# ---- keypad_scanner ----
[config.mk]
export PLATFORM = sky130hd
export DESIGN_NAME = keypad_scanner
export DESIGN_NICKNAME = d
export VERILOG_FILES = /design/src/rtl/keypad_pkg.sv /design/src/rtl/keypad_scanner_sync_2ff.sv /design/src/rtl/keypad_scanner.sv
export SDC_FILE = /design/constraint.sdc
export NUM_CORES = 1
export LEC_CHECK = 0
export ABC_AREA = 1
export CORE_AREA = 2 2 74 76
export DETAILED_ROUTE_END_ITERATION = 7
export DIE_AREA = 0 0 76 78
export PLACE_DENSITY = 0.66
export SLEW_MARGIN = 20
export SYNTH_ARGS = -nofsm -noshare
export SYNTH_HDL_FRONTEND = slang
export SYNTH_SLANG_ARGS = --single-unit
[constraint.sdc]
create_clock -name clk -period 5.01 [get_ports clk]
set_clock_uncertainty 0.05 [all_clocks]
set_input_delay 1.503 -clock clk [delete_from_list [all_inputs] [get_ports clk]]
set_output_delay 1.503 -clock clk [all_outputs]
set_load 0.02 [all_outputs]
[src/rtl/keypad_pkg.sv]
// Shared constants, FSM state type and key-code helper for the keypad scanner.
package keypad_pkg;

    localparam int unsigned NUM_ROWS = 4;
    localparam int unsigned NUM_COLS = 3;
    localparam int unsigned KEY_W    = 4;

    // Frame result meaning "no key seen"; never presented on key_code.
    localparam logic [KEY_W-1:0] KEY_NONE = 4'hF;

    typedef enum logic [1:0] {
        IDLE,
        DEB_PRESS,
        HELD,
        DEB_REL
    } deb_state_e;

    // Linear key code: row*3 + col.
    function automatic logic [KEY_W-1:0] key_of(input logic [1:0] row, input logic [1:0] col);
        return ({2'b00, row} * 4'd3) + {2'b00, col};
    endfunction

endpackage

[src/rtl/keypad_scanner_sync_2ff.sv]
// Two-flop synchronizer for the column inputs; resets to the idle (all ones) level.
module sync_2ff
    import keypad_pkg::*;
(
    input  logic                clk,
    input  logic                rst,
    input  logic [NUM_COLS-1:0] d,
    output logic [NUM_COLS-1:0] q
);

    logic [NUM_COLS-1:0] meta_q;

    // Two-stage capture of the asynchronous pin levels.
    always_ff @(posedge clk) begin
        if (rst) begin
            meta_q <= '1;
            q      <= '1;
        end else begin
            meta_q <= d;
            q      <= meta_q;
        end
    end

endmodule

[src/rtl/keypad_scanner.sv]
// Row-scanning 4x3 keypad initiator with frame-based debounce and press events.
module keypad_scanner
    import keypad_pkg::*;
#(
    parameter int unsigned SCAN_DIV       = 50000,
    parameter int unsigned DEBOUNCE_SCANS = 3
) (
    input  logic                clk,
    input  logic                rst,
    input  logic                scan_en,
    input  logic [NUM_COLS-1:0] in_from_keypad,
    output logic [NUM_ROWS-1:0] out_to_keypad,
    output logic                key_valid,
    output logic [KEY_W-1:0]    key_code,
    output logic                key_held
);

    localparam int unsigned DIV_W = (SCAN_DIV > 1) ? $clog2(SCAN_DIV) : 1;
    localparam logic [DIV_W-1:0] DWELL_LAST = DIV_W'(SCAN_DIV - 1);
    localparam logic [3:0]       DEB_CNT    = 4'(DEBOUNCE_SCANS);

    logic [NUM_COLS-1:0] col_sync;
    logic [NUM_COLS-1:0] col_act;
    logic [DIV_W-1:0]    dwell_q;
    logic [1:0]          row_q;
    logic [KEY_W-1:0]    acc_q;
    logic [KEY_W-1:0]    cand_q;
    logic [3:0]          cnt_q;
    deb_state_e          state_q;

    logic                sample_en;
    logic                frame_end;
    logic                row_hit;
    logic [KEY_W-1:0]    row_code;
    logic [KEY_W-1:0]    frame_code;

    sync_2ff u_sync (
        .clk (clk),
        .rst (rst),
        .d   (in_from_keypad),
        .q   (col_sync)
    );

    assign col_act   = ~col_sync;
    assign sample_en = scan_en && (dwell_q == DWELL_LAST);
    assign frame_end = sample_en && (row_q == 2'd3);

    // All rows released while frozen so the matrix is not driven.
    assign out_to_keypad = scan_en ? ~(4'b0001 << row_q) : 4'b1111;

    // Lowest pressed column in the row currently being sampled.
    always_comb begin
        row_hit  = 1'b0;
        row_code = KEY_NONE;
        for (int c = int'(NUM_COLS) - 1; c >= 0; c--) begin
            if (col_act[c]) begin
                row_hit  = 1'b1;
                row_code = key_of(row_q, 2'(c));
            end
        end
    end

    // Earlier rows win, so a recorded code is never overwritten within a frame.
    assign frame_code = (acc_q != KEY_NONE) ? acc_q : (row_hit ? row_code : KEY_NONE);

    // Dwell and row sequencing; while frozen the dwell is parked at 0 so the
    // current row gets its full settle time once scanning resumes.
    always_ff @(posedge clk) begin
        if (rst) begin
            dwell_q <= '0;
            row_q   <= 2'd0;
        end else if (!scan_en) begin
            dwell_q <= '0;
        end else if (dwell_q == DWELL_LAST) begin
            dwell_q <= '0;
            row_q   <= row_q + 2'd1;
        end else begin
            dwell_q <= dwell_q + DIV_W'(1);
        end
    end

    // Frame accumulator: keep the first (lowest) code, clear at frame end.
    always_ff @(posedge clk) begin
        if (rst) begin
            acc_q <= KEY_NONE;
        end else if (sample_en) begin
            acc_q <= frame_end ? KEY_NONE : frame_code;
        end
    end

    // Debounce FSM, evaluated once per frame end, with registered outputs.
    always_ff @(posedge clk) begin
        if (rst) begin
            state_q   <= IDLE;
            cnt_q     <= 4'd0;
            cand_q    <= KEY_NONE;
            key_code  <= '0;
            key_valid <= 1'b0;
            key_held  <= 1'b0;
        end else begin
            key_valid <= 1'b0;
            if (frame_end) begin
                case (state_q)
                    IDLE: begin
                        if (frame_code != KEY_NONE) begin
                            cand_q <= frame_code;
                            cnt_q  <= 4'd1;
                            if (DEB_CNT == 4'd1) begin
                                state_q   <= HELD;
                                key_code  <= frame_code;
                                key_valid <= 1'b1;
                                key_held  <= 1'b1;
                            end else begin
                                state_q <= DEB_PRESS;
                            end
                        end
                    end
                    DEB_PRESS: begin
                        if (frame_code == KEY_NONE) begin
                            state_q <= IDLE;
                        end else if (frame_code == cand_q) begin
                            cnt_q <= cnt_q + 4'd1;
                            if (cnt_q + 4'd1 >= DEB_CNT) begin
                                state_q   <= HELD;
                                key_code  <= cand_q;
                                key_valid <= 1'b1;
                                key_held  <= 1'b1;
                            end
                        end else begin
                            cand_q <= frame_code;
                            cnt_q  <= 4'd1;
                        end
                    end
                    HELD: begin
                        if (frame_code != key_code) begin
                            cnt_q <= 4'd1;
                            if (DEB_CNT == 4'd1) begin
                                state_q  <= IDLE;
                                key_held <= 1'b0;
                            end else begin
                                state_q <= DEB_REL;
                            end
                        end
                    end
                    DEB_REL: begin
                        if (frame_code == key_code) begin
                            state_q <= HELD;
                        end else begin
                            cnt_q <= cnt_q + 4'd1;
                            if (cnt_q + 4'd1 >= DEB_CNT) begin
                                state_q  <= IDLE;
                                key_held <= 1'b0;
                            end
                        end
                    end
                    default: begin
                        state_q  <= IDLE;
                        key_held <= 1'b0;
                    end
                endcase
            end
        end
    end

endmodule

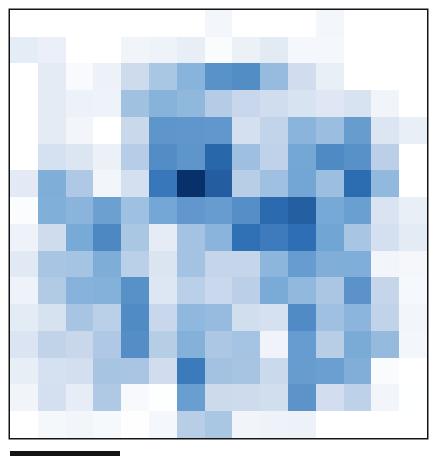
Fig. 1. Wiring heat map (keypad_scanner).
Bar = 20 microns. 15 x 16 tiles, from white (low) to dark blue (high), scaled to the fullest tile. Values are wire area over tile area, all layers added.
densest ninth of the die	middle
mean over tiles	0.13
fullest tile	0.47
tiles over half the peak	18%

==> flow_results.xml <==
<?xml version="1.0" encoding="UTF-8"?>
<metrics>
  <group name="setup_path">
    <metric name="delay_of_the_slowest_cell_on_the_worst_path" unit="ps">610</metric>
  </group>
  <group name="placement">
    <metric name="placement.cell_area" unit="sq um">2640</metric>
    <metric name="half_perimeter_wire_length_of_the_detailed_placement_result" unit="mm">3.75</metric>
  </group>
  <group name="clock_network">
    <metric name="cts_tree" unit="">done</metric>
    <metric name="ctsHtreeMaxLevel" unit="">2</metric>
    <metric name="cts-buffers-inserted" unit="">5</metric>
  </group>
  <group name="synthesis">
    <metric name="ys_sh_adder" unit="%">5.20</metric>
    <metric name="synth_top_flop_cell" unit="">sky130_fd_sc_hd__dfxtp_1</metric>
    <metric name="synth-xor-area-share" unit="%">1.82</metric>
    <metric name="yosys_reported_design_area_after_synthesis" unit="sq um">2410</metric>
  </group>
  <group name="finish">
    <metric name="final-seq-area" unit="sq um">881</metric>
    <metric name="lay_top_count" unit="">sky130_fd_sc_hd__nand2_1</metric>
    <metric name="final_cell_mix" unit="">80 x sky130_fd_sc_hd__nand2_1, 44 x sky130_fd_sc_hd__dfxtp_1, 37 x sky130_fd_sc_hd__nor2_1</metric>
  </group>
  <group name="die">
    <metric name="core" unit="sq um">5040</metric>
    <metric name="fp.dieArea" unit="sq um">5930</metric>
  </group>
  <group name="pwr">
    <metric name="total_switching_power" unit="mW">0.153</metric>
    <metric name="comb_power_share" unit="%">8.4</metric>
    <metric name="pwr.group.sequential" unit="mW">0.354</metric>
    <metric name="clkPwrFrac" unit="%">34.3</metric>
    <metric name="cell_internal_power" unit="mW">0.466</metric>
    <metric name="power.share.switching" unit="%">24.7</metric>
  </group>
  <group name="worst_hold_path">
    <metric name="timing.hold.worst.class" unit="">reg -&gt; reg</metric>
  </group>
  <group name="final_timing">
    <metric name="post-route-worst-setup-slack" unit="ps">711</metric>
    <metric name="tightest_slew" unit="ps">609</metric>
    <metric name="hold_viol" unit="">0</metric>
  </group>
  <group name="drt">
    <metric name="drt_iter0_markers" unit="">76</metric>
    <metric name="detailroute.via_count" unit="">2134</metric>
  </group>
  <group name="outcome">
    <metric name="status" unit="">finished clean</metric>
  </group>
  <group name="global_routing">
    <metric name="busiest_layer" unit="">met2</metric>
    <metric name="grt_pass1_vias" unit="">1958</metric>
    <metric name="grt_start_max_net_pins" unit="">20</metric>
  </group>
</metrics>
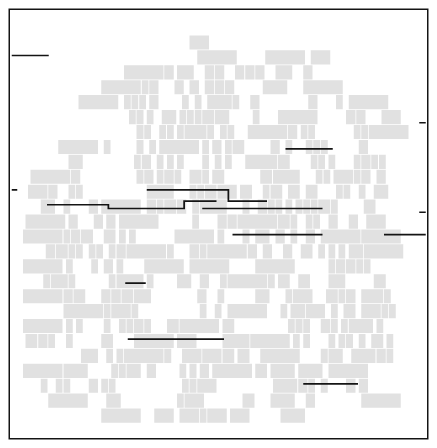
Fig. 2. The metal 3 layer (keypad_scanner).
Cells faint in the background.
nets with wire on the layer	10
wire length on this layer	149 microns
main direction	horizontal
share of all routed wire	3.0%
longest straight run	21.6 microns

## critical path: cells and delay by family
family	cells	cell delay, ps
buffers and inverters	2	1100
and+or+nand+nor	1	140
## area by class of cell
type / instances / area share [%]
Multi-Input combinational cell: 256 / 49.7
Sequential cell: 44 / 32.4
Tap cell: 70 / 3.22
Clock buffer: 5 / 2.53
Timing Repair Buffer: 16 / 5.79
Inverter: 43 / 5.93
Clock inverter: 2 / 0.460
## flip-flops by register name, summed over array words and instances, names as in the netlist
name	flops
key_held	1
cand_q	4
state_q	2
u_sync.q	3
u_sync.meta_q	3
cnt_q	4
row_q	2
key_code	4
dwell_q	16
key_valid	1
acc_q	4
## worst paths after layout
kind | start | endpoint | slack (ps) | cells after the start
hold reg to reg | u_sync.meta_q[0]$_SDFF_PP1_ | u_sync.q[0]$_SDFF_PP1_ | 360 | 1
setup reg to reg | row_q[0]$_SDFFE_PP0P_ | cnt_q[3]$_SDFFE_PP0P_ | 2490 | 15
hold / removal | u_sync.meta_q[0]$_SDFF_PP1_ | u_sync.q[0]$_SDFF_PP1_ | 360 | 1
setup / recovery | scan_en | out_to_keypad[3] | 710 | 3

# ---- instr_source_ctrl ----
<file path="config.mk">
export PLATFORM = sky130hd
export DESIGN_NAME = instr_source_ctrl
export DESIGN_NICKNAME = d
export VERILOG_FILES = /design/src/rtl/instr_source_ctrl.sv
export SDC_FILE = /design/constraint.sdc
export NUM_CORES = 1
export LEC_CHECK = 0
export CAP_MARGIN = 20
export CORE_MARGIN = 10
export CORE_UTILIZATION = 50
export CTS_BUF_LIST = sky130_fd_sc_hd__clkbuf_16
export CTS_CLUSTER_DIAMETER = 60
export DETAILED_ROUTE_END_ITERATION = 12
export GPL_ROUTABILITY_DRIVEN = 0
export GPL_TIMING_DRIVEN = 0
export PLACE_DENSITY = 0.77
export SLEW_MARGIN = 10
export SYNTH_ARGS = -nofsm -noshare
export SYNTH_HDL_FRONTEND = slang
export SYNTH_SLANG_ARGS = --single-unit
</file>
<file path="constraint.sdc">
create_clock -name clk_in -period 4.5 [get_ports clk_in]
set_clock_uncertainty 0.15 [all_clocks]
set_input_delay 0.675 -clock clk_in [delete_from_list [all_inputs] [get_ports clk_in]]
set_output_delay 0.675 -clock clk_in [all_outputs]
set_load 0.005 [all_outputs]
</file>
<file path="src/rtl/instr_source_ctrl.sv">
// Front-panel controller: debounces mode/step buttons, cycles ROM_RUN/ROM_STEP/MANUAL,
// selects the CPU instruction source and generates the CPU clock enable.
module instr_source_ctrl #(
    parameter int unsigned INSTR_W         = 16,
    parameter int unsigned DEBOUNCE_CYCLES = 16'd50000,
    parameter int unsigned DB_W            = 16,
    parameter int unsigned RUN_DIV         = 1,
    parameter int unsigned DIV_W           = 8,
    parameter int unsigned CNT_W           = 16
) (
    input  logic               clk_in,
    input  logic               reset,
    input  logic               mode_btn,
    input  logic               step_btn,
    input  logic [INSTR_W-1:0] switches,
    input  logic [INSTR_W-1:0] rom_instr,
    output logic [INSTR_W-1:0] instr_out,
    output logic               cpu_ce,
    output logic [1:0]         mode,
    output logic [2:0]         mode_led,
    output logic [CNT_W-1:0]   instr_count
);

    localparam logic [1:0] MODE_RUN    = 2'd0;
    localparam logic [1:0] MODE_STEP   = 2'd1;
    localparam logic [1:0] MODE_MANUAL = 2'd2;

    localparam logic [DB_W-1:0]  DB_LAST  = DB_W'(DEBOUNCE_CYCLES - 1);
    localparam logic [DIV_W-1:0] DIV_LAST = DIV_W'(RUN_DIV - 1);

    // Bit 0 is the mode button, bit 1 the step button
    logic [1:0]           raw_btn;
    logic [1:0]           sync1_q, sync2_q;
    logic [1:0]           stable_q, stable_d;
    logic [1:0]           press_q, press_d;
    logic [1:0][DB_W-1:0] db_cnt_q, db_cnt_d;

    logic [1:0]           mode_q, mode_d;
    logic [DIV_W-1:0]     div_q, div_d;
    logic                 cpu_ce_q, cpu_ce_d;
    logic [INSTR_W-1:0]   latch_q, latch_d;
    logic                 pending_q, pending_d;
    logic [CNT_W-1:0]     count_q, count_d;
    logic                 mode_ev, step_ev;

    assign raw_btn = {step_btn, mode_btn};

    // A level is accepted only after DEBOUNCE_CYCLES consecutive disagreeing edges
    always_comb begin
        for (int b = 0; b < 2; b++) begin
            stable_d[b] = stable_q[b];
            db_cnt_d[b] = '0;
            if (sync2_q[b] != stable_q[b]) begin
                if (db_cnt_q[b] == DB_LAST) begin
                    stable_d[b] = sync2_q[b];
                end else begin
                    db_cnt_d[b] = db_cnt_q[b] + 1'b1;
                end
            end
        end
        press_d = stable_d & ~stable_q;
    end

    always_ff @(posedge clk_in or posedge reset) begin
        if (reset) begin
            sync1_q  <= '0;
            sync2_q  <= '0;
            stable_q <= '0;
            press_q  <= '0;
            db_cnt_q <= '0;
        end else begin
            sync1_q  <= raw_btn;
            sync2_q  <= sync1_q;
            stable_q <= stable_d;
            press_q  <= press_d;
            db_cnt_q <= db_cnt_d;
        end
    end

    assign mode_ev = press_q[0];
    assign step_ev = press_q[1];

    // A mode event overrides everything, so a simultaneous step event is dropped
    always_comb begin
        mode_d    = mode_q;
        div_d     = div_q;
        cpu_ce_d  = 1'b0;
        latch_d   = latch_q;
        pending_d = pending_q;
        count_d   = cpu_ce_q ? count_q + 1'b1 : count_q;
        if (mode_ev) begin
            case (mode_q)
                MODE_RUN:  mode_d = MODE_STEP;
                MODE_STEP: mode_d = MODE_MANUAL;
                default:   mode_d = MODE_RUN;
            endcase
            div_d     = '0;
            pending_d = 1'b0;
        end else begin
            case (mode_q)
                MODE_RUN: begin
                    cpu_ce_d = (div_q == DIV_LAST);
                    div_d    = (div_q == DIV_LAST) ? '0 : div_q + 1'b1;
                end
                MODE_STEP: cpu_ce_d = step_ev;
                MODE_MANUAL: begin
                    if (pending_q) begin
                        cpu_ce_d  = 1'b1;
                        pending_d = 1'b0;
                    end else if (step_ev) begin
                        latch_d   = switches;
                        pending_d = 1'b1;
                    end
                end
                default: ;
            endcase
        end
    end

    always_ff @(posedge clk_in or posedge reset) begin
        if (reset) begin
            mode_q    <= MODE_RUN;
            div_q     <= '0;
            cpu_ce_q  <= 1'b0;
            latch_q   <= '0;
            pending_q <= 1'b0;
            count_q   <= '0;
        end else begin
            mode_q    <= mode_d;
            div_q     <= div_d;
            cpu_ce_q  <= cpu_ce_d;
            latch_q   <= latch_d;
            pending_q <= pending_d;
            count_q   <= count_d;
        end
    end

    assign mode        = mode_q;
    assign cpu_ce      = cpu_ce_q;
    assign instr_count = count_q;
    assign mode_led    = {mode_q == MODE_MANUAL, mode_q == MODE_STEP, mode_q == MODE_RUN};
    assign instr_out   = (mode_q == MODE_MANUAL) ? latch_q : rom_instr;

endmodule

</file>
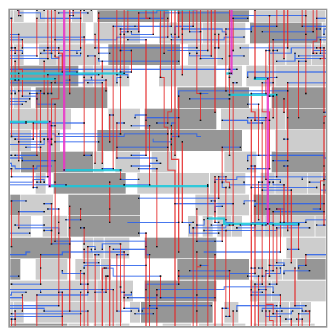
Fig. 3. Layout detail (instr_source_ctrl).
Window x 35 to 75, y 35 to 75 microns. Cells in grey, sequential cells in the stronger grey; small squares are vias.
colour	layer
cyan	metal 3
red	metal 2
blue	metal 1
magenta	metal 4
sequential cells in the window	23
most frequent	dfrtp_1 (23), nor2_1 (14), xnor2_1 (7)
netlist names of flops here include	db_cnt_q (8), instr_count (3), latch_q (3)
cells with their middle in the window	105

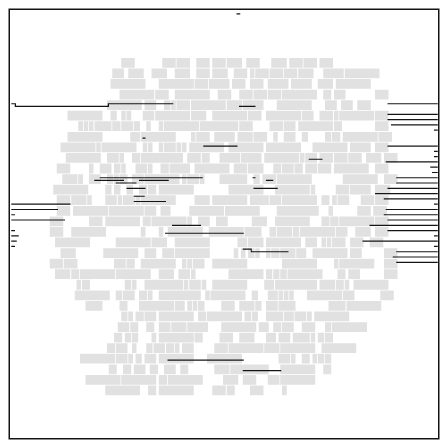
Fig. 4. The metal 3 layer (instr_source_ctrl).
Cells faint in the background.
longest straight run	26.2 microns
share of all routed wire	5.7%
wire length on this layer	507 microns
nets with wire on the layer	46
main direction	horizontal
total via count after detailed routing: 2865
routed wire length: 8.97 mm
global routing usage on met3: 4.29%

==> flow_results.xml <==
<?xml version="1.0" encoding="UTF-8"?>
<metrics>
  <group name="outcome">
    <metric name="status" unit="">finished clean</metric>
  </group>
  <group name="drt">
    <metric name="antenna_left" unit="">0</metric>
  </group>
  <group name="synthesis">
    <metric name="synth-xor-area-share" unit="%">10.3</metric>
    <metric name="postSynthRegisterBits" unit="">84</metric>
    <metric name="simple_gate_share" unit="%">18.0</metric>
    <metric name="yosys.stat.seqShare" unit="%">51.7</metric>
  </group>
  <group name="worst_hold_path">
    <metric name="timing.hold.worst.class" unit="">reg -&gt; reg</metric>
  </group>
  <group name="finish">
    <metric name="final-seq-area" unit="sq um">2100</metric>
    <metric name="final_cell_mix" unit="">84 x sky130_fd_sc_hd__dfrtp_1, 73 x sky130_fd_sc_hd__clkdlybuf4s50_1, 37 x sky130_fd_sc_hd__nor2_1</metric>
    <metric name="post_route_cells_drive_above_1_share" unit="%">18.5</metric>
  </group>
  <group name="pwr">
    <metric name="power.share.switching" unit="%">19.2</metric>
  </group>
  <group name="setup_path">
    <metric name="critical-path-top-delay-family" unit="">buffers and inverters</metric>
  </group>
  <group name="placement">
    <metric name="placement.cell_area" unit="sq um">4950</metric>
  </group>
  <group name="global_routing">
    <metric name="grt_first_pass_wirelength" unit="mm">14.8</metric>
  </group>
  <group name="die">
    <metric name="fp.dieH" unit="microns">110</metric>
  </group>
  <group name="final_timing">
    <metric name="hold_slack" unit="ps">203</metric>
  </group>
</metrics>
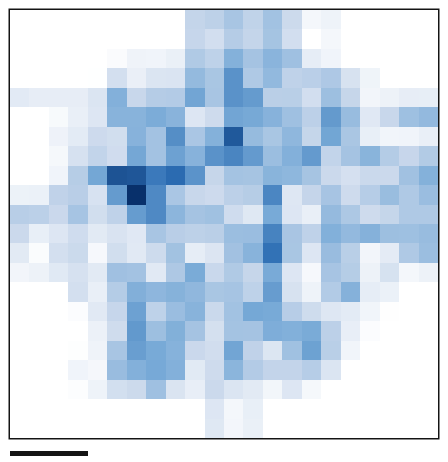
Fig. 5. Wiring heat map (instr_source_ctrl).
Bar = 20 microns. 22 x 22 tiles, from white (low) to dark blue (high), scaled to the fullest tile. Values are wire area over tile area, all layers added.
mean over tiles	0.12
emptiest ninth of the die	bottom right
densest ninth of the die	middle
total global-route track usage: 15.5%
per-cell routed wire length: 16.6 microns

## sequential cells by signal, indices dropped and copies added (netlist names)
| register | flops |
|---|---|
| db_cnt_q | 32 |
| instr_count | 16 |
| latch_q | 16 |
| div_q | 8 |
| mode | 2 |
| press_q | 2 |
| stable_q | 2 |
| sync1_q | 2 |
| sync2_q | 2 |
| cpu_ce | 1 |
| pending_q | 1 |
## worst max-delay path by stage
stage                              from                      to  slack, ps  cells after the start
finish              mode[1]$_DFFE_PP0P_            instr_out[7]       1370                      6
CTS                 mode[1]$_DFFE_PP0P_            instr_out[7]       1350                      6
global route        mode[1]$_DFFE_PP0P_           instr_out[13]       1280                      6
detailed placement  mode[1]$_DFFE_PP0P_            instr_out[7]       1720                      6
floorplan                         reset        cpu_ce$_DFF_PP0_       1510                      1
global placement                  reset  latch_q[3]$_DFFE_PP0P_        200                      2
## routing by layer
layer | up-vias | GRT usage (%) | part of all wire [%]
met3 | 12 | 4.29 | 5.7
met2 | 68 | 25.8 | 50
met1 | 1414 | 18.8 | 43
met5 | - | 0 | 0
met4 | 0 | 5.69 | 1.4
li1 | 1371 | - | -

# ---- uart_tx_arbiter ----
<file path="config.mk">
export PLATFORM = sky130hd
export DESIGN_NAME = uart_tx_arbiter
export DESIGN_NICKNAME = d
export VERILOG_FILES = /design/src/rtl/uart_tx_arbiter.sv
export SDC_FILE = /design/constraint.sdc
export NUM_CORES = 1
export LEC_CHECK = 0
export ABC_AREA = 1
export CAP_MARGIN = 15
export CORE_UTILIZATION = 56
export DETAILED_ROUTE_END_ITERATION = 8
export PLACE_DENSITY = 0.95
export REMOVE_ABC_BUFFERS = 1
export SLEW_MARGIN = 40
export SYNTH_ARGS = -nofsm -noshare
export SYNTH_HDL_FRONTEND = slang
export SYNTH_SLANG_ARGS = --single-unit
</file>
<file path="constraint.sdc">
create_clock -name i_clk -period 3.5 [get_ports i_clk]
set_clock_uncertainty 0.2 [all_clocks]
set_input_delay 0.7 -clock i_clk [delete_from_list [all_inputs] [get_ports i_clk]]
set_output_delay 0.7 -clock i_clk [all_outputs]
set_load 0.05 [all_outputs]
</file>
<file path="src/rtl/uart_tx_arbiter.sv">
// -----------------------------------------------------------------------------
// uart_tx_arbiter
//
// Round-robin arbiter sharing one UART transmit byte channel between NumReq
// requesters. A requester that wins keeps ownership for a multi-byte packet
// until it flags the last byte, reaches MaxBurst bytes, or stays idle for
// LockTimeout cycles while owning the channel.
//
// Ports:
//   i_clk       system clock
//   i_rst_n     asynchronous active-low reset
//   i_enable    low: no new grants (an in-flight byte still completes)
//   i_req       per-requester byte offer, held until its o_ack bit
//   i_data      requester k byte at [k*DataLength +: DataLength]
//   i_last      offered byte ends the packet
//   o_ack       one-cycle pulse, byte of requester k captured
//   o_tx_data   byte to the UART transmitter
//   o_tx_valid  o_tx_data valid
//   i_tx_ready  transmitter accepts the byte when high with o_tx_valid
//   o_owner     current / last owner index
//   o_locked    a requester holds ownership (SEND or LOCK)
// -----------------------------------------------------------------------------
module uart_tx_arbiter #(
   parameter int NumReq      = 4,
   parameter int DataLength  = 8,
   parameter int MaxBurst    = 16,
   parameter int LockTimeout = 255,
   localparam int OwnerW     = (NumReq > 1) ? $clog2(NumReq) : 1
) (
   input  logic                         i_clk,
   input  logic                         i_rst_n,
   input  logic                         i_enable,
   input  logic [NumReq-1:0]            i_req,
   input  logic [NumReq*DataLength-1:0] i_data,
   input  logic [NumReq-1:0]            i_last,
   output logic [NumReq-1:0]            o_ack,
   output logic [DataLength-1:0]        o_tx_data,
   output logic                         o_tx_valid,
   input  logic                         i_tx_ready,
   output logic [OwnerW-1:0]            o_owner,
   output logic                         o_locked
);

   localparam int BurstW = $clog2(MaxBurst + 1);
   localparam int TimerW = $clog2(LockTimeout + 1);

   localparam logic [BurstW-1:0] BurstMax  = BurstW'(MaxBurst);
   // Release fires on the edge where the timer would reach LockTimeout, so
   // LOCK lasts exactly LockTimeout idle cycles.
   localparam logic [TimerW-1:0] TimerLast = TimerW'(LockTimeout - 1);
   localparam logic [NumReq-1:0] OneHot0   = NumReq'(1);

   typedef enum logic [1:0] {
      ST_IDLE,
      ST_SEND,
      ST_LOCK
   } state_t;

   state_t              state;
   logic [OwnerW-1:0]   ptr;
   logic [BurstW-1:0]   burst;
   logic [TimerW-1:0]   timer;
   logic                last_q;

   // Unpacked view of the requester bytes so selection uses a narrow index.
   logic [DataLength-1:0] req_data [NumReq];

   for (genvar g = 0; g < NumReq; g++) begin : g_unpack
      assign req_data[g] = i_data[g*DataLength +: DataLength];
   end

   // Index arithmetic modulo NumReq (NumReq need not be a power of two).
   function automatic logic [OwnerW-1:0] wrap_add(input logic [OwnerW-1:0] a,
                                                  input int b);
      int s;
      s = int'(a) + b;
      if (s >= NumReq) s = s - NumReq;
      return s[OwnerW-1:0];
   endfunction

   // First requester at or after ptr in circular order.
   logic [OwnerW-1:0] win_idx;
   logic              win_found;

   always_comb begin
      logic [OwnerW-1:0] cand;
      win_found = 1'b0;
      win_idx   = '0;
      cand      = '0;
      for (int i = 0; i < NumReq; i++) begin
         cand = wrap_add(ptr, i);
         if (!win_found && i_req[cand]) begin
            win_found = 1'b1;
            win_idx   = cand;
         end
      end
   end

   always_ff @(posedge i_clk or negedge i_rst_n) begin
      if (!i_rst_n) begin
         state      <= ST_IDLE;
         ptr        <= '0;
         burst      <= '0;
         timer      <= '0;
         last_q     <= 1'b0;
         o_ack      <= '0;
         o_tx_data  <= '0;
         o_tx_valid <= 1'b0;
         o_owner    <= '0;
         o_locked   <= 1'b0;
      end else begin
         o_ack <= '0;
         case (state)
            ST_IDLE: begin
               if (i_enable && win_found) begin
                  o_owner    <= win_idx;
                  o_tx_data  <= req_data[win_idx];
                  last_q     <= i_last[win_idx];
                  burst      <= BurstW'(1);
                  o_ack      <= OneHot0 << win_idx;
                  o_tx_valid <= 1'b1;
                  o_locked   <= 1'b1;
                  state      <= ST_SEND;
               end
            end

            ST_SEND: begin
               // Requests are ignored here; the byte waits for the transmitter.
               if (i_tx_ready) begin
                  o_tx_valid <= 1'b0;
                  if (last_q || burst == BurstMax || !i_enable) begin
                     ptr      <= wrap_add(o_owner, 1);
                     o_locked <= 1'b0;
                     state    <= ST_IDLE;
                  end else begin
                     timer <= '0;
                     state <= ST_LOCK;
                  end
               end
            end

            ST_LOCK: begin
               if (!i_enable) begin
                  ptr      <= wrap_add(o_owner, 1);
                  o_locked <= 1'b0;
                  state    <= ST_IDLE;
               end else if (i_req[o_owner]) begin
                  o_tx_data  <= req_data[o_owner];
                  last_q     <= i_last[o_owner];
                  burst      <= burst + BurstW'(1);
                  o_ack      <= OneHot0 << o_owner;
                  o_tx_valid <= 1'b1;
                  state      <= ST_SEND;
               end else if (timer >= TimerLast) begin
                  ptr      <= wrap_add(o_owner, 1);
                  o_locked <= 1'b0;
                  state    <= ST_IDLE;
               end else begin
                  timer <= timer + TimerW'(1);
               end
            end

            default: state <= ST_IDLE;
         endcase
      end
   end

endmodule
</file>
==> flow_results.xml <==
<?xml version="1.0" encoding="UTF-8"?>
<metrics>
  <group name="outcome">
    <metric name="status" unit="">finished clean</metric>
  </group>
  <group name="synthesis">
    <metric name="synth_top_flop_cell" unit="">sky130_fd_sc_hd__dfrtp_1</metric>
    <metric name="yosys.stat.seqShare" unit="%">29.6</metric>
    <metric name="synthTopCellsByCount" unit="">128 x sky130_fd_sc_hd__nand2_1, 64 x sky130_fd_sc_hd__inv_1, 47 x sky130_fd_sc_hd__nand3_1</metric>
    <metric name="yosys_reported_design_area_after_synthesis" unit="sq um">2880</metric>
    <metric name="topCellsByArea" unit="">sky130_fd_sc_hd__dfrtp_1 30%, sky130_fd_sc_hd__nand2_1 17%, sky130_fd_sc_hd__inv_1 8.4%</metric>
  </group>
  <group name="flow_run">
    <metric name="tool_warnings" unit="">33</metric>
  </group>
  <group name="clock_network">
    <metric name="ctsHtreeMaxLevel" unit="">2</metric>
    <metric name="clk_pin_slew" unit="ps">80</metric>
  </group>
  <group name="pwr">
    <metric name="leakage_power_figure" unit="nW">1.83</metric>
    <metric name="vdd_drop_max" unit="mV">0.523</metric>
  </group>
  <group name="finish">
    <metric name="n_multi_input_combinational_cell" unit="">319</metric>
    <metric name="layoutNonFillerInstCount" unit="">563</metric>
    <metric name="final-comb-area" unit="sq um">1650</metric>
    <metric name="final-seq-area" unit="sq um">851</metric>
    <metric name="utilization" unit="%">74.4</metric>
    <metric name="post_route_cells_drive_above_1_share" unit="%">5.24</metric>
  </group>
  <group name="setup_path">
    <metric name="critical_path.slowest_cell" unit="">sky130_fd_sc_hd__clkdlybuf4s50_1</metric>
    <metric name="setup.worst_path.start_class" unit="">input port</metric>
    <metric name="most_frequent_cell_on_the_critical_path" unit="">sky130_fd_sc_hd__nand3_1</metric>
    <metric name="critPathBufInv" unit="">4</metric>
  </group>
  <group name="final_timing">
    <metric name="count_of_final_max_slew_check_failures" unit="">0</metric>
    <metric name="tightest_slew" unit="ps">505</metric>
    <metric name="finalSetupViolations" unit="">0</metric>
  </group>
  <group name="die">
    <metric name="die_x" unit="microns">73.7</metric>
  </group>
  <group name="global_routing">
    <metric name="grt_start_max_net_pins" unit="">35</metric>
  </group>
  <group name="worst_hold_path">
    <metric name="min-delay-start" unit="">o_tx_data[0]$_DFFE_PN0P_</metric>
  </group>
  <group name="drt">
    <metric name="drt_wl_total" unit="mm">7.60</metric>
  </group>
</metrics>
tightest hold or removal path, cell delays in order (launching register included):
cell                      delay, ps
sky130_fd_sc_hd__dfrtp_1        350
sky130_fd_sc_hd__nand2_1         50
sky130_fd_sc_hd__nand2_1         50
cells by family after synthesis:
group,after synthesis,share of synthesized area (%)
AND-OR/OR-AND,60,12.3
XOR/XNOR,8,2.44
buffers and inverters,89,13.2
multiplexers,1,0.392
adder cells (fa/ha/maj),12,5.22
AND/OR/NAND/NOR,238,36.9
flip-flops,34,29.6
power breakdown:
part           internal [mW]  leakage (nW)  switching, mW  total, mW
logic                  0.770          1.35           1.56       2.33
clock network          0.158        0.0472          0.162      0.320
registers              0.532         0.439          0.125      0.657
total                   1.46          1.83           1.84       3.30
sequential cells by signal, indices dropped and copies added (netlist names):
register,count
o_tx_valid,1
o_locked,1
timer,8
last_q,1
state,2
o_ack,4
o_owner,2
o_tx_data,8
burst,5
ptr,2
layer usage:
metal	up-vias	routed length, microns	GRT usage, %
li1	1550	-	-
met5	-	0	0
met1	1456	3220	36.9
met3	14	604	5.76
met4	0	110	13.0
met2	186	3660	51.6
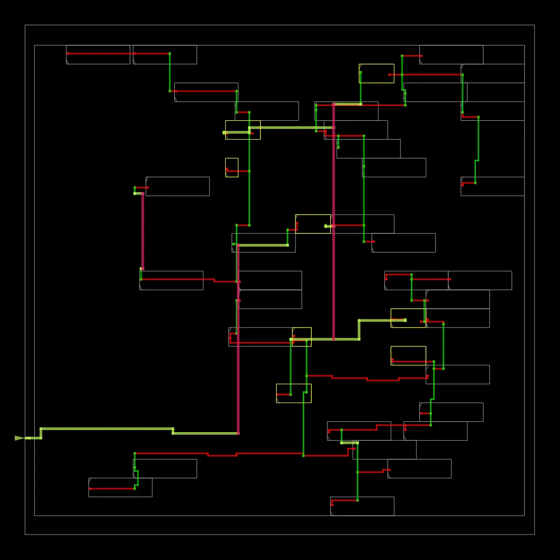
Fig. 6. The clock network (uart_tx_arbiter).
P_clk: 0.320 mW
Skew-Pair Late Insertion Delay: 290 ps

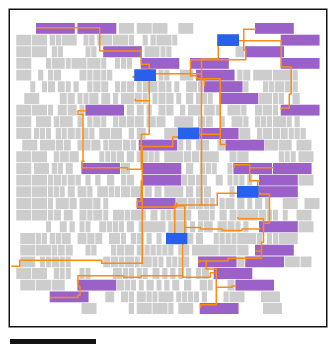
Fig. 7. Clock wires, drivers and flops (uart_tx_arbiter).
Bar = 20 microns.
[blue] clock drivers | count: 5
[purple] flip-flops | count: 34
[orange] clock wires | length: 537 microns
flops lie	all over the die
routed clock nets	6
share of total power in the clock network: 9.7%

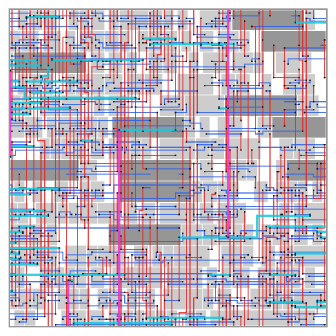
Fig. 8. Layout detail (uart_tx_arbiter).
Window x 17 to 57, y 17 to 57 microns. Cells in grey, sequential cells in the stronger grey; small squares are vias.
colour	layer
red	metal 2
blue	metal 1
cyan	metal 3
magenta	metal 4
most frequent	nand2_1 (56), nand3_1 (30), inv_1 (22)
cells with their middle in the window	208
netlist names of flops here include	burst (3), timer (3), o_owner (2)
sequential cells in the window	11


# ---- spike_synapse ----
Fig. 9: spike_synapse, the metal 3 layer
Cells faint in the background.
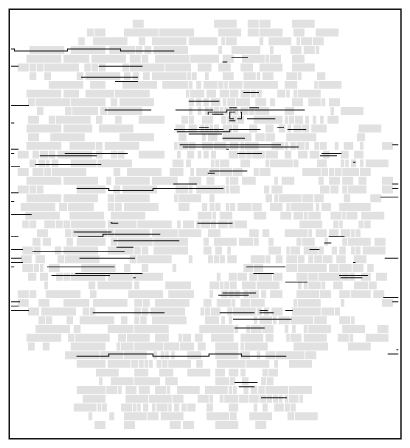
Fig. 10: spike_synapse, layout detail
Window x 41 to 81, y 47 to 87 microns. Cells in grey, sequential cells in the stronger grey; small squares are vias.
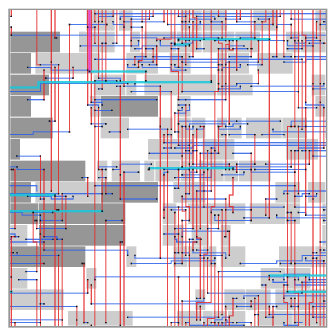
[src/rtl/neuron_pkg.sv]
// Types, constants and helpers shared by the neuron and its synapse front end.
// All values are signed 2.16 fixed point.
package neuron_pkg;
    typedef logic signed [17:0] fx18_t;

    localparam fx18_t FX_MAX         = 18'sh1FFFF;
    localparam fx18_t FX_MIN         = 18'sh20000;
    localparam int    FX_FRAC        = 16;
    localparam fx18_t I_BIAS_DEFAULT = 18'sd9830;

    typedef enum logic [1:0] {
        IDLE,
        DECAY,
        ACCUM,
        PUBLISH
    } syn_state_t;

    // A 19-bit result overflowed 18 bits exactly when its top two bits differ.
    function automatic fx18_t fx_clamp19(input logic signed [18:0] v);
        if (v[18] != v[17]) begin
            return v[18] ? FX_MIN : FX_MAX;
        end
        return v[17:0];
    endfunction
endpackage

[src/rtl/fx_sat_add.sv]
// Combinational saturating adder for 2.16 values, shared by the decay and
// accumulate steps of the synapse.
module fx_sat_add
    import neuron_pkg::*;
(
    input  fx18_t i_a,
    input  fx18_t i_b,
    output fx18_t o_sum
);
    logic signed [18:0] w_sumWide;

    assign w_sumWide = {i_a[17], i_a} + {i_b[17], i_b};
    assign o_sum     = fx_clamp19(w_sumWide);
endmodule

[src/rtl/spike_synapse.sv]
// Synaptic current generator: latches presynaptic spikes per update period,
// decays the current toward the bias and adds the weights of the inputs that fired.
module spike_synapse
    import neuron_pkg::*;
#(
    parameter int    N_IN      = 4,
    parameter int    TICK_BITS = 12,
    parameter int    TAU_SHIFT = 3,
    parameter fx18_t I_BIAS    = I_BIAS_DEFAULT,
    localparam int   AW        = (N_IN > 1) ? $clog2(N_IN) : 1
)(
    input  logic            CLOCK_50,
    input  logic            reset,
    input  logic [N_IN-1:0] spike_in,
    input  logic            w_we,
    input  logic [AW-1:0]   w_addr,
    input  fx18_t           w_data,
    output logic            w_ready,
    output fx18_t           i_syn,
    output logic            i_valid,
    output logic            busy
);
    syn_state_t          r_state, w_stateNext;
    logic [TICK_BITS-1:0] r_count;
    logic [N_IN-1:0]     r_pending, r_snap;
    logic [AW-1:0]       r_idx;
    fx18_t               r_acc, r_iSyn;
    logic                r_iValid;
    fx18_t               r_weight [N_IN];

    logic                w_tick, w_lastIdx;
    logic signed [18:0]  w_diff, w_decay;
    fx18_t               w_decayNeg, w_addA, w_addB, w_addSum;

    assign w_tick    = (r_count == '0) && !reset;
    assign w_lastIdx = (r_idx == AW'(N_IN - 1));
    assign w_ready   = (r_state != ACCUM);
    assign busy      = (r_state != IDLE);
    assign i_syn     = r_iSyn;
    assign i_valid   = r_iValid;

    // Decay is expressed as i_syn + (-(i_syn - bias) >>> tau) so one adder serves both steps.
    assign w_diff     = {r_iSyn[17], r_iSyn} - {I_BIAS[17], I_BIAS};
    assign w_decay    = w_diff >>> TAU_SHIFT;
    assign w_decayNeg = fx_clamp19(-w_decay);

    always_comb begin
        w_addA = r_acc;
        w_addB = r_weight[r_idx];
        if (r_state == DECAY) begin
            w_addA = r_iSyn;
            w_addB = w_decayNeg;
        end
    end

    fx_sat_add u_add (
        .i_a   (w_addA),
        .i_b   (w_addB),
        .o_sum (w_addSum)
    );

    always_ff @(posedge CLOCK_50) begin
        if (reset) begin
            r_state <= IDLE;
        end else begin
            r_state <= w_stateNext;
        end
    end

    always_comb begin
        w_stateNext = r_state;
        case (r_state)
            IDLE:    if (w_tick) w_stateNext = DECAY;
            DECAY:   w_stateNext = ACCUM;
            ACCUM:   if (w_lastIdx) w_stateNext = PUBLISH;
            PUBLISH: w_stateNext = IDLE;
            default: w_stateNext = IDLE;
        endcase
    end

    // Spikes arriving on the tick cycle seed the next period rather than the snapshot.
    always_ff @(posedge CLOCK_50) begin
        if (reset) begin
            r_count   <= '0;
            r_pending <= '0;
            r_snap    <= '0;
        end else begin
            r_count <= r_count + TICK_BITS'(1);
            if (w_tick) begin
                r_snap    <= r_pending;
                r_pending <= spike_in;
            end else begin
                r_pending <= r_pending | spike_in;
            end
        end
    end

    always_ff @(posedge CLOCK_50) begin
        if (reset) begin
            r_acc    <= I_BIAS;
            r_idx    <= '0;
            r_iSyn   <= I_BIAS;
            r_iValid <= 1'b0;
        end else begin
            r_iValid <= 1'b0;
            case (r_state)
                DECAY: begin
                    r_acc <= w_addSum;
                    r_idx <= '0;
                end
                ACCUM: begin
                    if (r_snap[r_idx]) r_acc <= w_addSum;
                    r_idx <= w_lastIdx ? '0 : r_idx + AW'(1);
                end
                PUBLISH: begin
                    r_iSyn   <= r_acc;
                    r_iValid <= 1'b1;
                end
                default: ;
            endcase
        end
    end

    always_ff @(posedge CLOCK_50) begin
        if (reset) begin
            for (int k = 0; k < N_IN; k++) r_weight[k] <= '0;
        end else if (w_we && w_ready && (int'(w_addr) < N_IN)) begin
            r_weight[w_addr] <= w_data;
        end
    end
endmodule

[config.mk]
export PLATFORM = sky130hd
export DESIGN_NAME = spike_synapse
export DESIGN_NICKNAME = d
export VERILOG_FILES = /design/src/rtl/neuron_pkg.sv /design/src/rtl/fx_sat_add.sv /design/src/rtl/spike_synapse.sv
export SDC_FILE = /design/constraint.sdc
export NUM_CORES = 1
export LEC_CHECK = 0
export CAP_MARGIN = 20
export CORE_ASPECT_RATIO = 1.1
export CORE_MARGIN = 2
export CORE_UTILIZATION = 50
export CTS_CLUSTER_DIAMETER = 50
export DETAILED_ROUTE_END_ITERATION = 10
export PLACE_DENSITY = 0.69
export SLEW_MARGIN = 25
export SYNTH_ARGS = -nofsm -noshare
export SYNTH_HDL_FRONTEND = slang
export SYNTH_HIERARCHICAL = 1
export SYNTH_SLANG_ARGS = --single-unit
[constraint.sdc]
create_clock -name CLOCK_50 -period 8.77 [get_ports CLOCK_50]
set_input_delay 1.3155 -clock CLOCK_50 [delete_from_list [all_inputs] [get_ports CLOCK_50]]
set_output_delay 1.3155 -clock CLOCK_50 [all_outputs]
set_load 0.01 [all_outputs]
==> flow_results.xml <==
<?xml version="1.0" encoding="UTF-8"?>
<metrics>
  <group name="pwr">
    <metric name="vdd_drop_max" unit="mV">0.151</metric>
  </group>
  <group name="finish">
    <metric name="layoutNonFillerInstCount" unit="">957</metric>
    <metric name="antenna_cells_inserted" unit="">0</metric>
    <metric name="final_cell_mix" unit="">72 x sky130_fd_sc_hd__edfxtp_1, 63 x sky130_fd_sc_hd__dfxtp_1, 62 x sky130_fd_sc_hd__nor2_1</metric>
    <metric name="filler_cell_count" unit="">1236</metric>
  </group>
  <group name="final_timing">
    <metric name="finalSetupViolations" unit="">0</metric>
    <metric name="tightest_slew" unit="ps">914</metric>
    <metric name="count_of_final_max_slew_check_failures" unit="">0</metric>
    <metric name="fin_skew" unit="ps">12.2</metric>
  </group>
  <group name="synthesis">
    <metric name="mappedNetlistArea" unit="sq um">7620</metric>
    <metric name="mappedNetlistNets" unit="">765</metric>
    <metric name="synth-xor-area-share" unit="%">4.14</metric>
    <metric name="post_synth_num_cell_types" unit="">72</metric>
    <metric name="synth.avg_cell_area" unit="sq um">10.7</metric>
    <metric name="post-synth-top-count-cell" unit="">sky130_fd_sc_hd__edfxtp_1</metric>
    <metric name="yosys.stat.seqShare" unit="%">44.9</metric>
  </group>
  <group name="worst_hold_path">
    <metric name="hold_path_depth" unit="">1</metric>
    <metric name="timing.hold.worst.class" unit="">reg -&gt; reg</metric>
    <metric name="hold_path_end" unit="">r_count[0]$_SDFF_PP0_</metric>
  </group>
  <group name="setup_path">
    <metric name="rr_startpoint" unit="">i_syn[3]$_SDFFE_PP0P_</metric>
    <metric name="setup.worst_path.start_class" unit="">flip-flop</metric>
    <metric name="worstPathCellList" unit="">a21boi_0 &gt; or2_1 &gt; ha_1 &gt; nand4b_1 &gt; or2_2 &gt; o221ai_1 &gt; nor3b_1 &gt; nor3_1 &gt; o22a_1 &gt; ha_1 &gt; a21o_1 &gt; a31oi_1 &gt; nor3_1 &gt; or3_1 &gt; o221a_2 &gt; nor2_2 &gt; a21oi_1 &gt; mux2i_1 &gt; nand2_1</metric>
    <metric name="critPathKind" unit="">reg -&gt; reg</metric>
    <metric name="delay_of_the_slowest_cell_on_the_worst_path" unit="ps">500</metric>
  </group>
  <group name="drt">
    <metric name="antenna_left" unit="">0</metric>
    <metric name="viasPerCell" unit="">5.77</metric>
    <metric name="drt_iter0_markers" unit="">501</metric>
  </group>
  <group name="outcome">
    <metric name="status" unit="">finished clean</metric>
  </group>
  <group name="global_routing">
    <metric name="grt_usage" unit="%">22.7</metric>
    <metric name="grt_antenna_before_repair" unit="">0</metric>
  </group>
  <group name="clock_network">
    <metric name="cts-buffers-inserted" unit="">17</metric>
  </group>
  <group name="die">
    <metric name="fp.dieArea" unit="sq um">16300</metric>
  </group>
</metrics>
About Fig. 9:
longest straight run	35.9 microns
wire length on this layer	945 microns
main direction	horizontal
nets with wire on the layer	80

About Fig. 10:
colour	layer
cyan	metal 3
magenta	metal 4
blue	metal 1
red	metal 2
cells with their middle in the window	93
netlist names of flops here include	r_weight (5)
most frequent	a21oi_1 (11), nand2_1 (10), ha_1 (8)
sequential cells in the window	7

==> per-layer routing <==
metal	routed length, microns	vias to the layer above	GRT usage (%)
met5	0	-	0
met4	198	0	6.58
met3	945	19	4.24
met2	8670	164	37.6
met1	7730	2687	30.4
li1	-	2649	-
==> where the power goes <==
| group | internal, mW | switching (mW) |
|---|---|---|
| logic | 0.468 | 0.606 |
| registers | 0.744 | 0.0491 |
| clock network | 0.499 | 0.276 |
==> state kept, by name (all words and copies together) (netlist names), named ones only <==
register and flops:
i_valid 1, r_acc 18, r_pending 4, r_idx 2, i_syn 18, r_snap 4
r_weight 72, r_state 2, r_count 12
==> layout make-up <==
| cell class | count | area [sq um] | area share, % |
|---|---|---|---|
| Sequential cell | 135 | 3420 | 38.5 |
| Tap cell | 196 | 245 | 2.76 |
| Inverter | 20 | 75.1 | 0.844 |
| Clock inverter | 10 | 138 | 1.55 |
| Timing Repair Buffer | 56 | 533 | 5.99 |
| Clock buffer | 22 | 510 | 5.74 |
| Multi-Input combinational cell | 518 | 3970 | 44.6 |

# ---- regfile_write_arbiter ----
Fig. 11: regfile_write_arbiter, layout detail
Window x 34 to 74, y 34 to 74 microns. Cells in grey, sequential cells in the stronger grey; small squares are vias.
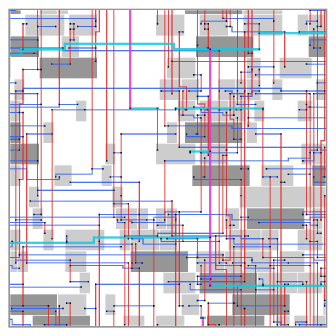
File: src/rtl/regfile_pkg.sv
// Shared widths, payload type and lookup helper for the register-file write arbiter.
package regfile_pkg;

    localparam int unsigned DATA_W = 32;
    localparam int unsigned ADDR_W = 5;

    localparam logic [ADDR_W-1:0] REG_ZERO = ADDR_W'(0);

    typedef struct packed {
        logic [ADDR_W-1:0] pos;
        logic [DATA_W-1:0] value;
    } wr_req_t;

    // Returns {hit, value} for a query against the two holding slots; younger slot wins a double match.
    function automatic logic [DATA_W:0] slot_lookup(
        input logic [ADDR_W-1:0] q,
        input logic              f0,
        input wr_req_t           s0,
        input logic              f1,
        input wr_req_t           s1,
        input logic              s1_older
    );
        logic m0;
        logic m1;
        m0 = f0 && (s0.pos == q) && (q != REG_ZERO);
        m1 = f1 && (s1.pos == q) && (q != REG_ZERO);
        if (m0 && m1)
            return {1'b1, (s1_older ? s0.value : s1.value)};
        else if (m0)
            return {1'b1, s0.value};
        else if (m1)
            return {1'b1, s1.value};
        return '0;
    endfunction

endpackage

File: src/rtl/wr_slot.sv
// One-entry holding register for a pending register-file write; load has priority over free.
module wr_slot
    import regfile_pkg::*;
(
    input  logic    clock,
    input  logic    reset,
    input  logic    load,
    input  logic    free,
    input  wr_req_t din,
    output logic    full,
    output wr_req_t dout
);

    always_ff @(posedge clock) begin
        if (reset) begin
            full <= 1'b0;
            dout <= '0;
        end else if (load) begin
            full <= 1'b1;
            dout <= din;
        end else if (free) begin
            full <= 1'b0;
        end
    end

endmodule

File: src/rtl/regfile_write_arbiter.sv
// Round-robin arbiter sharing the register-file write port between ALU and load writeback.
// Optional WR_FORWARD_EN adds two combinational lookup ports into the pending slots.
module regfile_write_arbiter
    import regfile_pkg::*;
(
    input  logic              clock,
    input  logic              reset,
    input  logic              req0_valid,
    output logic              req0_ready,
    input  logic [ADDR_W-1:0] req0_pos,
    input  logic [DATA_W-1:0] req0_value,
    input  logic              req1_valid,
    output logic              req1_ready,
    input  logic [ADDR_W-1:0] req1_pos,
    input  logic [DATA_W-1:0] req1_value,
    output logic              wr_en,
    output logic [ADDR_W-1:0] wr_pos,
    output logic [DATA_W-1:0] wr_value,
    output logic              busy
`ifdef WR_FORWARD_EN
    ,
    input  logic [ADDR_W-1:0] q_pos1,
    input  logic [ADDR_W-1:0] q_pos2,
    output logic              q_hit1,
    output logic              q_hit2,
    output logic [DATA_W-1:0] q_value1,
    output logic [DATA_W-1:0] q_value2
`endif
);

    logic    full0;
    logic    full1;
    wr_req_t slot0;
    wr_req_t slot1;
    wr_req_t in0;
    wr_req_t in1;
    wr_req_t sel;
    logic    acc0;
    logic    acc1;
    logic    gnt0;
    logic    gnt1;
    logic    both;
    logic    same;

    // rr_ptr=0 favours req0; age1_older=1 means slot1 filled before slot0
    logic    rr_ptr;
    logic    rr_next;
    logic    age1_older;
    logic    age_next;

    assign in0 = '{pos: req0_pos, value: req0_value};
    assign in1 = '{pos: req1_pos, value: req1_value};

    wr_slot u_slot0 (
        .clock (clock),
        .reset (reset),
        .load  (acc0),
        .free  (gnt0),
        .din   (in0),
        .full  (full0),
        .dout  (slot0)
    );

    wr_slot u_slot1 (
        .clock (clock),
        .reset (reset),
        .load  (acc1),
        .free  (gnt1),
        .din   (in1),
        .full  (full1),
        .dout  (slot1)
    );

    always_ff @(posedge clock) begin
        if (reset) begin
            rr_ptr     <= 1'b0;
            age1_older <= 1'b0;
        end else begin
            rr_ptr     <= rr_next;
            age1_older <= age_next;
        end
    end

    // Grant, handshake and write-port decode; age decides same-register conflicts
    always_comb begin
        both     = full0 && full1;
        same     = (slot0.pos == slot1.pos);
        gnt0     = 1'b0;
        gnt1     = 1'b0;
        rr_next  = rr_ptr;
        age_next = age1_older;

        if (both) begin
            gnt1 = same ? age1_older : rr_ptr;
            gnt0 = !gnt1;
            if (!same)
                rr_next = gnt0;
        end else begin
            gnt0 = full0;
            gnt1 = full1;
        end

        req0_ready = !full0 || gnt0;
        req1_ready = !full1 || gnt1;
        acc0       = req0_valid && req0_ready;
        acc1       = req1_valid && req1_ready;

        // Simultaneous fills leave slot0 older
        if (acc1)
            age_next = 1'b0;
        else if (acc0)
            age_next = 1'b1;

        sel      = gnt1 ? slot1 : slot0;
        wr_en    = (gnt0 || gnt1) && (sel.pos != REG_ZERO);
        wr_pos   = wr_en ? sel.pos : REG_ZERO;
        wr_value = wr_en ? sel.value : DATA_W'(0);
        busy     = full0 || full1;
    end

`ifdef WR_FORWARD_EN
    always_comb begin
        {q_hit1, q_value1} = slot_lookup(q_pos1, full0, slot0, full1, slot1, age1_older);
        {q_hit2, q_value2} = slot_lookup(q_pos2, full0, slot0, full1, slot1, age1_older);
    end
`endif

endmodule

File: config.mk
export PLATFORM = sky130hd
export DESIGN_NAME = regfile_write_arbiter
export DESIGN_NICKNAME = d
export VERILOG_FILES = /design/src/rtl/regfile_pkg.sv /design/src/rtl/wr_slot.sv /design/src/rtl/regfile_write_arbiter.sv
export SDC_FILE = /design/constraint.sdc
export NUM_CORES = 1
export LEC_CHECK = 0
export ABC_CLOCK_PERIOD_IN_PS = 5550
export CAP_MARGIN = 20
export CORE_MARGIN = 2
export CORE_UTILIZATION = 39
export CTS_BUF_LIST = sky130_fd_sc_hd__clkbuf_4 sky130_fd_sc_hd__clkbuf_8
export DETAILED_ROUTE_END_ITERATION = 6
export GPL_TIMING_DRIVEN = 0
export PLACE_DENSITY = 0.76
export SLEW_MARGIN = 10
export SYNTH_ARGS = -nofsm -noshare
export SYNTH_HDL_FRONTEND = slang
export SYNTH_SLANG_ARGS = --single-unit
File: constraint.sdc
create_clock -name clock -period 5.55 [get_ports clock]
set_input_delay 0.8325 -clock clock [delete_from_list [all_inputs] [get_ports clock]]
set_output_delay 0.8325 -clock clock [all_outputs]
set_load 0.01 [all_outputs]
==> flow_results.xml <==
<?xml version="1.0" encoding="UTF-8"?>
<metrics>
  <group name="outcome">
    <metric name="status" unit="">finished clean</metric>
  </group>
  <group name="die">
    <metric name="die_x" unit="microns">108</metric>
  </group>
  <group name="placement">
    <metric name="half_perimeter_wire_length_of_the_detailed_placement_result" unit="mm">8.28</metric>
  </group>
  <group name="setup_path">
    <metric name="worstPathCellList" unit="">xor2_1 &gt; or3_4 &gt; o2111ai_2 &gt; clkbuf_1 &gt; nand3_1 &gt; o21ai_0 &gt; clkdlybuf4s50_1</metric>
    <metric name="setup.worst_path.start_class" unit="">flip-flop</metric>
    <metric name="rr_startpoint" unit="">u_slot0.dout[35]$_SDFFE_PP0P_</metric>
  </group>
  <group name="clock_network">
    <metric name="clock.latency.late_pin" unit="ps">350</metric>
    <metric name="postCtsSetupRepairBufs" unit="">0</metric>
  </group>
  <group name="finish">
    <metric name="design.seq.count" unit="">78</metric>
    <metric name="biggestRegsByFlops" unit="">u_slot0.dout: 37 flops, u_slot1.dout: 37 flops</metric>
    <metric name="final_cell_mix" unit="">148 x sky130_fd_sc_hd__nand2b_1, 117 x sky130_fd_sc_hd__clkdlybuf4s50_1, 79 x sky130_fd_sc_hd__mux2i_1</metric>
  </group>
  <group name="drt">
    <metric name="detailroute.via_count" unit="">3659</metric>
    <metric name="detailroute.wirelength.met2" unit="mm">5.49</metric>
    <metric name="drt-met1-wl" unit="mm">5.02</metric>
  </group>
  <group name="synthesis">
    <metric name="async_flop_share" unit="%">0</metric>
    <metric name="topCellsByArea" unit="">sky130_fd_sc_hd__dfxtp_1 37%, sky130_fd_sc_hd__nand2b_1 22%, sky130_fd_sc_hd__mux2i_1 19%</metric>
    <metric name="postSynthRegisterBits" unit="">78</metric>
  </group>
  <group name="final_timing">
    <metric name="setup-tns-final" unit="ps">0</metric>
    <metric name="hold_slack" unit="ps">471</metric>
  </group>
  <group name="worst_hold_path">
    <metric name="hold_path_end" unit="">u_slot0.dout[4]$_SDFFE_PP0P_</metric>
    <metric name="hold_path_depth" unit="">2</metric>
  </group>
  <group name="pwr">
    <metric name="leakage_power_figure" unit="nW">2.22</metric>
  </group>
</metrics>
## Picture notes: Fig. 11
colour	layer
magenta	metal 4
cyan	metal 3
red	metal 2
blue	metal 1
sequential cells in the window	13
netlist names of flops here include	u_slot1.dout (10), u_slot0.dout (2)
cells with their middle in the window	85
most frequent	clkbuf_1 (24), dfxtp_1 (13)

==> logic make-up (layout without fill, tap and decap cells) <==
logic type             count (synthesis)  in the layout  share of synthesized area (%)
XOR/XNOR                               8              8                           1.66
AND-OR/OR-AND                         42             42                           5.39
flip-flops                            78             78                           37.0
AND/OR/NAND/NOR                      241            241                           32.5
multiplexers                          80             80                           19.0
buffers and inverters                 40            172                           4.50
==> how the worst max path moves through the flow <==
stage | depth (start not counted) | to | from | slack, ps
CTS | 7 | wr_value[5] | u_slot0.dout[35]$_SDFFE_PP0P_ | 1640
floorplan | 5 | wr_en | u_slot0.dout[35]$_SDFFE_PP0P_ | 2860
global placement | 7 | wr_value[10] | u_slot0.dout[35]$_SDFFE_PP0P_ | 2110
global route | 7 | wr_value[16] | u_slot0.dout[35]$_SDFFE_PP0P_ | 1430
detailed placement | 7 | wr_value[5] | u_slot0.dout[35]$_SDFFE_PP0P_ | 2020
finish | 7 | wr_value[8] | u_slot0.dout[35]$_SDFFE_PP0P_ | 1710
==> where the power goes <==
group          leakage, nW  internal (mW)  switching [mW]  total, mW
clock                0.104          0.239           0.196      0.434
sequential           0.644          0.597          0.0255      0.623
combinational         1.48          0.154           0.139      0.293

# ---- uart_frame_rx ----
[src/rtl/uart_rx_pkg.sv]
// Shared definitions for the bit-strobed UART frame receiver: FSM state
// encoding and the legal ranges for the frame-shape parameters.
package uart_rx_pkg;

  typedef enum logic [2:0] {
    ST_IDLE  = 3'd0,
    ST_START = 3'd1,
    ST_DATA  = 3'd2,
    ST_PAR   = 3'd3,
    ST_STOP  = 3'd4
  } state_e;

  localparam int DATA_BITS_MIN = 5;
  localparam int DATA_BITS_MAX = 9;
  localparam int STOP_BITS_MIN = 1;
  localparam int STOP_BITS_MAX = 2;

  // True when the data width and stop-bit count describe a frame we can build.
  function automatic bit cfg_legal(input int data_bits, input int stop_bits);
    return (data_bits >= DATA_BITS_MIN) && (data_bits <= DATA_BITS_MAX) &&
           (stop_bits >= STOP_BITS_MIN) && (stop_bits <= STOP_BITS_MAX);
  endfunction

endpackage

[src/rtl/uart_rx_shifter.sv]
// Data-bit datapath of the frame receiver: shift register, bit counter and
// running XOR of the bits shifted in. clr has priority over shift_en.
module uart_rx_shifter
  import uart_rx_pkg::*;
#(
  parameter int DATA_BITS = 8,
  parameter bit MSB_FIRST = 1'b1
) (
  input  logic                 CLK,
  input  logic                 RST_N,
  input  logic                 shift_en,
  input  logic                 clr,
  input  logic                 in_bit,
  output logic [DATA_BITS-1:0] data,
  output logic                 cnt_last,
  output logic                 parity
);

  localparam int CNT_W = $clog2(DATA_BITS);

  logic [DATA_BITS-1:0] sh_q, sh_d;
  logic [CNT_W-1:0]     cnt_q, cnt_d;
  logic                 par_q, par_d;

  assign cnt_last = (cnt_q == CNT_W'(DATA_BITS - 1));
  assign data     = sh_q;
  assign parity   = par_q;

  // Next-state for shifter, counter and running parity.
  always_comb begin
    // NOTE: every variable gets a default before any branch, so no path leaves it unassigned and no latch is inferred.
    sh_d  = sh_q;
    cnt_d = cnt_q;
    par_d = par_q;
    if (clr) begin
      sh_d  = '0;
      cnt_d = '0;
      par_d = 1'b0;
    end else if (shift_en) begin
      if (MSB_FIRST) sh_d = {sh_q[DATA_BITS-2:0], in_bit};
      else           sh_d = {in_bit, sh_q[DATA_BITS-1:1]};
      cnt_d = cnt_last ? '0 : cnt_q + CNT_W'(1);
      par_d = par_q ^ in_bit;
    end
  end

  // Datapath registers.
  always_ff @(posedge CLK or negedge RST_N) begin
    if (!RST_N) begin
      sh_q  <= '0;
      cnt_q <= '0;
      par_q <= 1'b0;
    end else begin
      // NOTE: non-blocking assignments so every flop samples the pre-edge values of its neighbours.
      sh_q  <= sh_d;
      cnt_q <= cnt_d;
      par_q <= par_d;
    end
  end

endmodule

[src/rtl/uart_frame_rx.sv]
// Bit-strobed UART frame receiver. Consumes one en strobe per bit centre,
// checks start/stop framing and delivers data words to the message layer.
// Optional parity check is built when the macro UART_RX_PARITY_EN is defined.
module uart_frame_rx
  import uart_rx_pkg::*;
#(
  parameter int DATA_BITS  = 8,
  parameter int STOP_BITS  = 1,
  parameter bit MSB_FIRST  = 1'b1,
  parameter bit PARITY_ODD = 1'b0
) (
  input  logic                 CLK,
  input  logic                 RST_N,
  input  logic                 en,
  input  logic                 in_bit,
  input  logic                 init_frame,
  output logic                 useful_in_bit,
  output logic                 last_bit,
  output logic                 busy,
  output logic                 out_valid,
  output logic [DATA_BITS-1:0] out_data,
  output logic                 frame_err,
  output logic                 parity_err,
  output logic                 msg_err
);

  if (!cfg_legal(DATA_BITS, STOP_BITS)) begin : g_bad_cfg
    $error("uart_frame_rx: DATA_BITS must be 5..9 and STOP_BITS 1..2");
  end

  state_e               state_q, state_d;
  logic                 scnt_q, scnt_d;
  logic                 out_valid_q, out_valid_d;
  logic [DATA_BITS-1:0] out_data_q, out_data_d;
  logic                 frame_err_q, frame_err_d;
  logic                 parity_err_q, parity_err_d;
  logic                 msg_err_q, msg_err_d;

  logic                 shift_en, clr;
  logic [DATA_BITS-1:0] sh_data;
  logic                 cnt_last;
  logic                 sh_parity;

`ifdef UART_RX_PARITY_EN
  logic par_mis_q, par_mis_d;
`else
  logic unused_parity;
  assign unused_parity = sh_parity ^ PARITY_ODD;
`endif

  uart_rx_shifter #(
    .DATA_BITS (DATA_BITS),
    .MSB_FIRST (MSB_FIRST)
  ) u_shifter (
    .CLK      (CLK),
    .RST_N    (RST_N),
    .shift_en (shift_en),
    .clr      (clr),
    .in_bit   (in_bit),
    .data     (sh_data),
    .cnt_last (cnt_last),
    .parity   (sh_parity)
  );

  // Frame FSM: next state, datapath controls and result pulses.
  always_comb begin
    state_d      = state_q;
    scnt_d       = scnt_q;
    out_valid_d  = 1'b0;
    out_data_d   = out_data_q;
    frame_err_d  = 1'b0;
    parity_err_d = 1'b0;
    shift_en     = 1'b0;
    clr          = 1'b0;
`ifdef UART_RX_PARITY_EN
    par_mis_d    = par_mis_q;
`endif
    if (en) begin
      if (init_frame) begin
        // Message start (from IDLE) or restart: any partial frame is dropped.
        state_d = ST_START;
        clr     = 1'b1;
      end else begin
        case (state_q)
          ST_IDLE: ;
          ST_START: begin
            if (!in_bit) begin
              state_d = ST_DATA;
              clr     = 1'b1;
            end else begin
              state_d = ST_IDLE;   // line idle in start slot: end of message
            end
          end
          ST_DATA: begin
            shift_en = 1'b1;
            if (cnt_last) begin
`ifdef UART_RX_PARITY_EN
              state_d = ST_PAR;
`else
              state_d = ST_STOP;
`endif
            end
          end
`ifdef UART_RX_PARITY_EN
          ST_PAR: begin
            par_mis_d = in_bit ^ sh_parity ^ PARITY_ODD;
            state_d   = ST_STOP;
          end
`endif
          ST_STOP: begin
            if (in_bit) begin
              if ((STOP_BITS == 2) && !scnt_q) begin
                scnt_d = 1'b1;
              end else begin
                out_valid_d = 1'b1;
                out_data_d  = sh_data;
`ifdef UART_RX_PARITY_EN
                parity_err_d = par_mis_q;
`endif
                state_d     = ST_START;
              end
            end else begin
              frame_err_d = 1'b1;
              state_d     = ST_IDLE;
            end
          end
          default: state_d = ST_IDLE;
        endcase
      end
    end
    // Stop-bit counter only lives while the FSM stays in STOP.
    if (state_d != ST_STOP) scnt_d = 1'b0;
    // Error pulses set the sticky flag; a new message clears it, set wins.
    msg_err_d = frame_err_q | parity_err_q | (msg_err_q & ~init_frame);
  end

  // FSM state and registered outputs.
  always_ff @(posedge CLK or negedge RST_N) begin
    if (!RST_N) begin
      state_q      <= ST_IDLE;
      scnt_q       <= 1'b0;
      out_valid_q  <= 1'b0;
      out_data_q   <= '0;
      frame_err_q  <= 1'b0;
      parity_err_q <= 1'b0;
      msg_err_q    <= 1'b0;
    end else begin
      state_q      <= state_d;
      scnt_q       <= scnt_d;
      out_valid_q  <= out_valid_d;
      out_data_q   <= out_data_d;
      frame_err_q  <= frame_err_d;
      parity_err_q <= parity_err_d;
      msg_err_q    <= msg_err_d;
    end
  end

`ifdef UART_RX_PARITY_EN
  // Parity mismatch captured in PAR, reported with the frame in STOP.
  always_ff @(posedge CLK or negedge RST_N) begin
    if (!RST_N) par_mis_q <= 1'b0;
    else        par_mis_q <= par_mis_d;
  end
`endif

  assign useful_in_bit = (state_q == ST_DATA);
  assign last_bit      = (state_q == ST_DATA) && cnt_last;
  assign busy          = (state_q != ST_IDLE);
  assign out_valid     = out_valid_q;
  assign out_data      = out_data_q;
  assign frame_err     = frame_err_q;
  assign parity_err    = parity_err_q;
  assign msg_err       = msg_err_q;

endmodule

[config.mk]
export PLATFORM = sky130hd
export DESIGN_NAME = uart_frame_rx
export DESIGN_NICKNAME = d
export VERILOG_FILES = /design/src/rtl/uart_rx_pkg.sv /design/src/rtl/uart_rx_shifter.sv /design/src/rtl/uart_frame_rx.sv
export SDC_FILE = /design/constraint.sdc
export NUM_CORES = 1
export LEC_CHECK = 0
export ABC_AREA = 1
export CORE_UTILIZATION = 46
export DETAILED_ROUTE_END_ITERATION = 6
export MAX_ROUTING_LAYER = met4
export PLACE_DENSITY = 0.81
export SYNTH_ARGS = -nofsm -noshare
export SYNTH_HDL_FRONTEND = slang
export SYNTH_SLANG_ARGS = --single-unit
export TNS_END_PERCENT = 1
[constraint.sdc]
create_clock -name CLK -period 1.3 [get_ports CLK]
set_input_delay 0.195 -clock CLK [delete_from_list [all_inputs] [get_ports CLK]]
set_output_delay 0.195 -clock CLK [all_outputs]
set_load 0.01 [all_outputs]
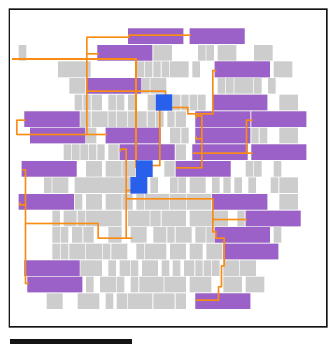
Fig. 12. Clock wires, drivers and flops (uart_frame_rx).
Bar = 20 microns.
[orange] clock wires | length: 271 microns
[purple] flip-flops | count: 25
[blue] clock drivers | count: 3
routed clock nets	4
flops lie	all over the die

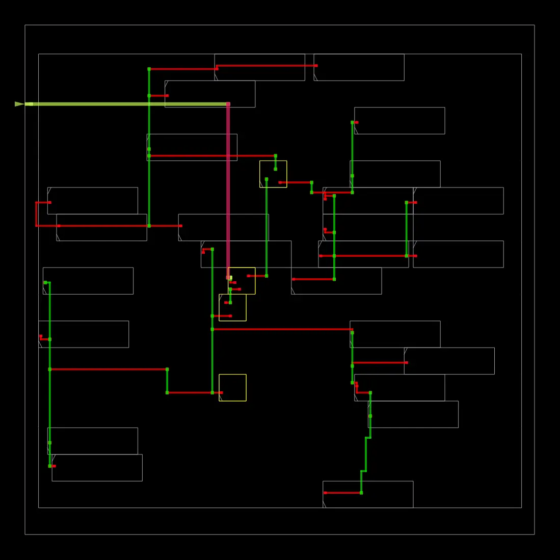
Fig. 13. The clock network (uart_frame_rx).
flip-flops: 25
TritonCTS Buffers: 3
Worst Clk Skew: 3.18 ps

==> flow_results.xml <==
<?xml version="1.0" encoding="UTF-8"?>
<metrics>
  <group name="global_routing">
    <metric name="grt_remaining_overflow" unit="">0</metric>
    <metric name="grt_first_pass_wirelength" unit="mm">4.33</metric>
  </group>
  <group name="drt">
    <metric name="remaining_drc_errors" unit="">0</metric>
    <metric name="drt_wl_total" unit="mm">2.56</metric>
    <metric name="post_drt_wl_per_cell" unit="microns">12.6</metric>
    <metric name="detailedRoute.firstPassIterationCount" unit="">4</metric>
  </group>
  <group name="synthesis">
    <metric name="synth.avg_cell_area" unit="sq um">8.43</metric>
    <metric name="synth_top_flop_cell" unit="">sky130_fd_sc_hd__dfrtp_1</metric>
    <metric name="ys_sh_adder" unit="%">2.18</metric>
  </group>
  <group name="setup_path">
    <metric name="endpoint_class_of_the_critical_path" unit="">output port</metric>
    <metric name="worstPathMaxFanout" unit="">2</metric>
  </group>
  <group name="outcome">
    <metric name="violations" unit="">setup timing</metric>
    <metric name="status" unit="">finished, violations left</metric>
  </group>
  <group name="die">
    <metric name="fp.dieArea" unit="sq um">2700</metric>
  </group>
  <group name="clock_network">
    <metric name="cts_num_sinks" unit="">25</metric>
    <metric name="cts_resized" unit="">32</metric>
  </group>
  <group name="pwr">
    <metric name="cell_internal_power" unit="mW">1.03</metric>
    <metric name="comb-power" unit="mW">0.288</metric>
    <metric name="pwr.group.sequential" unit="mW">0.815</metric>
    <metric name="vdd_drop_max" unit="mV">0.606</metric>
    <metric name="power_density" unit="nW/um^2">937</metric>
  </group>
  <group name="final_timing">
    <metric name="min_period_over_period" unit="%">116</metric>
    <metric name="finalSetupViolations" unit="">20</metric>
    <metric name="post-route-worst-setup-slack" unit="ps">-212</metric>
    <metric name="hold_viol" unit="">0</metric>
  </group>
  <group name="finish">
    <metric name="utilization" unit="%">68.3</metric>
    <metric name="final_cell_mix" unit="">56 x sky130_fd_sc_hd__nand2_1, 25 x sky130_fd_sc_hd__dfrtp_1, 20 x sky130_fd_sc_hd__buf_4</metric>
  </group>
  <group name="placement">
    <metric name="half_perimeter_wire_length_of_the_detailed_placement_result" unit="mm">1.72</metric>
  </group>
</metrics>
[path summary, 6_finish.rpt]
path,end,start,slack (ps)
max reg2reg,u_shifter.data[4]$_DFFE_PN0P_,state_q[2]$_DFFE_PN0P_,-100
max,last_bit,u_shifter.cnt_q[1]$_DFFE_PN0P_,-210
min in group CLK,msg_err$_DFF_PN0_,frame_err$_DFF_PN0_,470
min,state_q[0]$_DFFE_PN0P_,RST_N,230
max in group asynchronous,msg_err$_DFF_PN0_,RST_N,840
min reg2reg,msg_err$_DFF_PN0_,frame_err$_DFF_PN0_,470
[registers in the layout, summed over array words and instances, names as in the netlist]
signal,cells
out_data,8
u_shifter.data,8
state_q,3
u_shifter.cnt_q,3
frame_err,1
msg_err,1
out_valid,1
[final cells by class]
type / instances / area [sq um]
multi-input cells: 97 / 509
clock inverters: 1 / 7.51
clock buffers: 3 / 22.5
repair buffers: 38 / 308
inverters: 11 / 46.3
well taps: 28 / 35.0
flip-flops and latches: 25 / 626
fillers: 178 / 722
[metal layers]
layer  vias up  track usage, %  wire length, microns
met5         -               -                     0
met1       489            25.8                  1040
met3         8            3.51                   100
met4         0            11.7                    54
li1        505               -                     -
met2        33            38.9                  1360

# ---- addsub_rr_arbiter ----
Fig. 14: addsub_rr_arbiter, wiring heat map
Bar = 20 microns. 16 x 12 tiles, from white (low) to dark blue (high), scaled to the fullest tile. Values are wire area over tile area, all layers added.
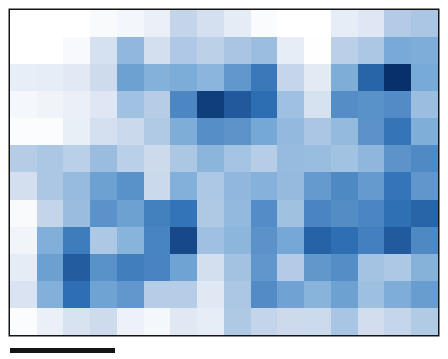
Fig. 15: addsub_rr_arbiter, the metal 3 layer
Cells faint in the background.
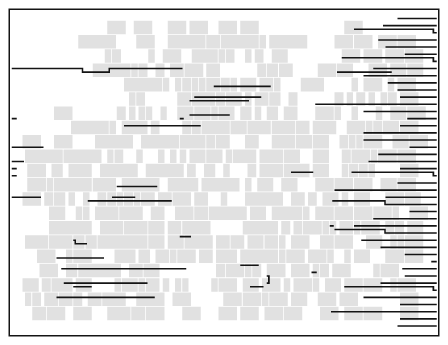
**src/rtl/addsub_pkg.sv**
```systemverilog
// Shared definitions for the AddSub round-robin arbiter.
package addsub_pkg;

  localparam logic ADD = 1'b0;
  localparam logic SUB = 1'b1;

  // Largest supported requester count and matching index width.
  localparam int unsigned MAX_REQ = 8;
  localparam int unsigned MAX_IDW = 3;

  // One-hot round-robin winner: first set req bit above last_ptr, wrapping modulo n.
  function automatic logic [MAX_REQ-1:0] rr_pick(
    input logic [MAX_REQ-1:0] req,
    input logic [MAX_IDW-1:0] last_ptr,
    input int unsigned        n
  );
    logic [MAX_REQ-1:0] pick;
    logic [MAX_IDW-1:0] idx;
    logic               found;
    pick  = '0;
    found = 1'b0;
    for (int unsigned k = 1; k <= MAX_REQ; k++) begin
      idx = MAX_IDW'((32'(last_ptr) + k) % n);
      if (!found && (k <= n) && req[idx]) begin
        pick[idx] = 1'b1;
        found     = 1'b1;
      end
    end
    return pick;
  endfunction

endpackage

```
**src/rtl/addsub_rr_arbiter_addsub.sv**
```systemverilog
// Combinational W-bit add/subtract with carry out and signed overflow.
module addsub_rr_arbiter_addsub #(
  parameter int unsigned W = 8
) (
  input  logic [W-1:0] A,
  input  logic [W-1:0] B,
  input  logic         Ci,
  output logic [W-1:0] SD,
  output logic         Co,
  output logic         Err
);

  logic [W-1:0] bx;

  // Subtract is A + ~B + 1; overflow when like-signed inputs give an unlike-signed result.
  always_comb begin
    bx        = Ci ? ~B : B;
    {Co, SD}  = (W+1)'(A) + (W+1)'(bx) + (W+1)'(Ci);
    Err       = (A[W-1] == bx[W-1]) && (SD[W-1] != A[W-1]);
  end

endmodule

```
**src/rtl/addsub_rr_arbiter.sv**
```systemverilog
// Round-robin arbiter sharing one AddSub datapath among NUM_REQ requesters.
module addsub_rr_arbiter
  import addsub_pkg::*;
#(
  parameter int unsigned NUM_REQ = 4,
  parameter int unsigned W       = 8,
  parameter int unsigned IDW     = $clog2(NUM_REQ)
) (
  input  logic                 clk,
  input  logic                 rst_n,
  input  logic [NUM_REQ-1:0]   req,
  input  logic [NUM_REQ*W-1:0] a_flat,
  input  logic [NUM_REQ*W-1:0] b_flat,
  input  logic [NUM_REQ-1:0]   sub,
  output logic [NUM_REQ-1:0]   gnt,
  output logic                 rsp_valid,
  input  logic                 rsp_ready,
  output logic [IDW-1:0]       rsp_id,
  output logic [W-1:0]         rsp_sd,
  output logic                 rsp_co,
  output logic                 rsp_err
);

  logic [IDW-1:0]     last_ptr;
  logic               can_accept_c;
  logic [MAX_REQ-1:0] pick_c;
  logic [IDW-1:0]     win_idx_c;
  logic [W-1:0]       a_sel_c;
  logic [W-1:0]       b_sel_c;
  logic               ci_sel_c;
  logic [W-1:0]       sd_c;
  logic               co_c;
  logic               err_c;

  // Arbitration, winner index and operand mux.
  always_comb begin
    can_accept_c = !rsp_valid || rsp_ready;
    pick_c       = rr_pick(MAX_REQ'(req), MAX_IDW'(last_ptr), NUM_REQ);
    win_idx_c    = '0;
    a_sel_c      = '0;
    b_sel_c      = '0;
    ci_sel_c     = ADD;
    for (int i = 0; i < MAX_REQ; i++) begin
      if (pick_c[i]) win_idx_c = IDW'(i);
    end
    for (int i = 0; i < NUM_REQ; i++) begin
      if (pick_c[i]) begin
        a_sel_c  = a_flat[i*W +: W];
        b_sel_c  = b_flat[i*W +: W];
        ci_sel_c = (sub[i] == SUB);
      end
    end
    gnt = (rst_n && can_accept_c) ? pick_c[NUM_REQ-1:0] : '0;
  end

  addsub_rr_arbiter_addsub #(.W(W)) u_addsub (
    .A   (a_sel_c),
    .B   (b_sel_c),
    .Ci  (ci_sel_c),
    .SD  (sd_c),
    .Co  (co_c),
    .Err (err_c)
  );

  // Response register and round-robin pointer.
  always_ff @(posedge clk) begin
    if (!rst_n) begin
      rsp_valid <= 1'b0;
      rsp_id    <= '0;
      rsp_sd    <= '0;
      rsp_co    <= 1'b0;
      rsp_err   <= 1'b0;
      last_ptr  <= IDW'(NUM_REQ - 1);
    end else if (|gnt) begin
      rsp_valid <= 1'b1;
      rsp_id    <= win_idx_c;
      rsp_sd    <= sd_c;
      rsp_co    <= co_c;
      rsp_err   <= err_c;
      last_ptr  <= win_idx_c;
    end else if (rsp_ready) begin
      rsp_valid <= 1'b0;
    end
  end

endmodule
```
**config.mk**
```make
export PLATFORM = sky130hd
export DESIGN_NAME = addsub_rr_arbiter
export DESIGN_NICKNAME = d
export VERILOG_FILES = /design/src/rtl/addsub_pkg.sv /design/src/rtl/addsub_rr_arbiter_addsub.sv /design/src/rtl/addsub_rr_arbiter.sv
export SDC_FILE = /design/constraint.sdc
export NUM_CORES = 1
export LEC_CHECK = 0
export ABC_CLOCK_PERIOD_IN_PS = 5110
export CORE_ASPECT_RATIO = 0.75
export CORE_MARGIN = 1.5
export CORE_UTILIZATION = 41
export DETAILED_ROUTE_END_ITERATION = 10
export PLACE_DENSITY = 0.82
export SETUP_SLACK_MARGIN = 0.02
export SYNTH_ARGS = -nofsm -noshare
export SYNTH_HDL_FRONTEND = slang
export SYNTH_HIERARCHICAL = 1
export SYNTH_SLANG_ARGS = --single-unit
```
**constraint.sdc**
```tcl
create_clock -name clk -period 5.11 [get_ports clk]
set_input_delay 1.022 -clock clk [delete_from_list [all_inputs] [get_ports clk]]
set_output_delay 1.022 -clock clk [all_outputs]
set_load 0.01 [all_outputs]
```
==> flow_results.xml <==
<?xml version="1.0" encoding="UTF-8"?>
<metrics>
  <group name="outcome">
    <metric name="status" unit="">finished clean</metric>
  </group>
  <group name="final_timing">
    <metric name="finalSetupViolations" unit="">0</metric>
    <metric name="tightest_slew" unit="ps">549</metric>
    <metric name="min_period_over_period" unit="%">96.2</metric>
    <metric name="post-route-worst-setup-slack" unit="ps">192</metric>
    <metric name="fin_crit" unit="ps">4920</metric>
  </group>
  <group name="drt">
    <metric name="drt_iter0_markers" unit="">142</metric>
    <metric name="detailedRoute.firstPassIterationCount" unit="">4</metric>
  </group>
  <group name="synthesis">
    <metric name="synth_warnings" unit="">6</metric>
    <metric name="ys_sh_adder" unit="%">11.0</metric>
    <metric name="and_or_or_and_share_of_the_synthesized_area" unit="%">32.3</metric>
    <metric name="mappedNetlistNets" unit="">343</metric>
  </group>
  <group name="finish">
    <metric name="biggestRegsByFlops" unit="">rsp_sd: 8 flops, last_ptr: 2 flops, rsp_id: 2 flops</metric>
    <metric name="layoutNonFillerInstCount" unit="">413</metric>
    <metric name="final_cell_mix" unit="">89 x sky130_fd_sc_hd__clkdlybuf4s50_1, 43 x sky130_fd_sc_hd__nand2_1, 29 x sky130_fd_sc_hd__nor2_1</metric>
  </group>
  <group name="setup_path">
    <metric name="critical_path.slowest_cell" unit="">sky130_fd_sc_hd__mux4_2</metric>
    <metric name="critPathBufInv" unit="">3</metric>
    <metric name="critical_path_required" unit="ps">5240</metric>
    <metric name="delay_of_the_slowest_cell_on_the_worst_path" unit="ps">500</metric>
  </group>
  <group name="placement">
    <metric name="place_ws" unit="ps">-209</metric>
    <metric name="place.gp.congestion" unit="">0.965</metric>
    <metric name="placement.cell_area" unit="sq um">3000</metric>
    <metric name="dp_cells" unit="">408</metric>
  </group>
  <group name="die">
    <metric name="placementRows" unit="">21</metric>
    <metric name="fp.dieH" unit="microns">61.8</metric>
  </group>
  <group name="clock_network">
    <metric name="ctsHtreeMaxLevel" unit="">1</metric>
    <metric name="clock.latency.late_pin" unit="ps">250</metric>
    <metric name="cts-buffers-inserted" unit="">3</metric>
    <metric name="postCtsSetupRepairBufs" unit="">0</metric>
  </group>
  <group name="flow_run">
    <metric name="tool_warnings" unit="">33</metric>
  </group>
</metrics>
Notes on Fig. 14 above:
tiles over half the peak	32%
densest ninth of the die	right middle
mean over tiles	0.21
total via count after detailed routing: 2307
total global-route track usage: 24.3%
routed wire length: 6.15 mm
per-cell routed wire length: 14.9 microns

Notes on Fig. 15 above:
wire length on this layer	715 microns
main direction	horizontal
longest straight run	23.5 microns
share of all routed wire	12%
nets with wire on the layer	71

layout make-up:
type	count	area (sq um)	area share [%]
clock buffer	3	41.3	1.33
inverter	7	26.3	0.850
clock inverter	1	7.51	0.243
tap	57	71.3	2.31
multi-input combinational	216	1520	49.2
timing repair buffer	114	1130	36.4
sequential	15	300	9.71
cell families after synthesis:
family                   after synthesis
AND/OR/NAND/NOR                      100
multiplexers                           6
AND-OR/OR-AND                         82
buffers and inverters                 21
flip-flops                            15
XOR/XNOR                              12
adder cells (fa/ha/maj)               16
path summary, 6_finish.rpt:
path,from,to,slack [ps],cells past startpoint
setup / recovery,req[0],rsp_sd[6]$_SDFFE_PN0P_,190,18
hold / removal,rsp_sd[7]$_SDFFE_PN0P_,rsp_sd[7]$_SDFFE_PN0P_,460,2
setup reg to reg,last_ptr[1]$_SDFFE_PN1P_,rsp_sd[6]$_SDFFE_PN0P_,440,20
hold reg to reg,rsp_sd[7]$_SDFFE_PN0P_,rsp_sd[7]$_SDFFE_PN0P_,460,2
metal layers:
layer	vias to the layer above	GRT usage (%)	wire length, microns
li1	1136	-	-
met1	1068	32.2	2710
met2	97	40.4	2690
met3	6	6.13	714
met4	0	4.93	44
met5	-	0	0

# ---- decoder ----
===== src/rtl/decoder.sv =====
// Bipolar line decoder: recovers one data bit per slot from P/N pulses, strips
// four-zero substitutions, flags code errors and loss of signal. Optional error counter: DECODER_ERR_CNT_EN.
module decoder #(
    parameter int LOS_LIMIT = 16,
    parameter int ERR_W     = 8
) (
    input  logic             clk,
    input  logic             reset,
    input  logic             P,
    input  logic             N,
    output logic             data,
    output logic             code_err,
    output logic             los,
    output logic [ERR_W-1:0] err_cnt
);

    localparam logic [7:0] LOS_MAX = 8'(LOS_LIMIT);

    logic       lastpol, lastpol_n;
    logic [1:0] zrun, zrun_n;
    logic [7:0] loscnt, loscnt_n;
    logic       data_n, err_n, los_n;

    // Slot decode; an illegal P=N=1 slot advances the zero run like an empty one
    always_comb begin
        data_n    = 1'b0;
        err_n     = 1'b0;
        los_n     = los;
        lastpol_n = lastpol;
        zrun_n    = zrun;
        loscnt_n  = loscnt;
        if (P ^ N) begin
            if (P != lastpol) begin
                data_n    = 1'b1;
                lastpol_n = P;
            end else begin
                err_n = (zrun != 2'd3);
            end
            zrun_n   = 2'd0;
            loscnt_n = 8'd0;
            los_n    = 1'b0;
        end else begin
            if (P & N)
                err_n = 1'b1;
            if (zrun == 2'd3)
                err_n = 1'b1;
            else
                zrun_n = zrun + 2'd1;
            if (loscnt < LOS_MAX)
                loscnt_n = loscnt + 8'd1;
            if (loscnt_n == LOS_MAX)
                los_n = 1'b1;
        end
    end

    always_ff @(posedge clk) begin
        if (reset) begin
            data     <= 1'b0;
            code_err <= 1'b0;
            los      <= 1'b0;
            lastpol  <= 1'b1;
            zrun     <= 2'd0;
            loscnt   <= 8'd0;
        end else begin
            data     <= data_n;
            code_err <= err_n;
            los      <= los_n;
            lastpol  <= lastpol_n;
            zrun     <= zrun_n;
            loscnt   <= loscnt_n;
        end
    end

`ifdef DECODER_ERR_CNT_EN
    // Counts on the same edge that raises code_err, so both outputs move together
    always_ff @(posedge clk) begin
        if (reset)
            err_cnt <= '0;
        else if (err_n && (err_cnt != {ERR_W{1'b1}}))
            err_cnt <= err_cnt + 1'b1;
    end
`else
    assign err_cnt = '0;
`endif

endmodule


===== config.mk =====
export PLATFORM = sky130hd
export DESIGN_NAME = decoder
export DESIGN_NICKNAME = d
export VERILOG_FILES = /design/src/rtl/decoder.sv
export SDC_FILE = /design/constraint.sdc
export NUM_CORES = 1
export LEC_CHECK = 0
export CELL_PAD_IN_SITES_DETAIL_PLACEMENT = 1
export CELL_PAD_IN_SITES_GLOBAL_PLACEMENT = 2
export CORE_MARGIN = 3
export CORE_UTILIZATION = 26
export DETAILED_ROUTE_END_ITERATION = 8
export PLACE_DENSITY = 0.72
export SYNTH_ARGS = -nofsm -noshare
export SYNTH_HDL_FRONTEND = slang
export SYNTH_SLANG_ARGS = --single-unit

===== constraint.sdc =====
create_clock -name clk -period 1.55 [get_ports clk]
set_clock_uncertainty 0.2 [all_clocks]
set_input_delay 0.2325 -clock clk [delete_from_list [all_inputs] [get_ports clk]]
set_output_delay 0.2325 -clock clk [all_outputs]
set_load 0.02 [all_outputs]

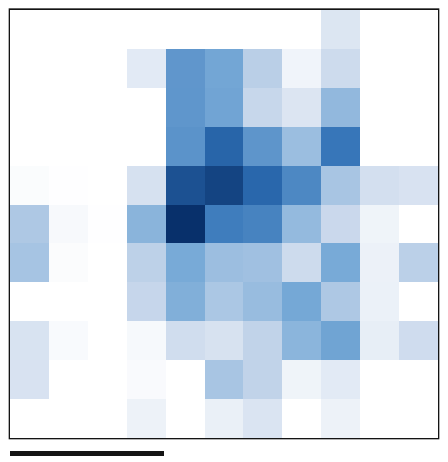
Fig. 16. Wiring heat map (decoder).
Bar = 20 microns. 11 x 11 tiles, from white (low) to dark blue (high), scaled to the fullest tile. Values are wire area over tile area, all layers added.
tiles over half the peak	14%
fullest tile	0.32
densest ninth of the die	middle
emptiest ninth of the die	top left
nearly empty tiles	41%
mean over tiles	0.063

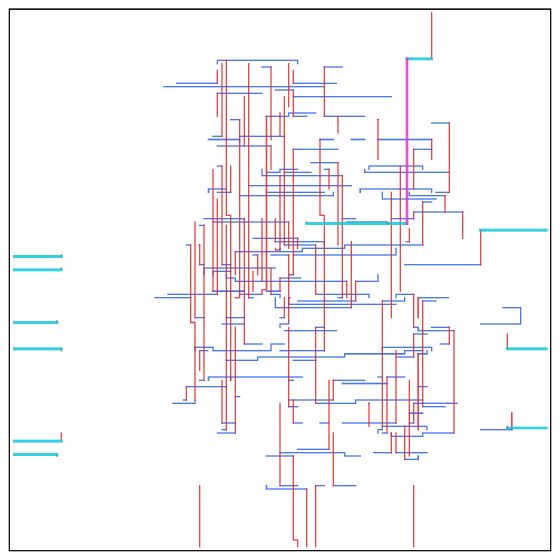
Fig. 17. Metal layers overlaid (decoder).
colour	layer	wire length
cyan	metal 3	55.7 microns
blue	metal 1	546 microns
red	metal 2	630 microns
magenta	metal 4	17.0 microns
total global-route track usage: 8.23%
routed wire length: 1.25 mm
per-cell routed wire length: 11.4 microns

[stage by stage]
step | instances | worst slack, ps
5_1_grt | 109 | -91.6
3_3_place_gp | 104 | -244
2_1_floorplan | 71 | 16.3
6_report | 109 | 5.21
3_5_place_dp | 104 | -290
4_1_cts | 108 | 6.64
[placed cells by master, fill, tap and decap left out, types with 2 or more instances in the layout]
cell	count
sky130_fd_sc_hd__dfxtp_1	13
sky130_fd_sc_hd__ha_1	3
sky130_fd_sc_hd__mux2i_1	2
sky130_fd_sc_hd__clkdlybuf4s50_1	3
sky130_fd_sc_hd__nor2_1	7
sky130_fd_sc_hd__buf_4	9
sky130_fd_sc_hd__conb_1	8
sky130_fd_sc_hd__dlygate4sd2_1	3
sky130_fd_sc_hd__and2_1	2
sky130_fd_sc_hd__xnor2_1	2
sky130_fd_sc_hd__nor2_2	2
sky130_fd_sc_hd__xor2_1	4
sky130_fd_sc_hd__a21oi_1	2
sky130_fd_sc_hd__nor3b_2	2
sky130_fd_sc_hd__clkbuf_4	3
[power breakdown]
group	switching (mW)	leakage, nW	internal (mW)
registers	0.00730	0.115	0.374
logic	0.0656	0.241	0.0532
clock network	0.120	0.0210	0.143
total	0.193	0.377	0.570
==> flow_results.xml <==
<?xml version="1.0" encoding="UTF-8"?>
<metrics>
  <group name="setup_path">
    <metric name="worstSetupStartpoint" unit="">P</metric>
    <metric name="ff2ff_setup_slack" unit="ps">5</metric>
    <metric name="setup.worst_path.start_class" unit="">input port</metric>
    <metric name="critical-path-top-delay-family" unit="">buffers and inverters</metric>
    <metric name="delay_of_the_slowest_cell_on_the_worst_path" unit="ps">480</metric>
    <metric name="worstPathMaxFanout" unit="">2</metric>
    <metric name="worstRegToRegCells" unit="">5</metric>
    <metric name="worstReg2RegEnd" unit="">los$_SDFFE_PP0N_</metric>
    <metric name="critical_path.slowest_cell" unit="">sky130_fd_sc_hd__clkdlybuf4s50_1</metric>
  </group>
  <group name="final_timing">
    <metric name="min_period_over_period" unit="%">99.7</metric>
    <metric name="hold_slack" unit="ps">284</metric>
    <metric name="fmax" unit="MHz">647</metric>
    <metric name="finalSetupViolations" unit="">0</metric>
  </group>
  <group name="synthesis">
    <metric name="mappedNetlistArea" unit="sq um">642</metric>
    <metric name="synth-xor-area-share" unit="%">8.19</metric>
    <metric name="synth_warnings" unit="">0</metric>
    <metric name="yosys.stat.seqShare" unit="%">43.7</metric>
    <metric name="yosysCellCount" unit="">64</metric>
    <metric name="topCellsByArea" unit="">sky130_fd_sc_hd__dfxtp_1 44%, sky130_fd_sc_hd__buf_4 9.4%, sky130_fd_sc_hd__ha_1 5.8%</metric>
    <metric name="synth_largest_type_area_fraction" unit="%">43.7</metric>
  </group>
  <group name="clock_network">
    <metric name="postCtsSetupRepairBufs" unit="">0</metric>
    <metric name="cts_resized" unit="">3</metric>
  </group>
  <group name="drt">
    <metric name="drt_iter0_markers" unit="">3</metric>
    <metric name="viasPerCell" unit="">4.35</metric>
    <metric name="detailedRoute.firstPassIterationCount" unit="">2</metric>
  </group>
  <group name="die">
    <metric name="fp.dieH" unit="microns">55.7</metric>
    <metric name="initial_utilization" unit="%">28.2</metric>
  </group>
  <group name="outcome">
    <metric name="status" unit="">finished clean</metric>
  </group>
  <group name="finish">
    <metric name="n_multi_input_combinational_cell" unit="">48</metric>
    <metric name="num-nonclk-buffers" unit="">15</metric>
    <metric name="layout.buffer.nonclock.area_share" unit="%">15.0</metric>
    <metric name="clock_buffers" unit="">4</metric>
    <metric name="design.seq.count" unit="">14</metric>
    <metric name="fraction_of_area_in_registers" unit="%">34.2</metric>
  </group>
  <group name="pwr">
    <metric name="design_power_total" unit="mW">0.763</metric>
    <metric name="leakage_power_figure" unit="nW">0.377</metric>
  </group>
  <group name="global_routing">
    <metric name="busiest_layer" unit="">met2</metric>
    <metric name="grt_first_pass_wirelength" unit="mm">1.99</metric>
    <metric name="met2_usage" unit="%">12.8</metric>
    <metric name="grt_remaining_overflow" unit="">0</metric>
  </group>
  <group name="placement">
    <metric name="placement.cell_area" unit="sq um">759</metric>
  </group>
</metrics>

# ---- alarm_clock_core ----
Fig. 18: alarm_clock_core, layout detail
Window x 33 to 73, y 33 to 73 microns. Cells in grey, sequential cells in the stronger grey; small squares are vias.
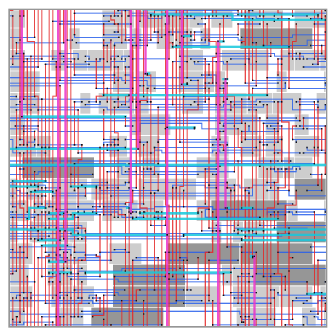
Fig. 19: alarm_clock_core, the metal 3 layer
Cells faint in the background.
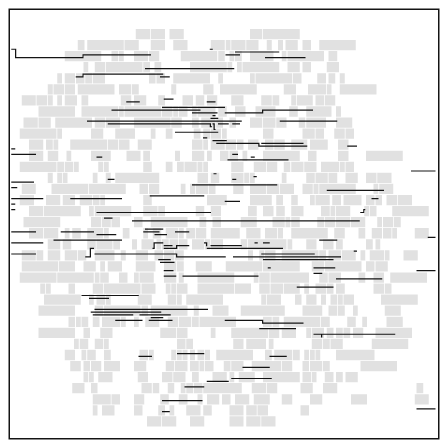
--- config.mk ---
export PLATFORM = sky130hd
export DESIGN_NAME = alarm_clock_core
export DESIGN_NICKNAME = d
export VERILOG_FILES = /design/src/rtl/alarm_clock_core.sv
export SDC_FILE = /design/constraint.sdc
export NUM_CORES = 1
export LEC_CHECK = 0
export CAP_MARGIN = 10
export CORE_MARGIN = 2
export CORE_UTILIZATION = 46
export CTS_CLUSTER_SIZE = 16
export DETAILED_ROUTE_END_ITERATION = 16
export PLACE_DENSITY = 0.72
export SLEW_MARGIN = 20
export SYNTH_ARGS = -nofsm -noshare
export SYNTH_HDL_FRONTEND = slang
export SYNTH_SLANG_ARGS = --single-unit
--- constraint.sdc ---
create_clock -name clk -period 3.7 [get_ports clk]
set_clock_uncertainty 0.1 [all_clocks]
set_input_delay 0.37 -clock clk [delete_from_list [all_inputs] [get_ports clk]]
set_output_delay 0.37 -clock clk [all_outputs]
set_load 0.05 [all_outputs]
--- src/rtl/alarm_clock_core.sv ---
// Alarm clock timekeeping and edit engine.
// Keeps the live time, the alarm setting, the alarm enable and the edit cursor.
// Acts on one-cycle command pulses and drives registered display fields plus an
// update strobe toward the LCD driver.
//   clk, rst_n   : clock and asynchronous active-low reset
//   clock_op     : command pulses {display_time, set_time, set_alarm, toggle_alarm, left, up}
//   disp_hh/mm/ss: displayed fields
//   mode         : 0 DISPLAY, 1 SET_TIME, 2 SET_ALARM
//   cursor_hours : 1 = hours field selected, 0 = minutes field selected
//   alarm_en     : alarm armed
//   alarm_ring   : alarm sounding
//   disp_update  : one-cycle strobe after any visible change

package common_pkg;
  localparam int unsigned CLOCK_FREQ_DEFAULT = 2;

  typedef struct packed {
    logic display_time;
    logic set_time;
    logic set_alarm;
    logic toggle_alarm;
    logic left;
    logic up;
  } clock_op_t;
endpackage

module alarm_clock_core #(
  parameter int unsigned CLOCK_FREQ = common_pkg::CLOCK_FREQ_DEFAULT
) (
  input  logic       clk,
  input  logic       rst_n,
  input  logic [5:0] clock_op,
  output logic [4:0] disp_hh,
  output logic [5:0] disp_mm,
  output logic [5:0] disp_ss,
  output logic [1:0] mode,
  output logic       cursor_hours,
  output logic       alarm_en,
  output logic       alarm_ring,
  output logic       disp_update
);

  localparam int unsigned PRE_W = (CLOCK_FREQ > 1) ? $clog2(CLOCK_FREQ) : 1;

  localparam logic [1:0] MODE_DISPLAY   = 2'd0;
  localparam logic [1:0] MODE_SET_TIME  = 2'd1;
  localparam logic [1:0] MODE_SET_ALARM = 2'd2;

  common_pkg::clock_op_t op;

  logic [PRE_W-1:0] pre_q, pre_d;
  logic [4:0] t_hh_q, t_hh_d, a_hh_q, a_hh_d, e_hh_q, e_hh_d;
  logic [5:0] t_mm_q, t_mm_d, a_mm_q, a_mm_d, e_mm_q, e_mm_d;
  logic [5:0] t_ss_q, t_ss_d;
  logic [1:0] mode_q, mode_d;
  logic       cursor_q, cursor_d, en_q, en_d, ring_q, ring_d, upd_q, upd_d;
  logic [4:0] dhh_q, dhh_d;
  logic [5:0] dmm_q, dmm_d, dss_q, dss_d;
  logic       tick, commit, cmd_any;

  assign op = common_pkg::clock_op_t'(clock_op);

  // State and output registers
  always_ff @(posedge clk or negedge rst_n) begin
    if (!rst_n) begin
      pre_q    <= '0;
      t_hh_q   <= 5'd0;
      t_mm_q   <= 6'd0;
      t_ss_q   <= 6'd0;
      a_hh_q   <= 5'd7;
      a_mm_q   <= 6'd0;
      e_hh_q   <= 5'd0;
      e_mm_q   <= 6'd0;
      mode_q   <= MODE_DISPLAY;
      cursor_q <= 1'b1;
      en_q     <= 1'b0;
      ring_q   <= 1'b0;
      upd_q    <= 1'b0;
      dhh_q    <= 5'd0;
      dmm_q    <= 6'd0;
      dss_q    <= 6'd0;
    end else begin
      pre_q    <= pre_d;
      t_hh_q   <= t_hh_d;
      t_mm_q   <= t_mm_d;
      t_ss_q   <= t_ss_d;
      a_hh_q   <= a_hh_d;
      a_mm_q   <= a_mm_d;
      e_hh_q   <= e_hh_d;
      e_mm_q   <= e_mm_d;
      mode_q   <= mode_d;
      cursor_q <= cursor_d;
      en_q     <= en_d;
      ring_q   <= ring_d;
      upd_q    <= upd_d;
      dhh_q    <= dhh_d;
      dmm_q    <= dmm_d;
      dss_q    <= dss_d;
    end
  end

  // Next-state: prescaler, time carry, prioritised command, ring, display
  always_comb begin
    pre_d    = pre_q + PRE_W'(1);
    t_hh_d   = t_hh_q;
    t_mm_d   = t_mm_q;
    t_ss_d   = t_ss_q;
    a_hh_d   = a_hh_q;
    a_mm_d   = a_mm_q;
    e_hh_d   = e_hh_q;
    e_mm_d   = e_mm_q;
    mode_d   = mode_q;
    cursor_d = cursor_q;
    en_d     = en_q;
    ring_d   = ring_q;
    commit   = 1'b0;
    cmd_any  = |clock_op;
    tick     = (pre_q == PRE_W'(CLOCK_FREQ - 1));

    if (tick) begin
      pre_d = '0;
      if (t_ss_q == 6'd59) begin
        t_ss_d = 6'd0;
        if (t_mm_q == 6'd59) begin
          t_mm_d = 6'd0;
          t_hh_d = (t_hh_q == 5'd23) ? 5'd0 : t_hh_q + 5'd1;
        end else begin
          t_mm_d = t_mm_q + 6'd1;
        end
      end else begin
        t_ss_d = t_ss_q + 6'd1;
      end
    end

    // Only the highest-priority asserted bit is acted on
    if (op.display_time) begin
      if (mode_q == MODE_SET_TIME) begin
        // Commit overrides any same-cycle tick
        t_hh_d = e_hh_q;
        t_mm_d = e_mm_q;
        t_ss_d = 6'd0;
        pre_d  = '0;
        commit = 1'b1;
        mode_d = MODE_DISPLAY;
      end else if (mode_q == MODE_SET_ALARM) begin
        a_hh_d = e_hh_q;
        a_mm_d = e_mm_q;
        mode_d = MODE_DISPLAY;
      end
    end else if (op.set_time) begin
      mode_d   = MODE_SET_TIME;
      e_hh_d   = t_hh_q;
      e_mm_d   = t_mm_q;
      cursor_d = 1'b1;
    end else if (op.set_alarm) begin
      mode_d   = MODE_SET_ALARM;
      e_hh_d   = a_hh_q;
      e_mm_d   = a_mm_q;
      cursor_d = 1'b1;
    end else if (op.toggle_alarm) begin
      en_d = ~en_q;
    end else if (op.left) begin
      if (mode_q != MODE_DISPLAY) cursor_d = ~cursor_q;
    end else if (op.up) begin
      if (mode_q != MODE_DISPLAY) begin
        if (cursor_q) e_hh_d = (e_hh_q == 5'd23) ? 5'd0 : e_hh_q + 5'd1;
        else          e_mm_d = (e_mm_q == 6'd59) ? 6'd0 : e_mm_q + 6'd1;
      end
    end

    // Clear first so a fresh match on the same tick keeps the ring set
    if (cmd_any || !en_d || (tick && t_ss_q == 6'd59)) ring_d = 1'b0;
    if (tick && !commit && en_d && t_ss_d == 6'd0 &&
        t_hh_d == a_hh_d && t_mm_d == a_mm_d) ring_d = 1'b1;

    if (mode_d == MODE_DISPLAY) begin
      dhh_d = t_hh_d;
      dmm_d = t_mm_d;
      dss_d = t_ss_d;
    end else begin
      dhh_d = e_hh_d;
      dmm_d = e_mm_d;
      dss_d = 6'd0;
    end

    upd_d = (dhh_d != dhh_q) || (dmm_d != dmm_q) || (dss_d != dss_q) ||
            (mode_d != mode_q) || (cursor_d != cursor_q) ||
            (en_d != en_q) || (ring_d != ring_q);
  end

  assign disp_hh      = dhh_q;
  assign disp_mm      = dmm_q;
  assign disp_ss      = dss_q;
  assign mode         = mode_q;
  assign cursor_hours = cursor_q;
  assign alarm_en     = en_q;
  assign alarm_ring   = ring_q;
  assign disp_update  = upd_q;

endmodule
==> flow_results.xml <==
<?xml version="1.0" encoding="UTF-8"?>
<metrics>
  <group name="final_timing">
    <metric name="finalSetupViolations" unit="">0</metric>
    <metric name="slew_headroom" unit="%">59.8</metric>
    <metric name="count_of_final_max_slew_check_failures" unit="">0</metric>
  </group>
  <group name="die">
    <metric name="core" unit="sq um">9860</metric>
    <metric name="initial_utilization" unit="%">47.7</metric>
    <metric name="boundaryPins" unit="">31</metric>
  </group>
  <group name="placement">
    <metric name="place.port_buffers" unit="">30</metric>
    <metric name="half_perimeter_wire_length_of_the_detailed_placement_result" unit="mm">11.5</metric>
  </group>
  <group name="pwr">
    <metric name="power.share.switching" unit="%">45.1</metric>
    <metric name="clkPwrFrac" unit="%">20.6</metric>
  </group>
  <group name="synthesis">
    <metric name="yosysCellCount" unit="">550</metric>
    <metric name="synth_warnings" unit="">0</metric>
  </group>
  <group name="global_routing">
    <metric name="grt_antenna_before_repair" unit="">0</metric>
  </group>
  <group name="setup_path">
    <metric name="worstReg2RegEnd" unit="">disp_update$_DFF_PN0_</metric>
    <metric name="most_frequent_cell_on_the_critical_path" unit="">sky130_fd_sc_hd__nand4_1</metric>
    <metric name="critPathBufInv" unit="">0</metric>
    <metric name="endpoint_class_of_the_critical_path" unit="">flip-flop</metric>
    <metric name="worstSetupStartpoint" unit="">t_ss_q[0]$_DFF_PN0_</metric>
  </group>
  <group name="outcome">
    <metric name="status" unit="">finished clean</metric>
  </group>
  <group name="clock_network">
    <metric name="cts_resized" unit="">0</metric>
    <metric name="cts_tree" unit="">done</metric>
  </group>
  <group name="worst_hold_path">
    <metric name="timing.hold.worst.class" unit="">in -&gt; async</metric>
  </group>
</metrics>
About Fig. 18:
colour	layer
red	metal 2
cyan	metal 3
magenta	metal 4
blue	metal 1
netlist names of flops here include	a_mm_q (3), a_hh_q (2)
cells with their middle in the window	122
sequential cells in the window	10
most frequent	nor2_1 (11), nand2_1 (11), dfrtp_1 (8)

About Fig. 19:
nets with wire on the layer	80
wire length on this layer	972 microns
total via count after detailed routing: 4572
routed wire length: 15.4 mm
global routing usage on met3: 5.36%

cell type report:
class / instances / area [sq um]
tap: 133 / 166
clock inverter: 7 / 103
sequential: 63 / 1580
fill: 922 / 4470
clock buffer: 9 / 124
inverter: 28 / 105
multi-input combinational: 419 / 2820
timing repair buffer: 57 / 500
stage by stage:
step | std cells | area, sq um | hold WS (ps) | setup slack (ps) | utilization (%)
4_1_cts | 716 | 5400 | 451 | 372 | 54.7
3_5_place_dp | 699 | 5160 | 308 | 283 | 52.3
6_report | 716 | 5400 | 429 | 362 | 54.7
5_1_grt | 716 | 5400 | 465 | 36.6 | 54.7
2_1_floorplan | 550 | 4710 | -25.6 | 785 | -
3_3_place_gp | 699 | 5160 | 301 | 207 | 52.3
power by group through the flow:
stage          logic [mW]  registers (mW)  clock network, mW
6_report             1.55            1.18              0.705
5_1_grt              1.67            1.20              0.743
4_1_cts              1.53            1.16              0.715
3_5_place_dp         1.52            1.17                  0
3_3_place_gp         1.50            1.17                  0
2_1_floorplan       0.941            1.22                  0
layer usage:
metal,GRT usage (%),routed length [microns],vias up
met5,0,0,-
met4,10.3,510,0
met3,5.36,971,33
met2,43.8,7070,196
met1,39.5,6870,2246
li1,-,-,2097

# ---- cosim_ep_channel_arbiter ----
Fig. 20: cosim_ep_channel_arbiter, wiring heat map
Bar = 50 microns. 32 x 32 tiles, from white (low) to dark blue (high), scaled to the fullest tile. Values are wire area over tile area, all layers added.
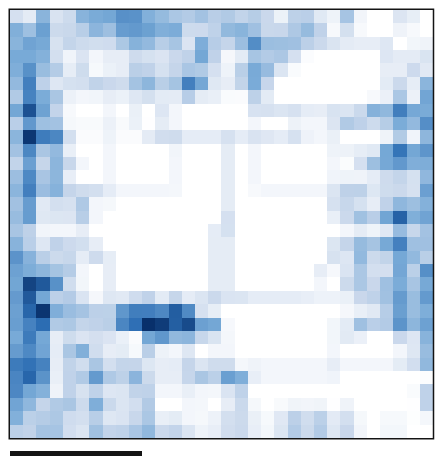
Fig. 21: cosim_ep_channel_arbiter, the clock network
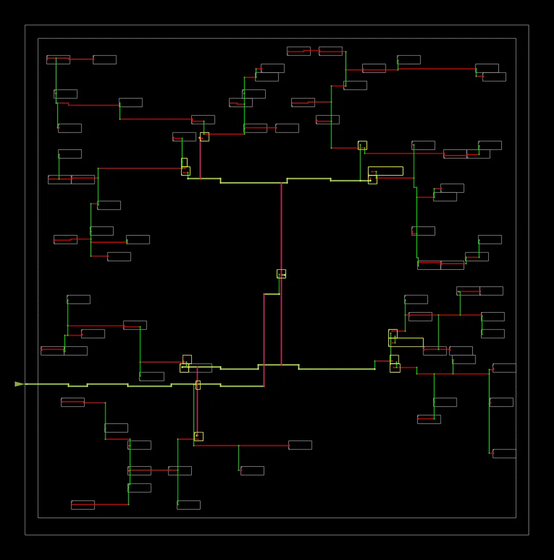
### config.mk
export PLATFORM = sky130hd
export DESIGN_NAME = cosim_ep_channel_arbiter
export DESIGN_NICKNAME = d
export VERILOG_FILES = /design/src/rtl/cosim_arb_pkg.sv /design/src/rtl/cosim_rr_arbiter.sv /design/src/rtl/cosim_ep_channel_arbiter.sv
export SDC_FILE = /design/constraint.sdc
export NUM_CORES = 1
export LEC_CHECK = 0
export CAP_MARGIN = 20
export CORE_AREA = 4 4 156 158
export CTS_BUF_LIST = sky130_fd_sc_hd__clkbuf_4
export DETAILED_ROUTE_END_ITERATION = 8
export DIE_AREA = 0 0 160 162
export DONT_BUFFER_PORTS = 1
export HOLD_SLACK_MARGIN = 0.03
export PLACE_DENSITY = 0.33
export SLEW_MARGIN = 10
export SYNTH_ARGS = -nofsm -noshare
export SYNTH_HDL_FRONTEND = slang
export SYNTH_HIERARCHICAL = 1
export SYNTH_SLANG_ARGS = --single-unit
### constraint.sdc
create_clock -name clk -period 4.5 [get_ports clk]
set_input_delay 0.9 -clock clk [delete_from_list [all_inputs] [get_ports clk]]
set_output_delay 0.9 -clock clk [all_outputs]
set_load 0.01 [all_outputs]
### src/rtl/cosim_arb_pkg.sv
// Shared types, widths and the round-robin pick function for the cosim channel arbiter.
package cosim_arb_pkg;

  localparam int unsigned CHAN_TAG_BITS   = 8;
  localparam int unsigned COUNTER_BITS    = 32;
  localparam int unsigned DROP_COUNT_BITS = 16;
  // An 8-bit tag can address at most this many channels.
  localparam int unsigned MAX_CHANNELS    = 256;

  typedef enum logic {InEmpty, InFull} in_state_e;
  typedef enum logic {HoldEmpty, HoldFull} eg_state_e;

  // First requester at or after (last + 1) mod num. Returns 0 when nothing requests.
  function automatic logic [CHAN_TAG_BITS-1:0] rr_next(input logic [MAX_CHANNELS-1:0]  req,
                                                       input logic [CHAN_TAG_BITS-1:0] last,
                                                       input int unsigned              num);
    logic [CHAN_TAG_BITS-1:0] pick;
    logic                     found;
    int unsigned              idx;
    pick  = '0;
    found = 1'b0;
    for (int unsigned k = 1; k <= MAX_CHANNELS; k++) begin
      idx = 32'(last) + k;
      // last < num and k <= num, so a single subtraction wraps the index.
      if (idx >= num) idx = idx - num;
      if (k <= num && !found && req[idx[CHAN_TAG_BITS-1:0]]) begin
        pick  = idx[CHAN_TAG_BITS-1:0];
        found = 1'b1;
      end
    end
    return pick;
  endfunction

endpackage

### src/rtl/cosim_rr_arbiter.sv
// Round-robin arbiter: combinational grant from the request vector and a last-grant register
// that moves to the current grant whenever the caller accepts it (advance).
module cosim_rr_arbiter
  import cosim_arb_pkg::*;
#(
  parameter int unsigned NUM_REQ = 4,
  localparam int unsigned IdxW   = (NUM_REQ > 1) ? $clog2(NUM_REQ) : 1
) (
  input  logic               clk,
  input  logic               rstn,
  input  logic [NUM_REQ-1:0] req,
  input  logic               advance,
  output logic [IdxW-1:0]    grant,
  output logic               grant_valid
);

  logic [IdxW-1:0]          last_q;
  logic [MAX_CHANNELS-1:0]  req_ext;
  logic [CHAN_TAG_BITS-1:0] last_ext;

  // Widen to the package function's fixed operand sizes and pick the next requester.
  always_comb begin
    req_ext                = '0;
    req_ext[NUM_REQ-1:0]   = req;
    last_ext               = CHAN_TAG_BITS'(last_q);
    grant                  = IdxW'(rr_next(req_ext, last_ext, NUM_REQ));
    grant_valid            = |req;
  end

  // Last grant starts at the top index so channel 0 wins first after reset.
  always_ff @(posedge clk) begin
    if (!rstn) begin
      last_q <= IdxW'(NUM_REQ - 1);
    end else if (advance) begin
      last_q <= grant;
    end
  end

endmodule

### src/rtl/cosim_ep_channel_arbiter.sv
// Shares one cosim endpoint between NUM_CHANNELS valid/ready channel pairs.
// Ingress: round-robin pick, tag prefixed in byte 0. Egress: tag stripped, payload steered.
// Optional statistics counters are built when COSIM_ARB_STATS_EN is defined.
module cosim_ep_channel_arbiter
  import cosim_arb_pkg::*;
#(
  parameter int unsigned NUM_CHANNELS = 4,
  parameter int unsigned PAYLOAD_BITS = 32,
  localparam int unsigned EP_BITS     = PAYLOAD_BITS + CHAN_TAG_BITS
) (
  input  logic                                 clk,
  input  logic                                 rstn,
  input  logic [NUM_CHANNELS-1:0]              ch_in_valid,
  output logic [NUM_CHANNELS-1:0]              ch_in_ready,
  input  logic [NUM_CHANNELS*PAYLOAD_BITS-1:0] ch_in_data,
  output logic [NUM_CHANNELS-1:0]              ch_out_valid,
  input  logic [NUM_CHANNELS-1:0]              ch_out_ready,
  output logic [PAYLOAD_BITS-1:0]              ch_out_data,
  output logic                                 ep_in_valid,
  input  logic                                 ep_in_ready,
  output logic [EP_BITS-1:0]                   ep_in_data,
  input  logic                                 ep_out_valid,
  output logic                                 ep_out_ready,
  input  logic [EP_BITS-1:0]                   ep_out_data,
  output logic [DROP_COUNT_BITS-1:0]           drop_count,
  output logic [NUM_CHANNELS*COUNTER_BITS-1:0] msg_count
);

  localparam int unsigned IdxW = (NUM_CHANNELS > 1) ? $clog2(NUM_CHANNELS) : 1;

  // ---------------------------------------------------------------------------------------------
  // Ingress
  // ---------------------------------------------------------------------------------------------
  in_state_e                in_st_q, in_st_d;
  logic [EP_BITS-1:0]       in_data_q, in_data_d;
  logic [IdxW-1:0]          grant;
  logic                     grant_valid;
  logic                     capture_ok;
  logic                     in_capture;
  logic [PAYLOAD_BITS-1:0]  in_sel_data;

  cosim_rr_arbiter #(
    .NUM_REQ (NUM_CHANNELS)
  ) u_rr_arbiter (
    .clk         (clk),
    .rstn        (rstn),
    .req         (ch_in_valid),
    .advance     (in_capture),
    .grant       (grant),
    .grant_valid (grant_valid)
  );

  // Payload mux for the granted channel.
  always_comb begin
    in_sel_data = '0;
    for (int unsigned i = 0; i < NUM_CHANNELS; i++) begin
      if (grant == IdxW'(i)) in_sel_data = ch_in_data[i*PAYLOAD_BITS +: PAYLOAD_BITS];
    end
  end

  // Ingress next state, capture decision and one-hot accept.
  always_comb begin
    in_st_d     = in_st_q;
    in_data_d   = in_data_q;
    // Loading is allowed when empty or when the held message leaves this same cycle.
    capture_ok  = (in_st_q == InEmpty) || ep_in_ready;
    in_capture  = rstn && capture_ok && grant_valid;
    ch_in_ready = '0;
    if (in_capture) begin
      in_data_d = {in_sel_data, CHAN_TAG_BITS'(grant)};
      in_st_d   = InFull;
      for (int unsigned i = 0; i < NUM_CHANNELS; i++) begin
        if (grant == IdxW'(i)) ch_in_ready[i] = 1'b1;
      end
    end else if (in_st_q == InFull && ep_in_ready) begin
      in_st_d = InEmpty;
    end
  end

  // Ingress output register.
  always_ff @(posedge clk) begin
    if (!rstn) begin
      in_st_q   <= InEmpty;
      in_data_q <= '0;
    end else begin
      in_st_q   <= in_st_d;
      in_data_q <= in_data_d;
    end
  end

  assign ep_in_valid = (in_st_q == InFull);
  assign ep_in_data  = in_data_q;

  // ---------------------------------------------------------------------------------------------
  // Egress
  // ---------------------------------------------------------------------------------------------
  eg_state_e               eg_st_q, eg_st_d;
  logic [PAYLOAD_BITS-1:0] eg_data_q, eg_data_d;
  logic [IdxW-1:0]         eg_tag_q, eg_tag_d;
  logic                    out_xfer;
  logic                    eg_capture;
  logic                    tag_ok;

  // Egress next state, endpoint ready and channel steering.
  always_comb begin
    eg_st_d      = eg_st_q;
    eg_data_d    = eg_data_q;
    eg_tag_d     = eg_tag_q;
    ch_out_valid = '0;
    out_xfer     = 1'b0;
    if (eg_st_q == HoldFull) begin
      for (int unsigned i = 0; i < NUM_CHANNELS; i++) begin
        if (eg_tag_q == IdxW'(i)) begin
          ch_out_valid[i] = 1'b1;
          // Only the addressed channel's ready counts; no bypass of a stalled head.
          out_xfer        = ch_out_ready[i];
        end
      end
    end
    ep_out_ready = rstn && ((eg_st_q == HoldEmpty) || out_xfer);
    eg_capture   = ep_out_valid && ep_out_ready;
    tag_ok       = 32'(ep_out_data[CHAN_TAG_BITS-1:0]) < NUM_CHANNELS;
    if (eg_capture && tag_ok) begin
      eg_data_d = ep_out_data[EP_BITS-1:CHAN_TAG_BITS];
      eg_tag_d  = IdxW'(ep_out_data[CHAN_TAG_BITS-1:0]);
      eg_st_d   = HoldFull;
    end else if (eg_capture || out_xfer) begin
      // Bad tags are discarded; a completed transfer with nothing new empties the holder.
      eg_st_d = HoldEmpty;
    end
  end

  // Egress holding register.
  always_ff @(posedge clk) begin
    if (!rstn) begin
      eg_st_q   <= HoldEmpty;
      eg_data_q <= '0;
      eg_tag_q  <= '0;
    end else begin
      eg_st_q   <= eg_st_d;
      eg_data_q <= eg_data_d;
      eg_tag_q  <= eg_tag_d;
    end
  end

  assign ch_out_data = eg_data_q;

  // ---------------------------------------------------------------------------------------------
  // Statistics
  // ---------------------------------------------------------------------------------------------
`ifdef COSIM_ARB_STATS_EN
  logic [NUM_CHANNELS-1:0][COUNTER_BITS-1:0] msg_count_q;
  logic [DROP_COUNT_BITS-1:0]                drop_count_q;

  // Per-channel capture counters (wrapping) and saturating bad-tag counter.
  always_ff @(posedge clk) begin
    if (!rstn) begin
      msg_count_q  <= '0;
      drop_count_q <= '0;
    end else begin
      for (int unsigned i = 0; i < NUM_CHANNELS; i++) begin
        if (in_capture && grant == IdxW'(i)) msg_count_q[i] <= msg_count_q[i] + 1'b1;
      end
      if (eg_capture && !tag_ok && drop_count_q != '1) drop_count_q <= drop_count_q + 1'b1;
    end
  end

  assign msg_count  = msg_count_q;
  assign drop_count = drop_count_q;
`else
  assign msg_count  = '0;
  assign drop_count = '0;
`endif

endmodule

==> flow_results.xml <==
<?xml version="1.0" encoding="UTF-8"?>
<metrics>
  <group name="drt">
    <metric name="viasPerCell" unit="">4.25</metric>
    <metric name="drt_wl_total" unit="mm">15.3</metric>
    <metric name="post_drt_wl_per_cell" unit="microns">18.0</metric>
    <metric name="antenna_left" unit="">0</metric>
  </group>
  <group name="pwr">
    <metric name="power.share.switching" unit="%">36.4</metric>
    <metric name="vdd_drop_max" unit="mV">0.230</metric>
    <metric name="pwr.group.sequential" unit="mW">0.860</metric>
    <metric name="comb-power" unit="mW">0.677</metric>
  </group>
  <group name="global_routing">
    <metric name="grt_pass1_vias" unit="">3563</metric>
    <metric name="grt_remaining_overflow" unit="">0</metric>
  </group>
  <group name="outcome">
    <metric name="status" unit="">finished clean</metric>
  </group>
  <group name="setup_path">
    <metric name="critical_path.slowest_cell" unit="">sky130_fd_sc_hd__dfxtp_2</metric>
    <metric name="setup.worst_path.start_class" unit="">flip-flop</metric>
    <metric name="rr_startpoint" unit="">u_rr_arbiter/last_q[0]$_SDFFE_PN1P_</metric>
    <metric name="critPathArrivalTime" unit="ps">3220</metric>
    <metric name="worstPathMaxFanout" unit="">18</metric>
    <metric name="critical-path-top-delay-family" unit="">simple AND/OR/NAND/NOR gates</metric>
  </group>
  <group name="placement">
    <metric name="half_perimeter_wire_length_of_the_detailed_placement_result" unit="mm">12.2</metric>
  </group>
  <group name="synthesis">
    <metric name="synthesis.instances" unit="">571</metric>
    <metric name="synth_largest_type_area_fraction" unit="%">28.0</metric>
    <metric name="enable_flop_cells" unit="">0</metric>
    <metric name="post_synth_num_cell_types" unit="">45</metric>
    <metric name="topCellsByArea" unit="">sky130_fd_sc_hd__dfxtp_1 28%, sky130_fd_sc_hd__buf_4 22%, sky130_fd_sc_hd__mux4_2 14%</metric>
    <metric name="yosys.stat.seqShare" unit="%">28.0</metric>
    <metric name="yosysCellCount" unit="">571</metric>
  </group>
  <group name="finish">
    <metric name="largest_register_ffs" unit="">34</metric>
  </group>
  <group name="clock_network">
    <metric name="clock_tree.buffer_depth" unit="">2</metric>
    <metric name="postCtsSetupRepairBufs" unit="">0</metric>
    <metric name="cts_num_sinks" unit="">72</metric>
  </group>
  <group name="final_timing">
    <metric name="count_of_final_max_slew_check_failures" unit="">0</metric>
    <metric name="hold_viol" unit="">0</metric>
    <metric name="setup-tns-final" unit="ps">0</metric>
  </group>
  <group name="worst_hold_path">
    <metric name="hold_path_end" unit="">eg_tag_q[0]$_SDFFE_PN0P_</metric>
    <metric name="timing.hold.worst.class" unit="">reg -&gt; reg</metric>
    <metric name="hold_path_depth" unit="">2</metric>
  </group>
  <group name="flow_run">
    <metric name="number_of_max_cap_violations" unit="">0</metric>
  </group>
  <group name="die">
    <metric name="placementRows" unit="">56</metric>
  </group>
</metrics>
## Picture notes: Fig. 20
densest ninth of the die	bottom left
tiles over half the peak	10%
emptiest ninth of the die	middle

## Picture notes: Fig. 21
Skew-Pair Late Insertion Delay: 450 ps
Worst Clk Skew: 27.5 ps
TritonCTS Buffers: 9

cell families after synthesis:
logic type	Yosys count	synth area share, %
adder cells (fa/ha/maj)	5	1.22
multiplexers	44	16.6
AND/OR/NAND/NOR	203	18.8
AND-OR/OR-AND	53	8.74
flip-flops	72	28.0
other	1	0.0730
buffers and inverters	193	26.6
metrics by stage:
step           cell area, sq um  power [mW]  setup WS (ps)  instances  util, %
2_1_floorplan              5700        1.53            631        720        -
6_report                   4960        2.02            380        849     21.4
3_3_place_gp               4790        1.55            695        829     20.7
4_1_cts                    4940        2.07           71.9        844     21.4
3_5_place_dp               4790        1.56            610        829     20.7
5_1_grt                    4950        2.17            125        847     21.4
metal layers:
metal | GRT usage (%) | part of all wire (%)
met3 | 4.92 | 11
met4 | 3.17 | 1.2
met2 | 17.8 | 49
met5 | 0 | 0
met1 | 12.4 | 38
layout make-up:
| cell class | instances | area [sq um] |
|---|---|---|
| clock buffer | 9 | 67.6 |
| antenna | 5 | 12.5 |
| sequential | 72 | 1440 |
| multi-input combinational | 455 | 2910 |
| tap | 290 | 363 |
| inverter | 4 | 15.0 |
| clock inverter | 6 | 85.1 |
| timing repair buffer | 8 | 60.1 |
| fill | 2612 | 18200 |


==> gallery <==
Clock wires, drivers and flops.
Bar = 20 microns.
shot_01.png
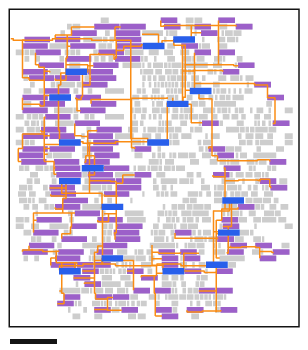
shot_02.png
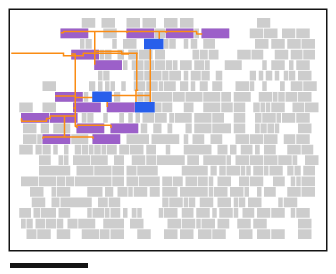
shot_03.png
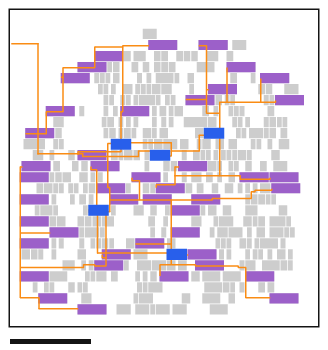
shot_04.png
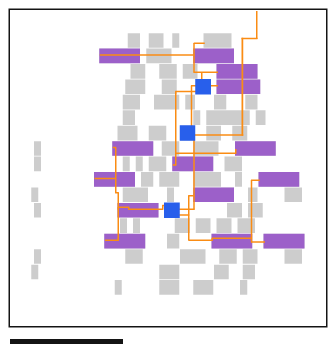
shot_05.png
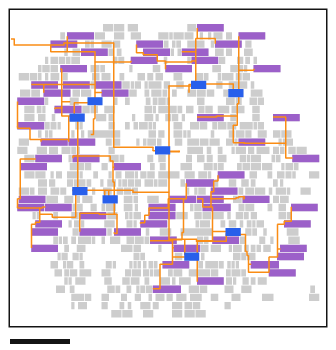
shot_06.png
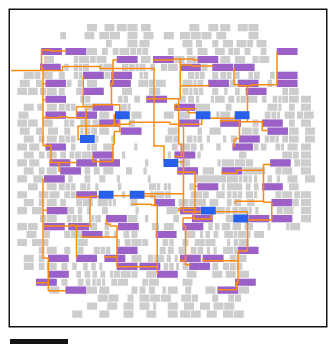
alarm_clock_core -> shot_05.png
regfile_write_arbiter -> shot_06.png
spike_synapse -> shot_01.png
addsub_rr_arbiter -> shot_02.png
decoder -> shot_04.png
keypad_scanner -> shot_03.png
Of these, largest die: shot_01.png


==> gallery <==
The metal 3 layer.
Cells faint in the background.
picture 1
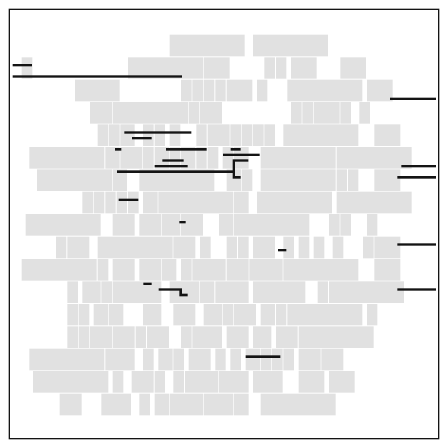
picture 2
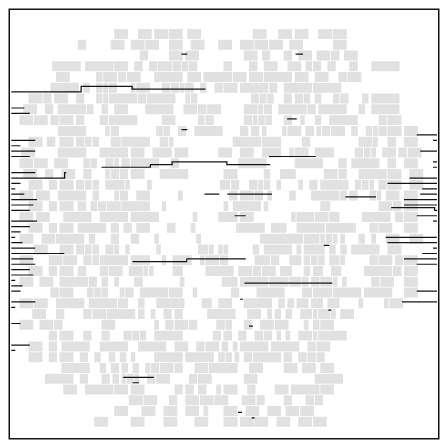
picture 3
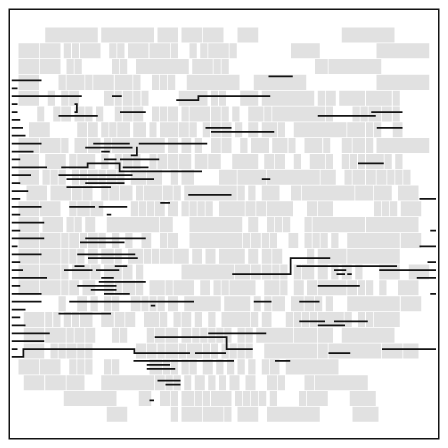
picture 4
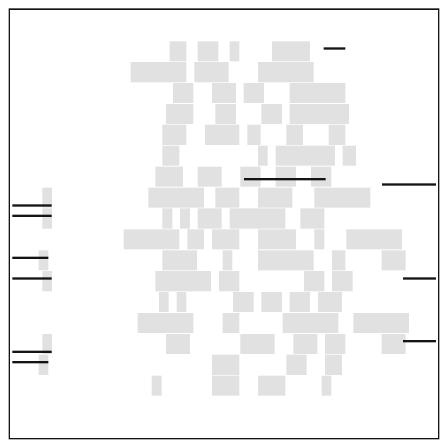
picture 5
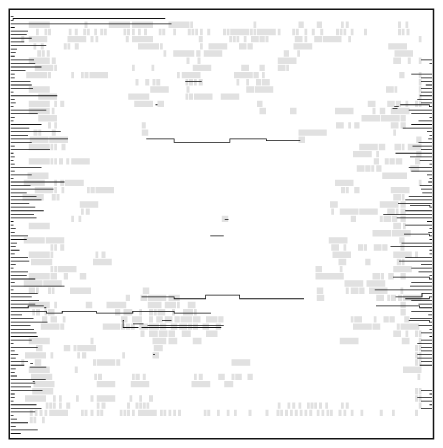
decoder -> picture 4
uart_tx_arbiter -> picture 3
uart_frame_rx -> picture 1
cosim_ep_channel_arbiter -> picture 5
regfile_write_arbiter -> picture 2

Key to picture 2:
wire length on this layer	468 microns
share of all routed wire	4.2%
main direction	horizontal
longest straight run	21.8 microns
nets with wire on the layer	66

Power figures rest on the tool's default switching activity, not on a simulated workload.
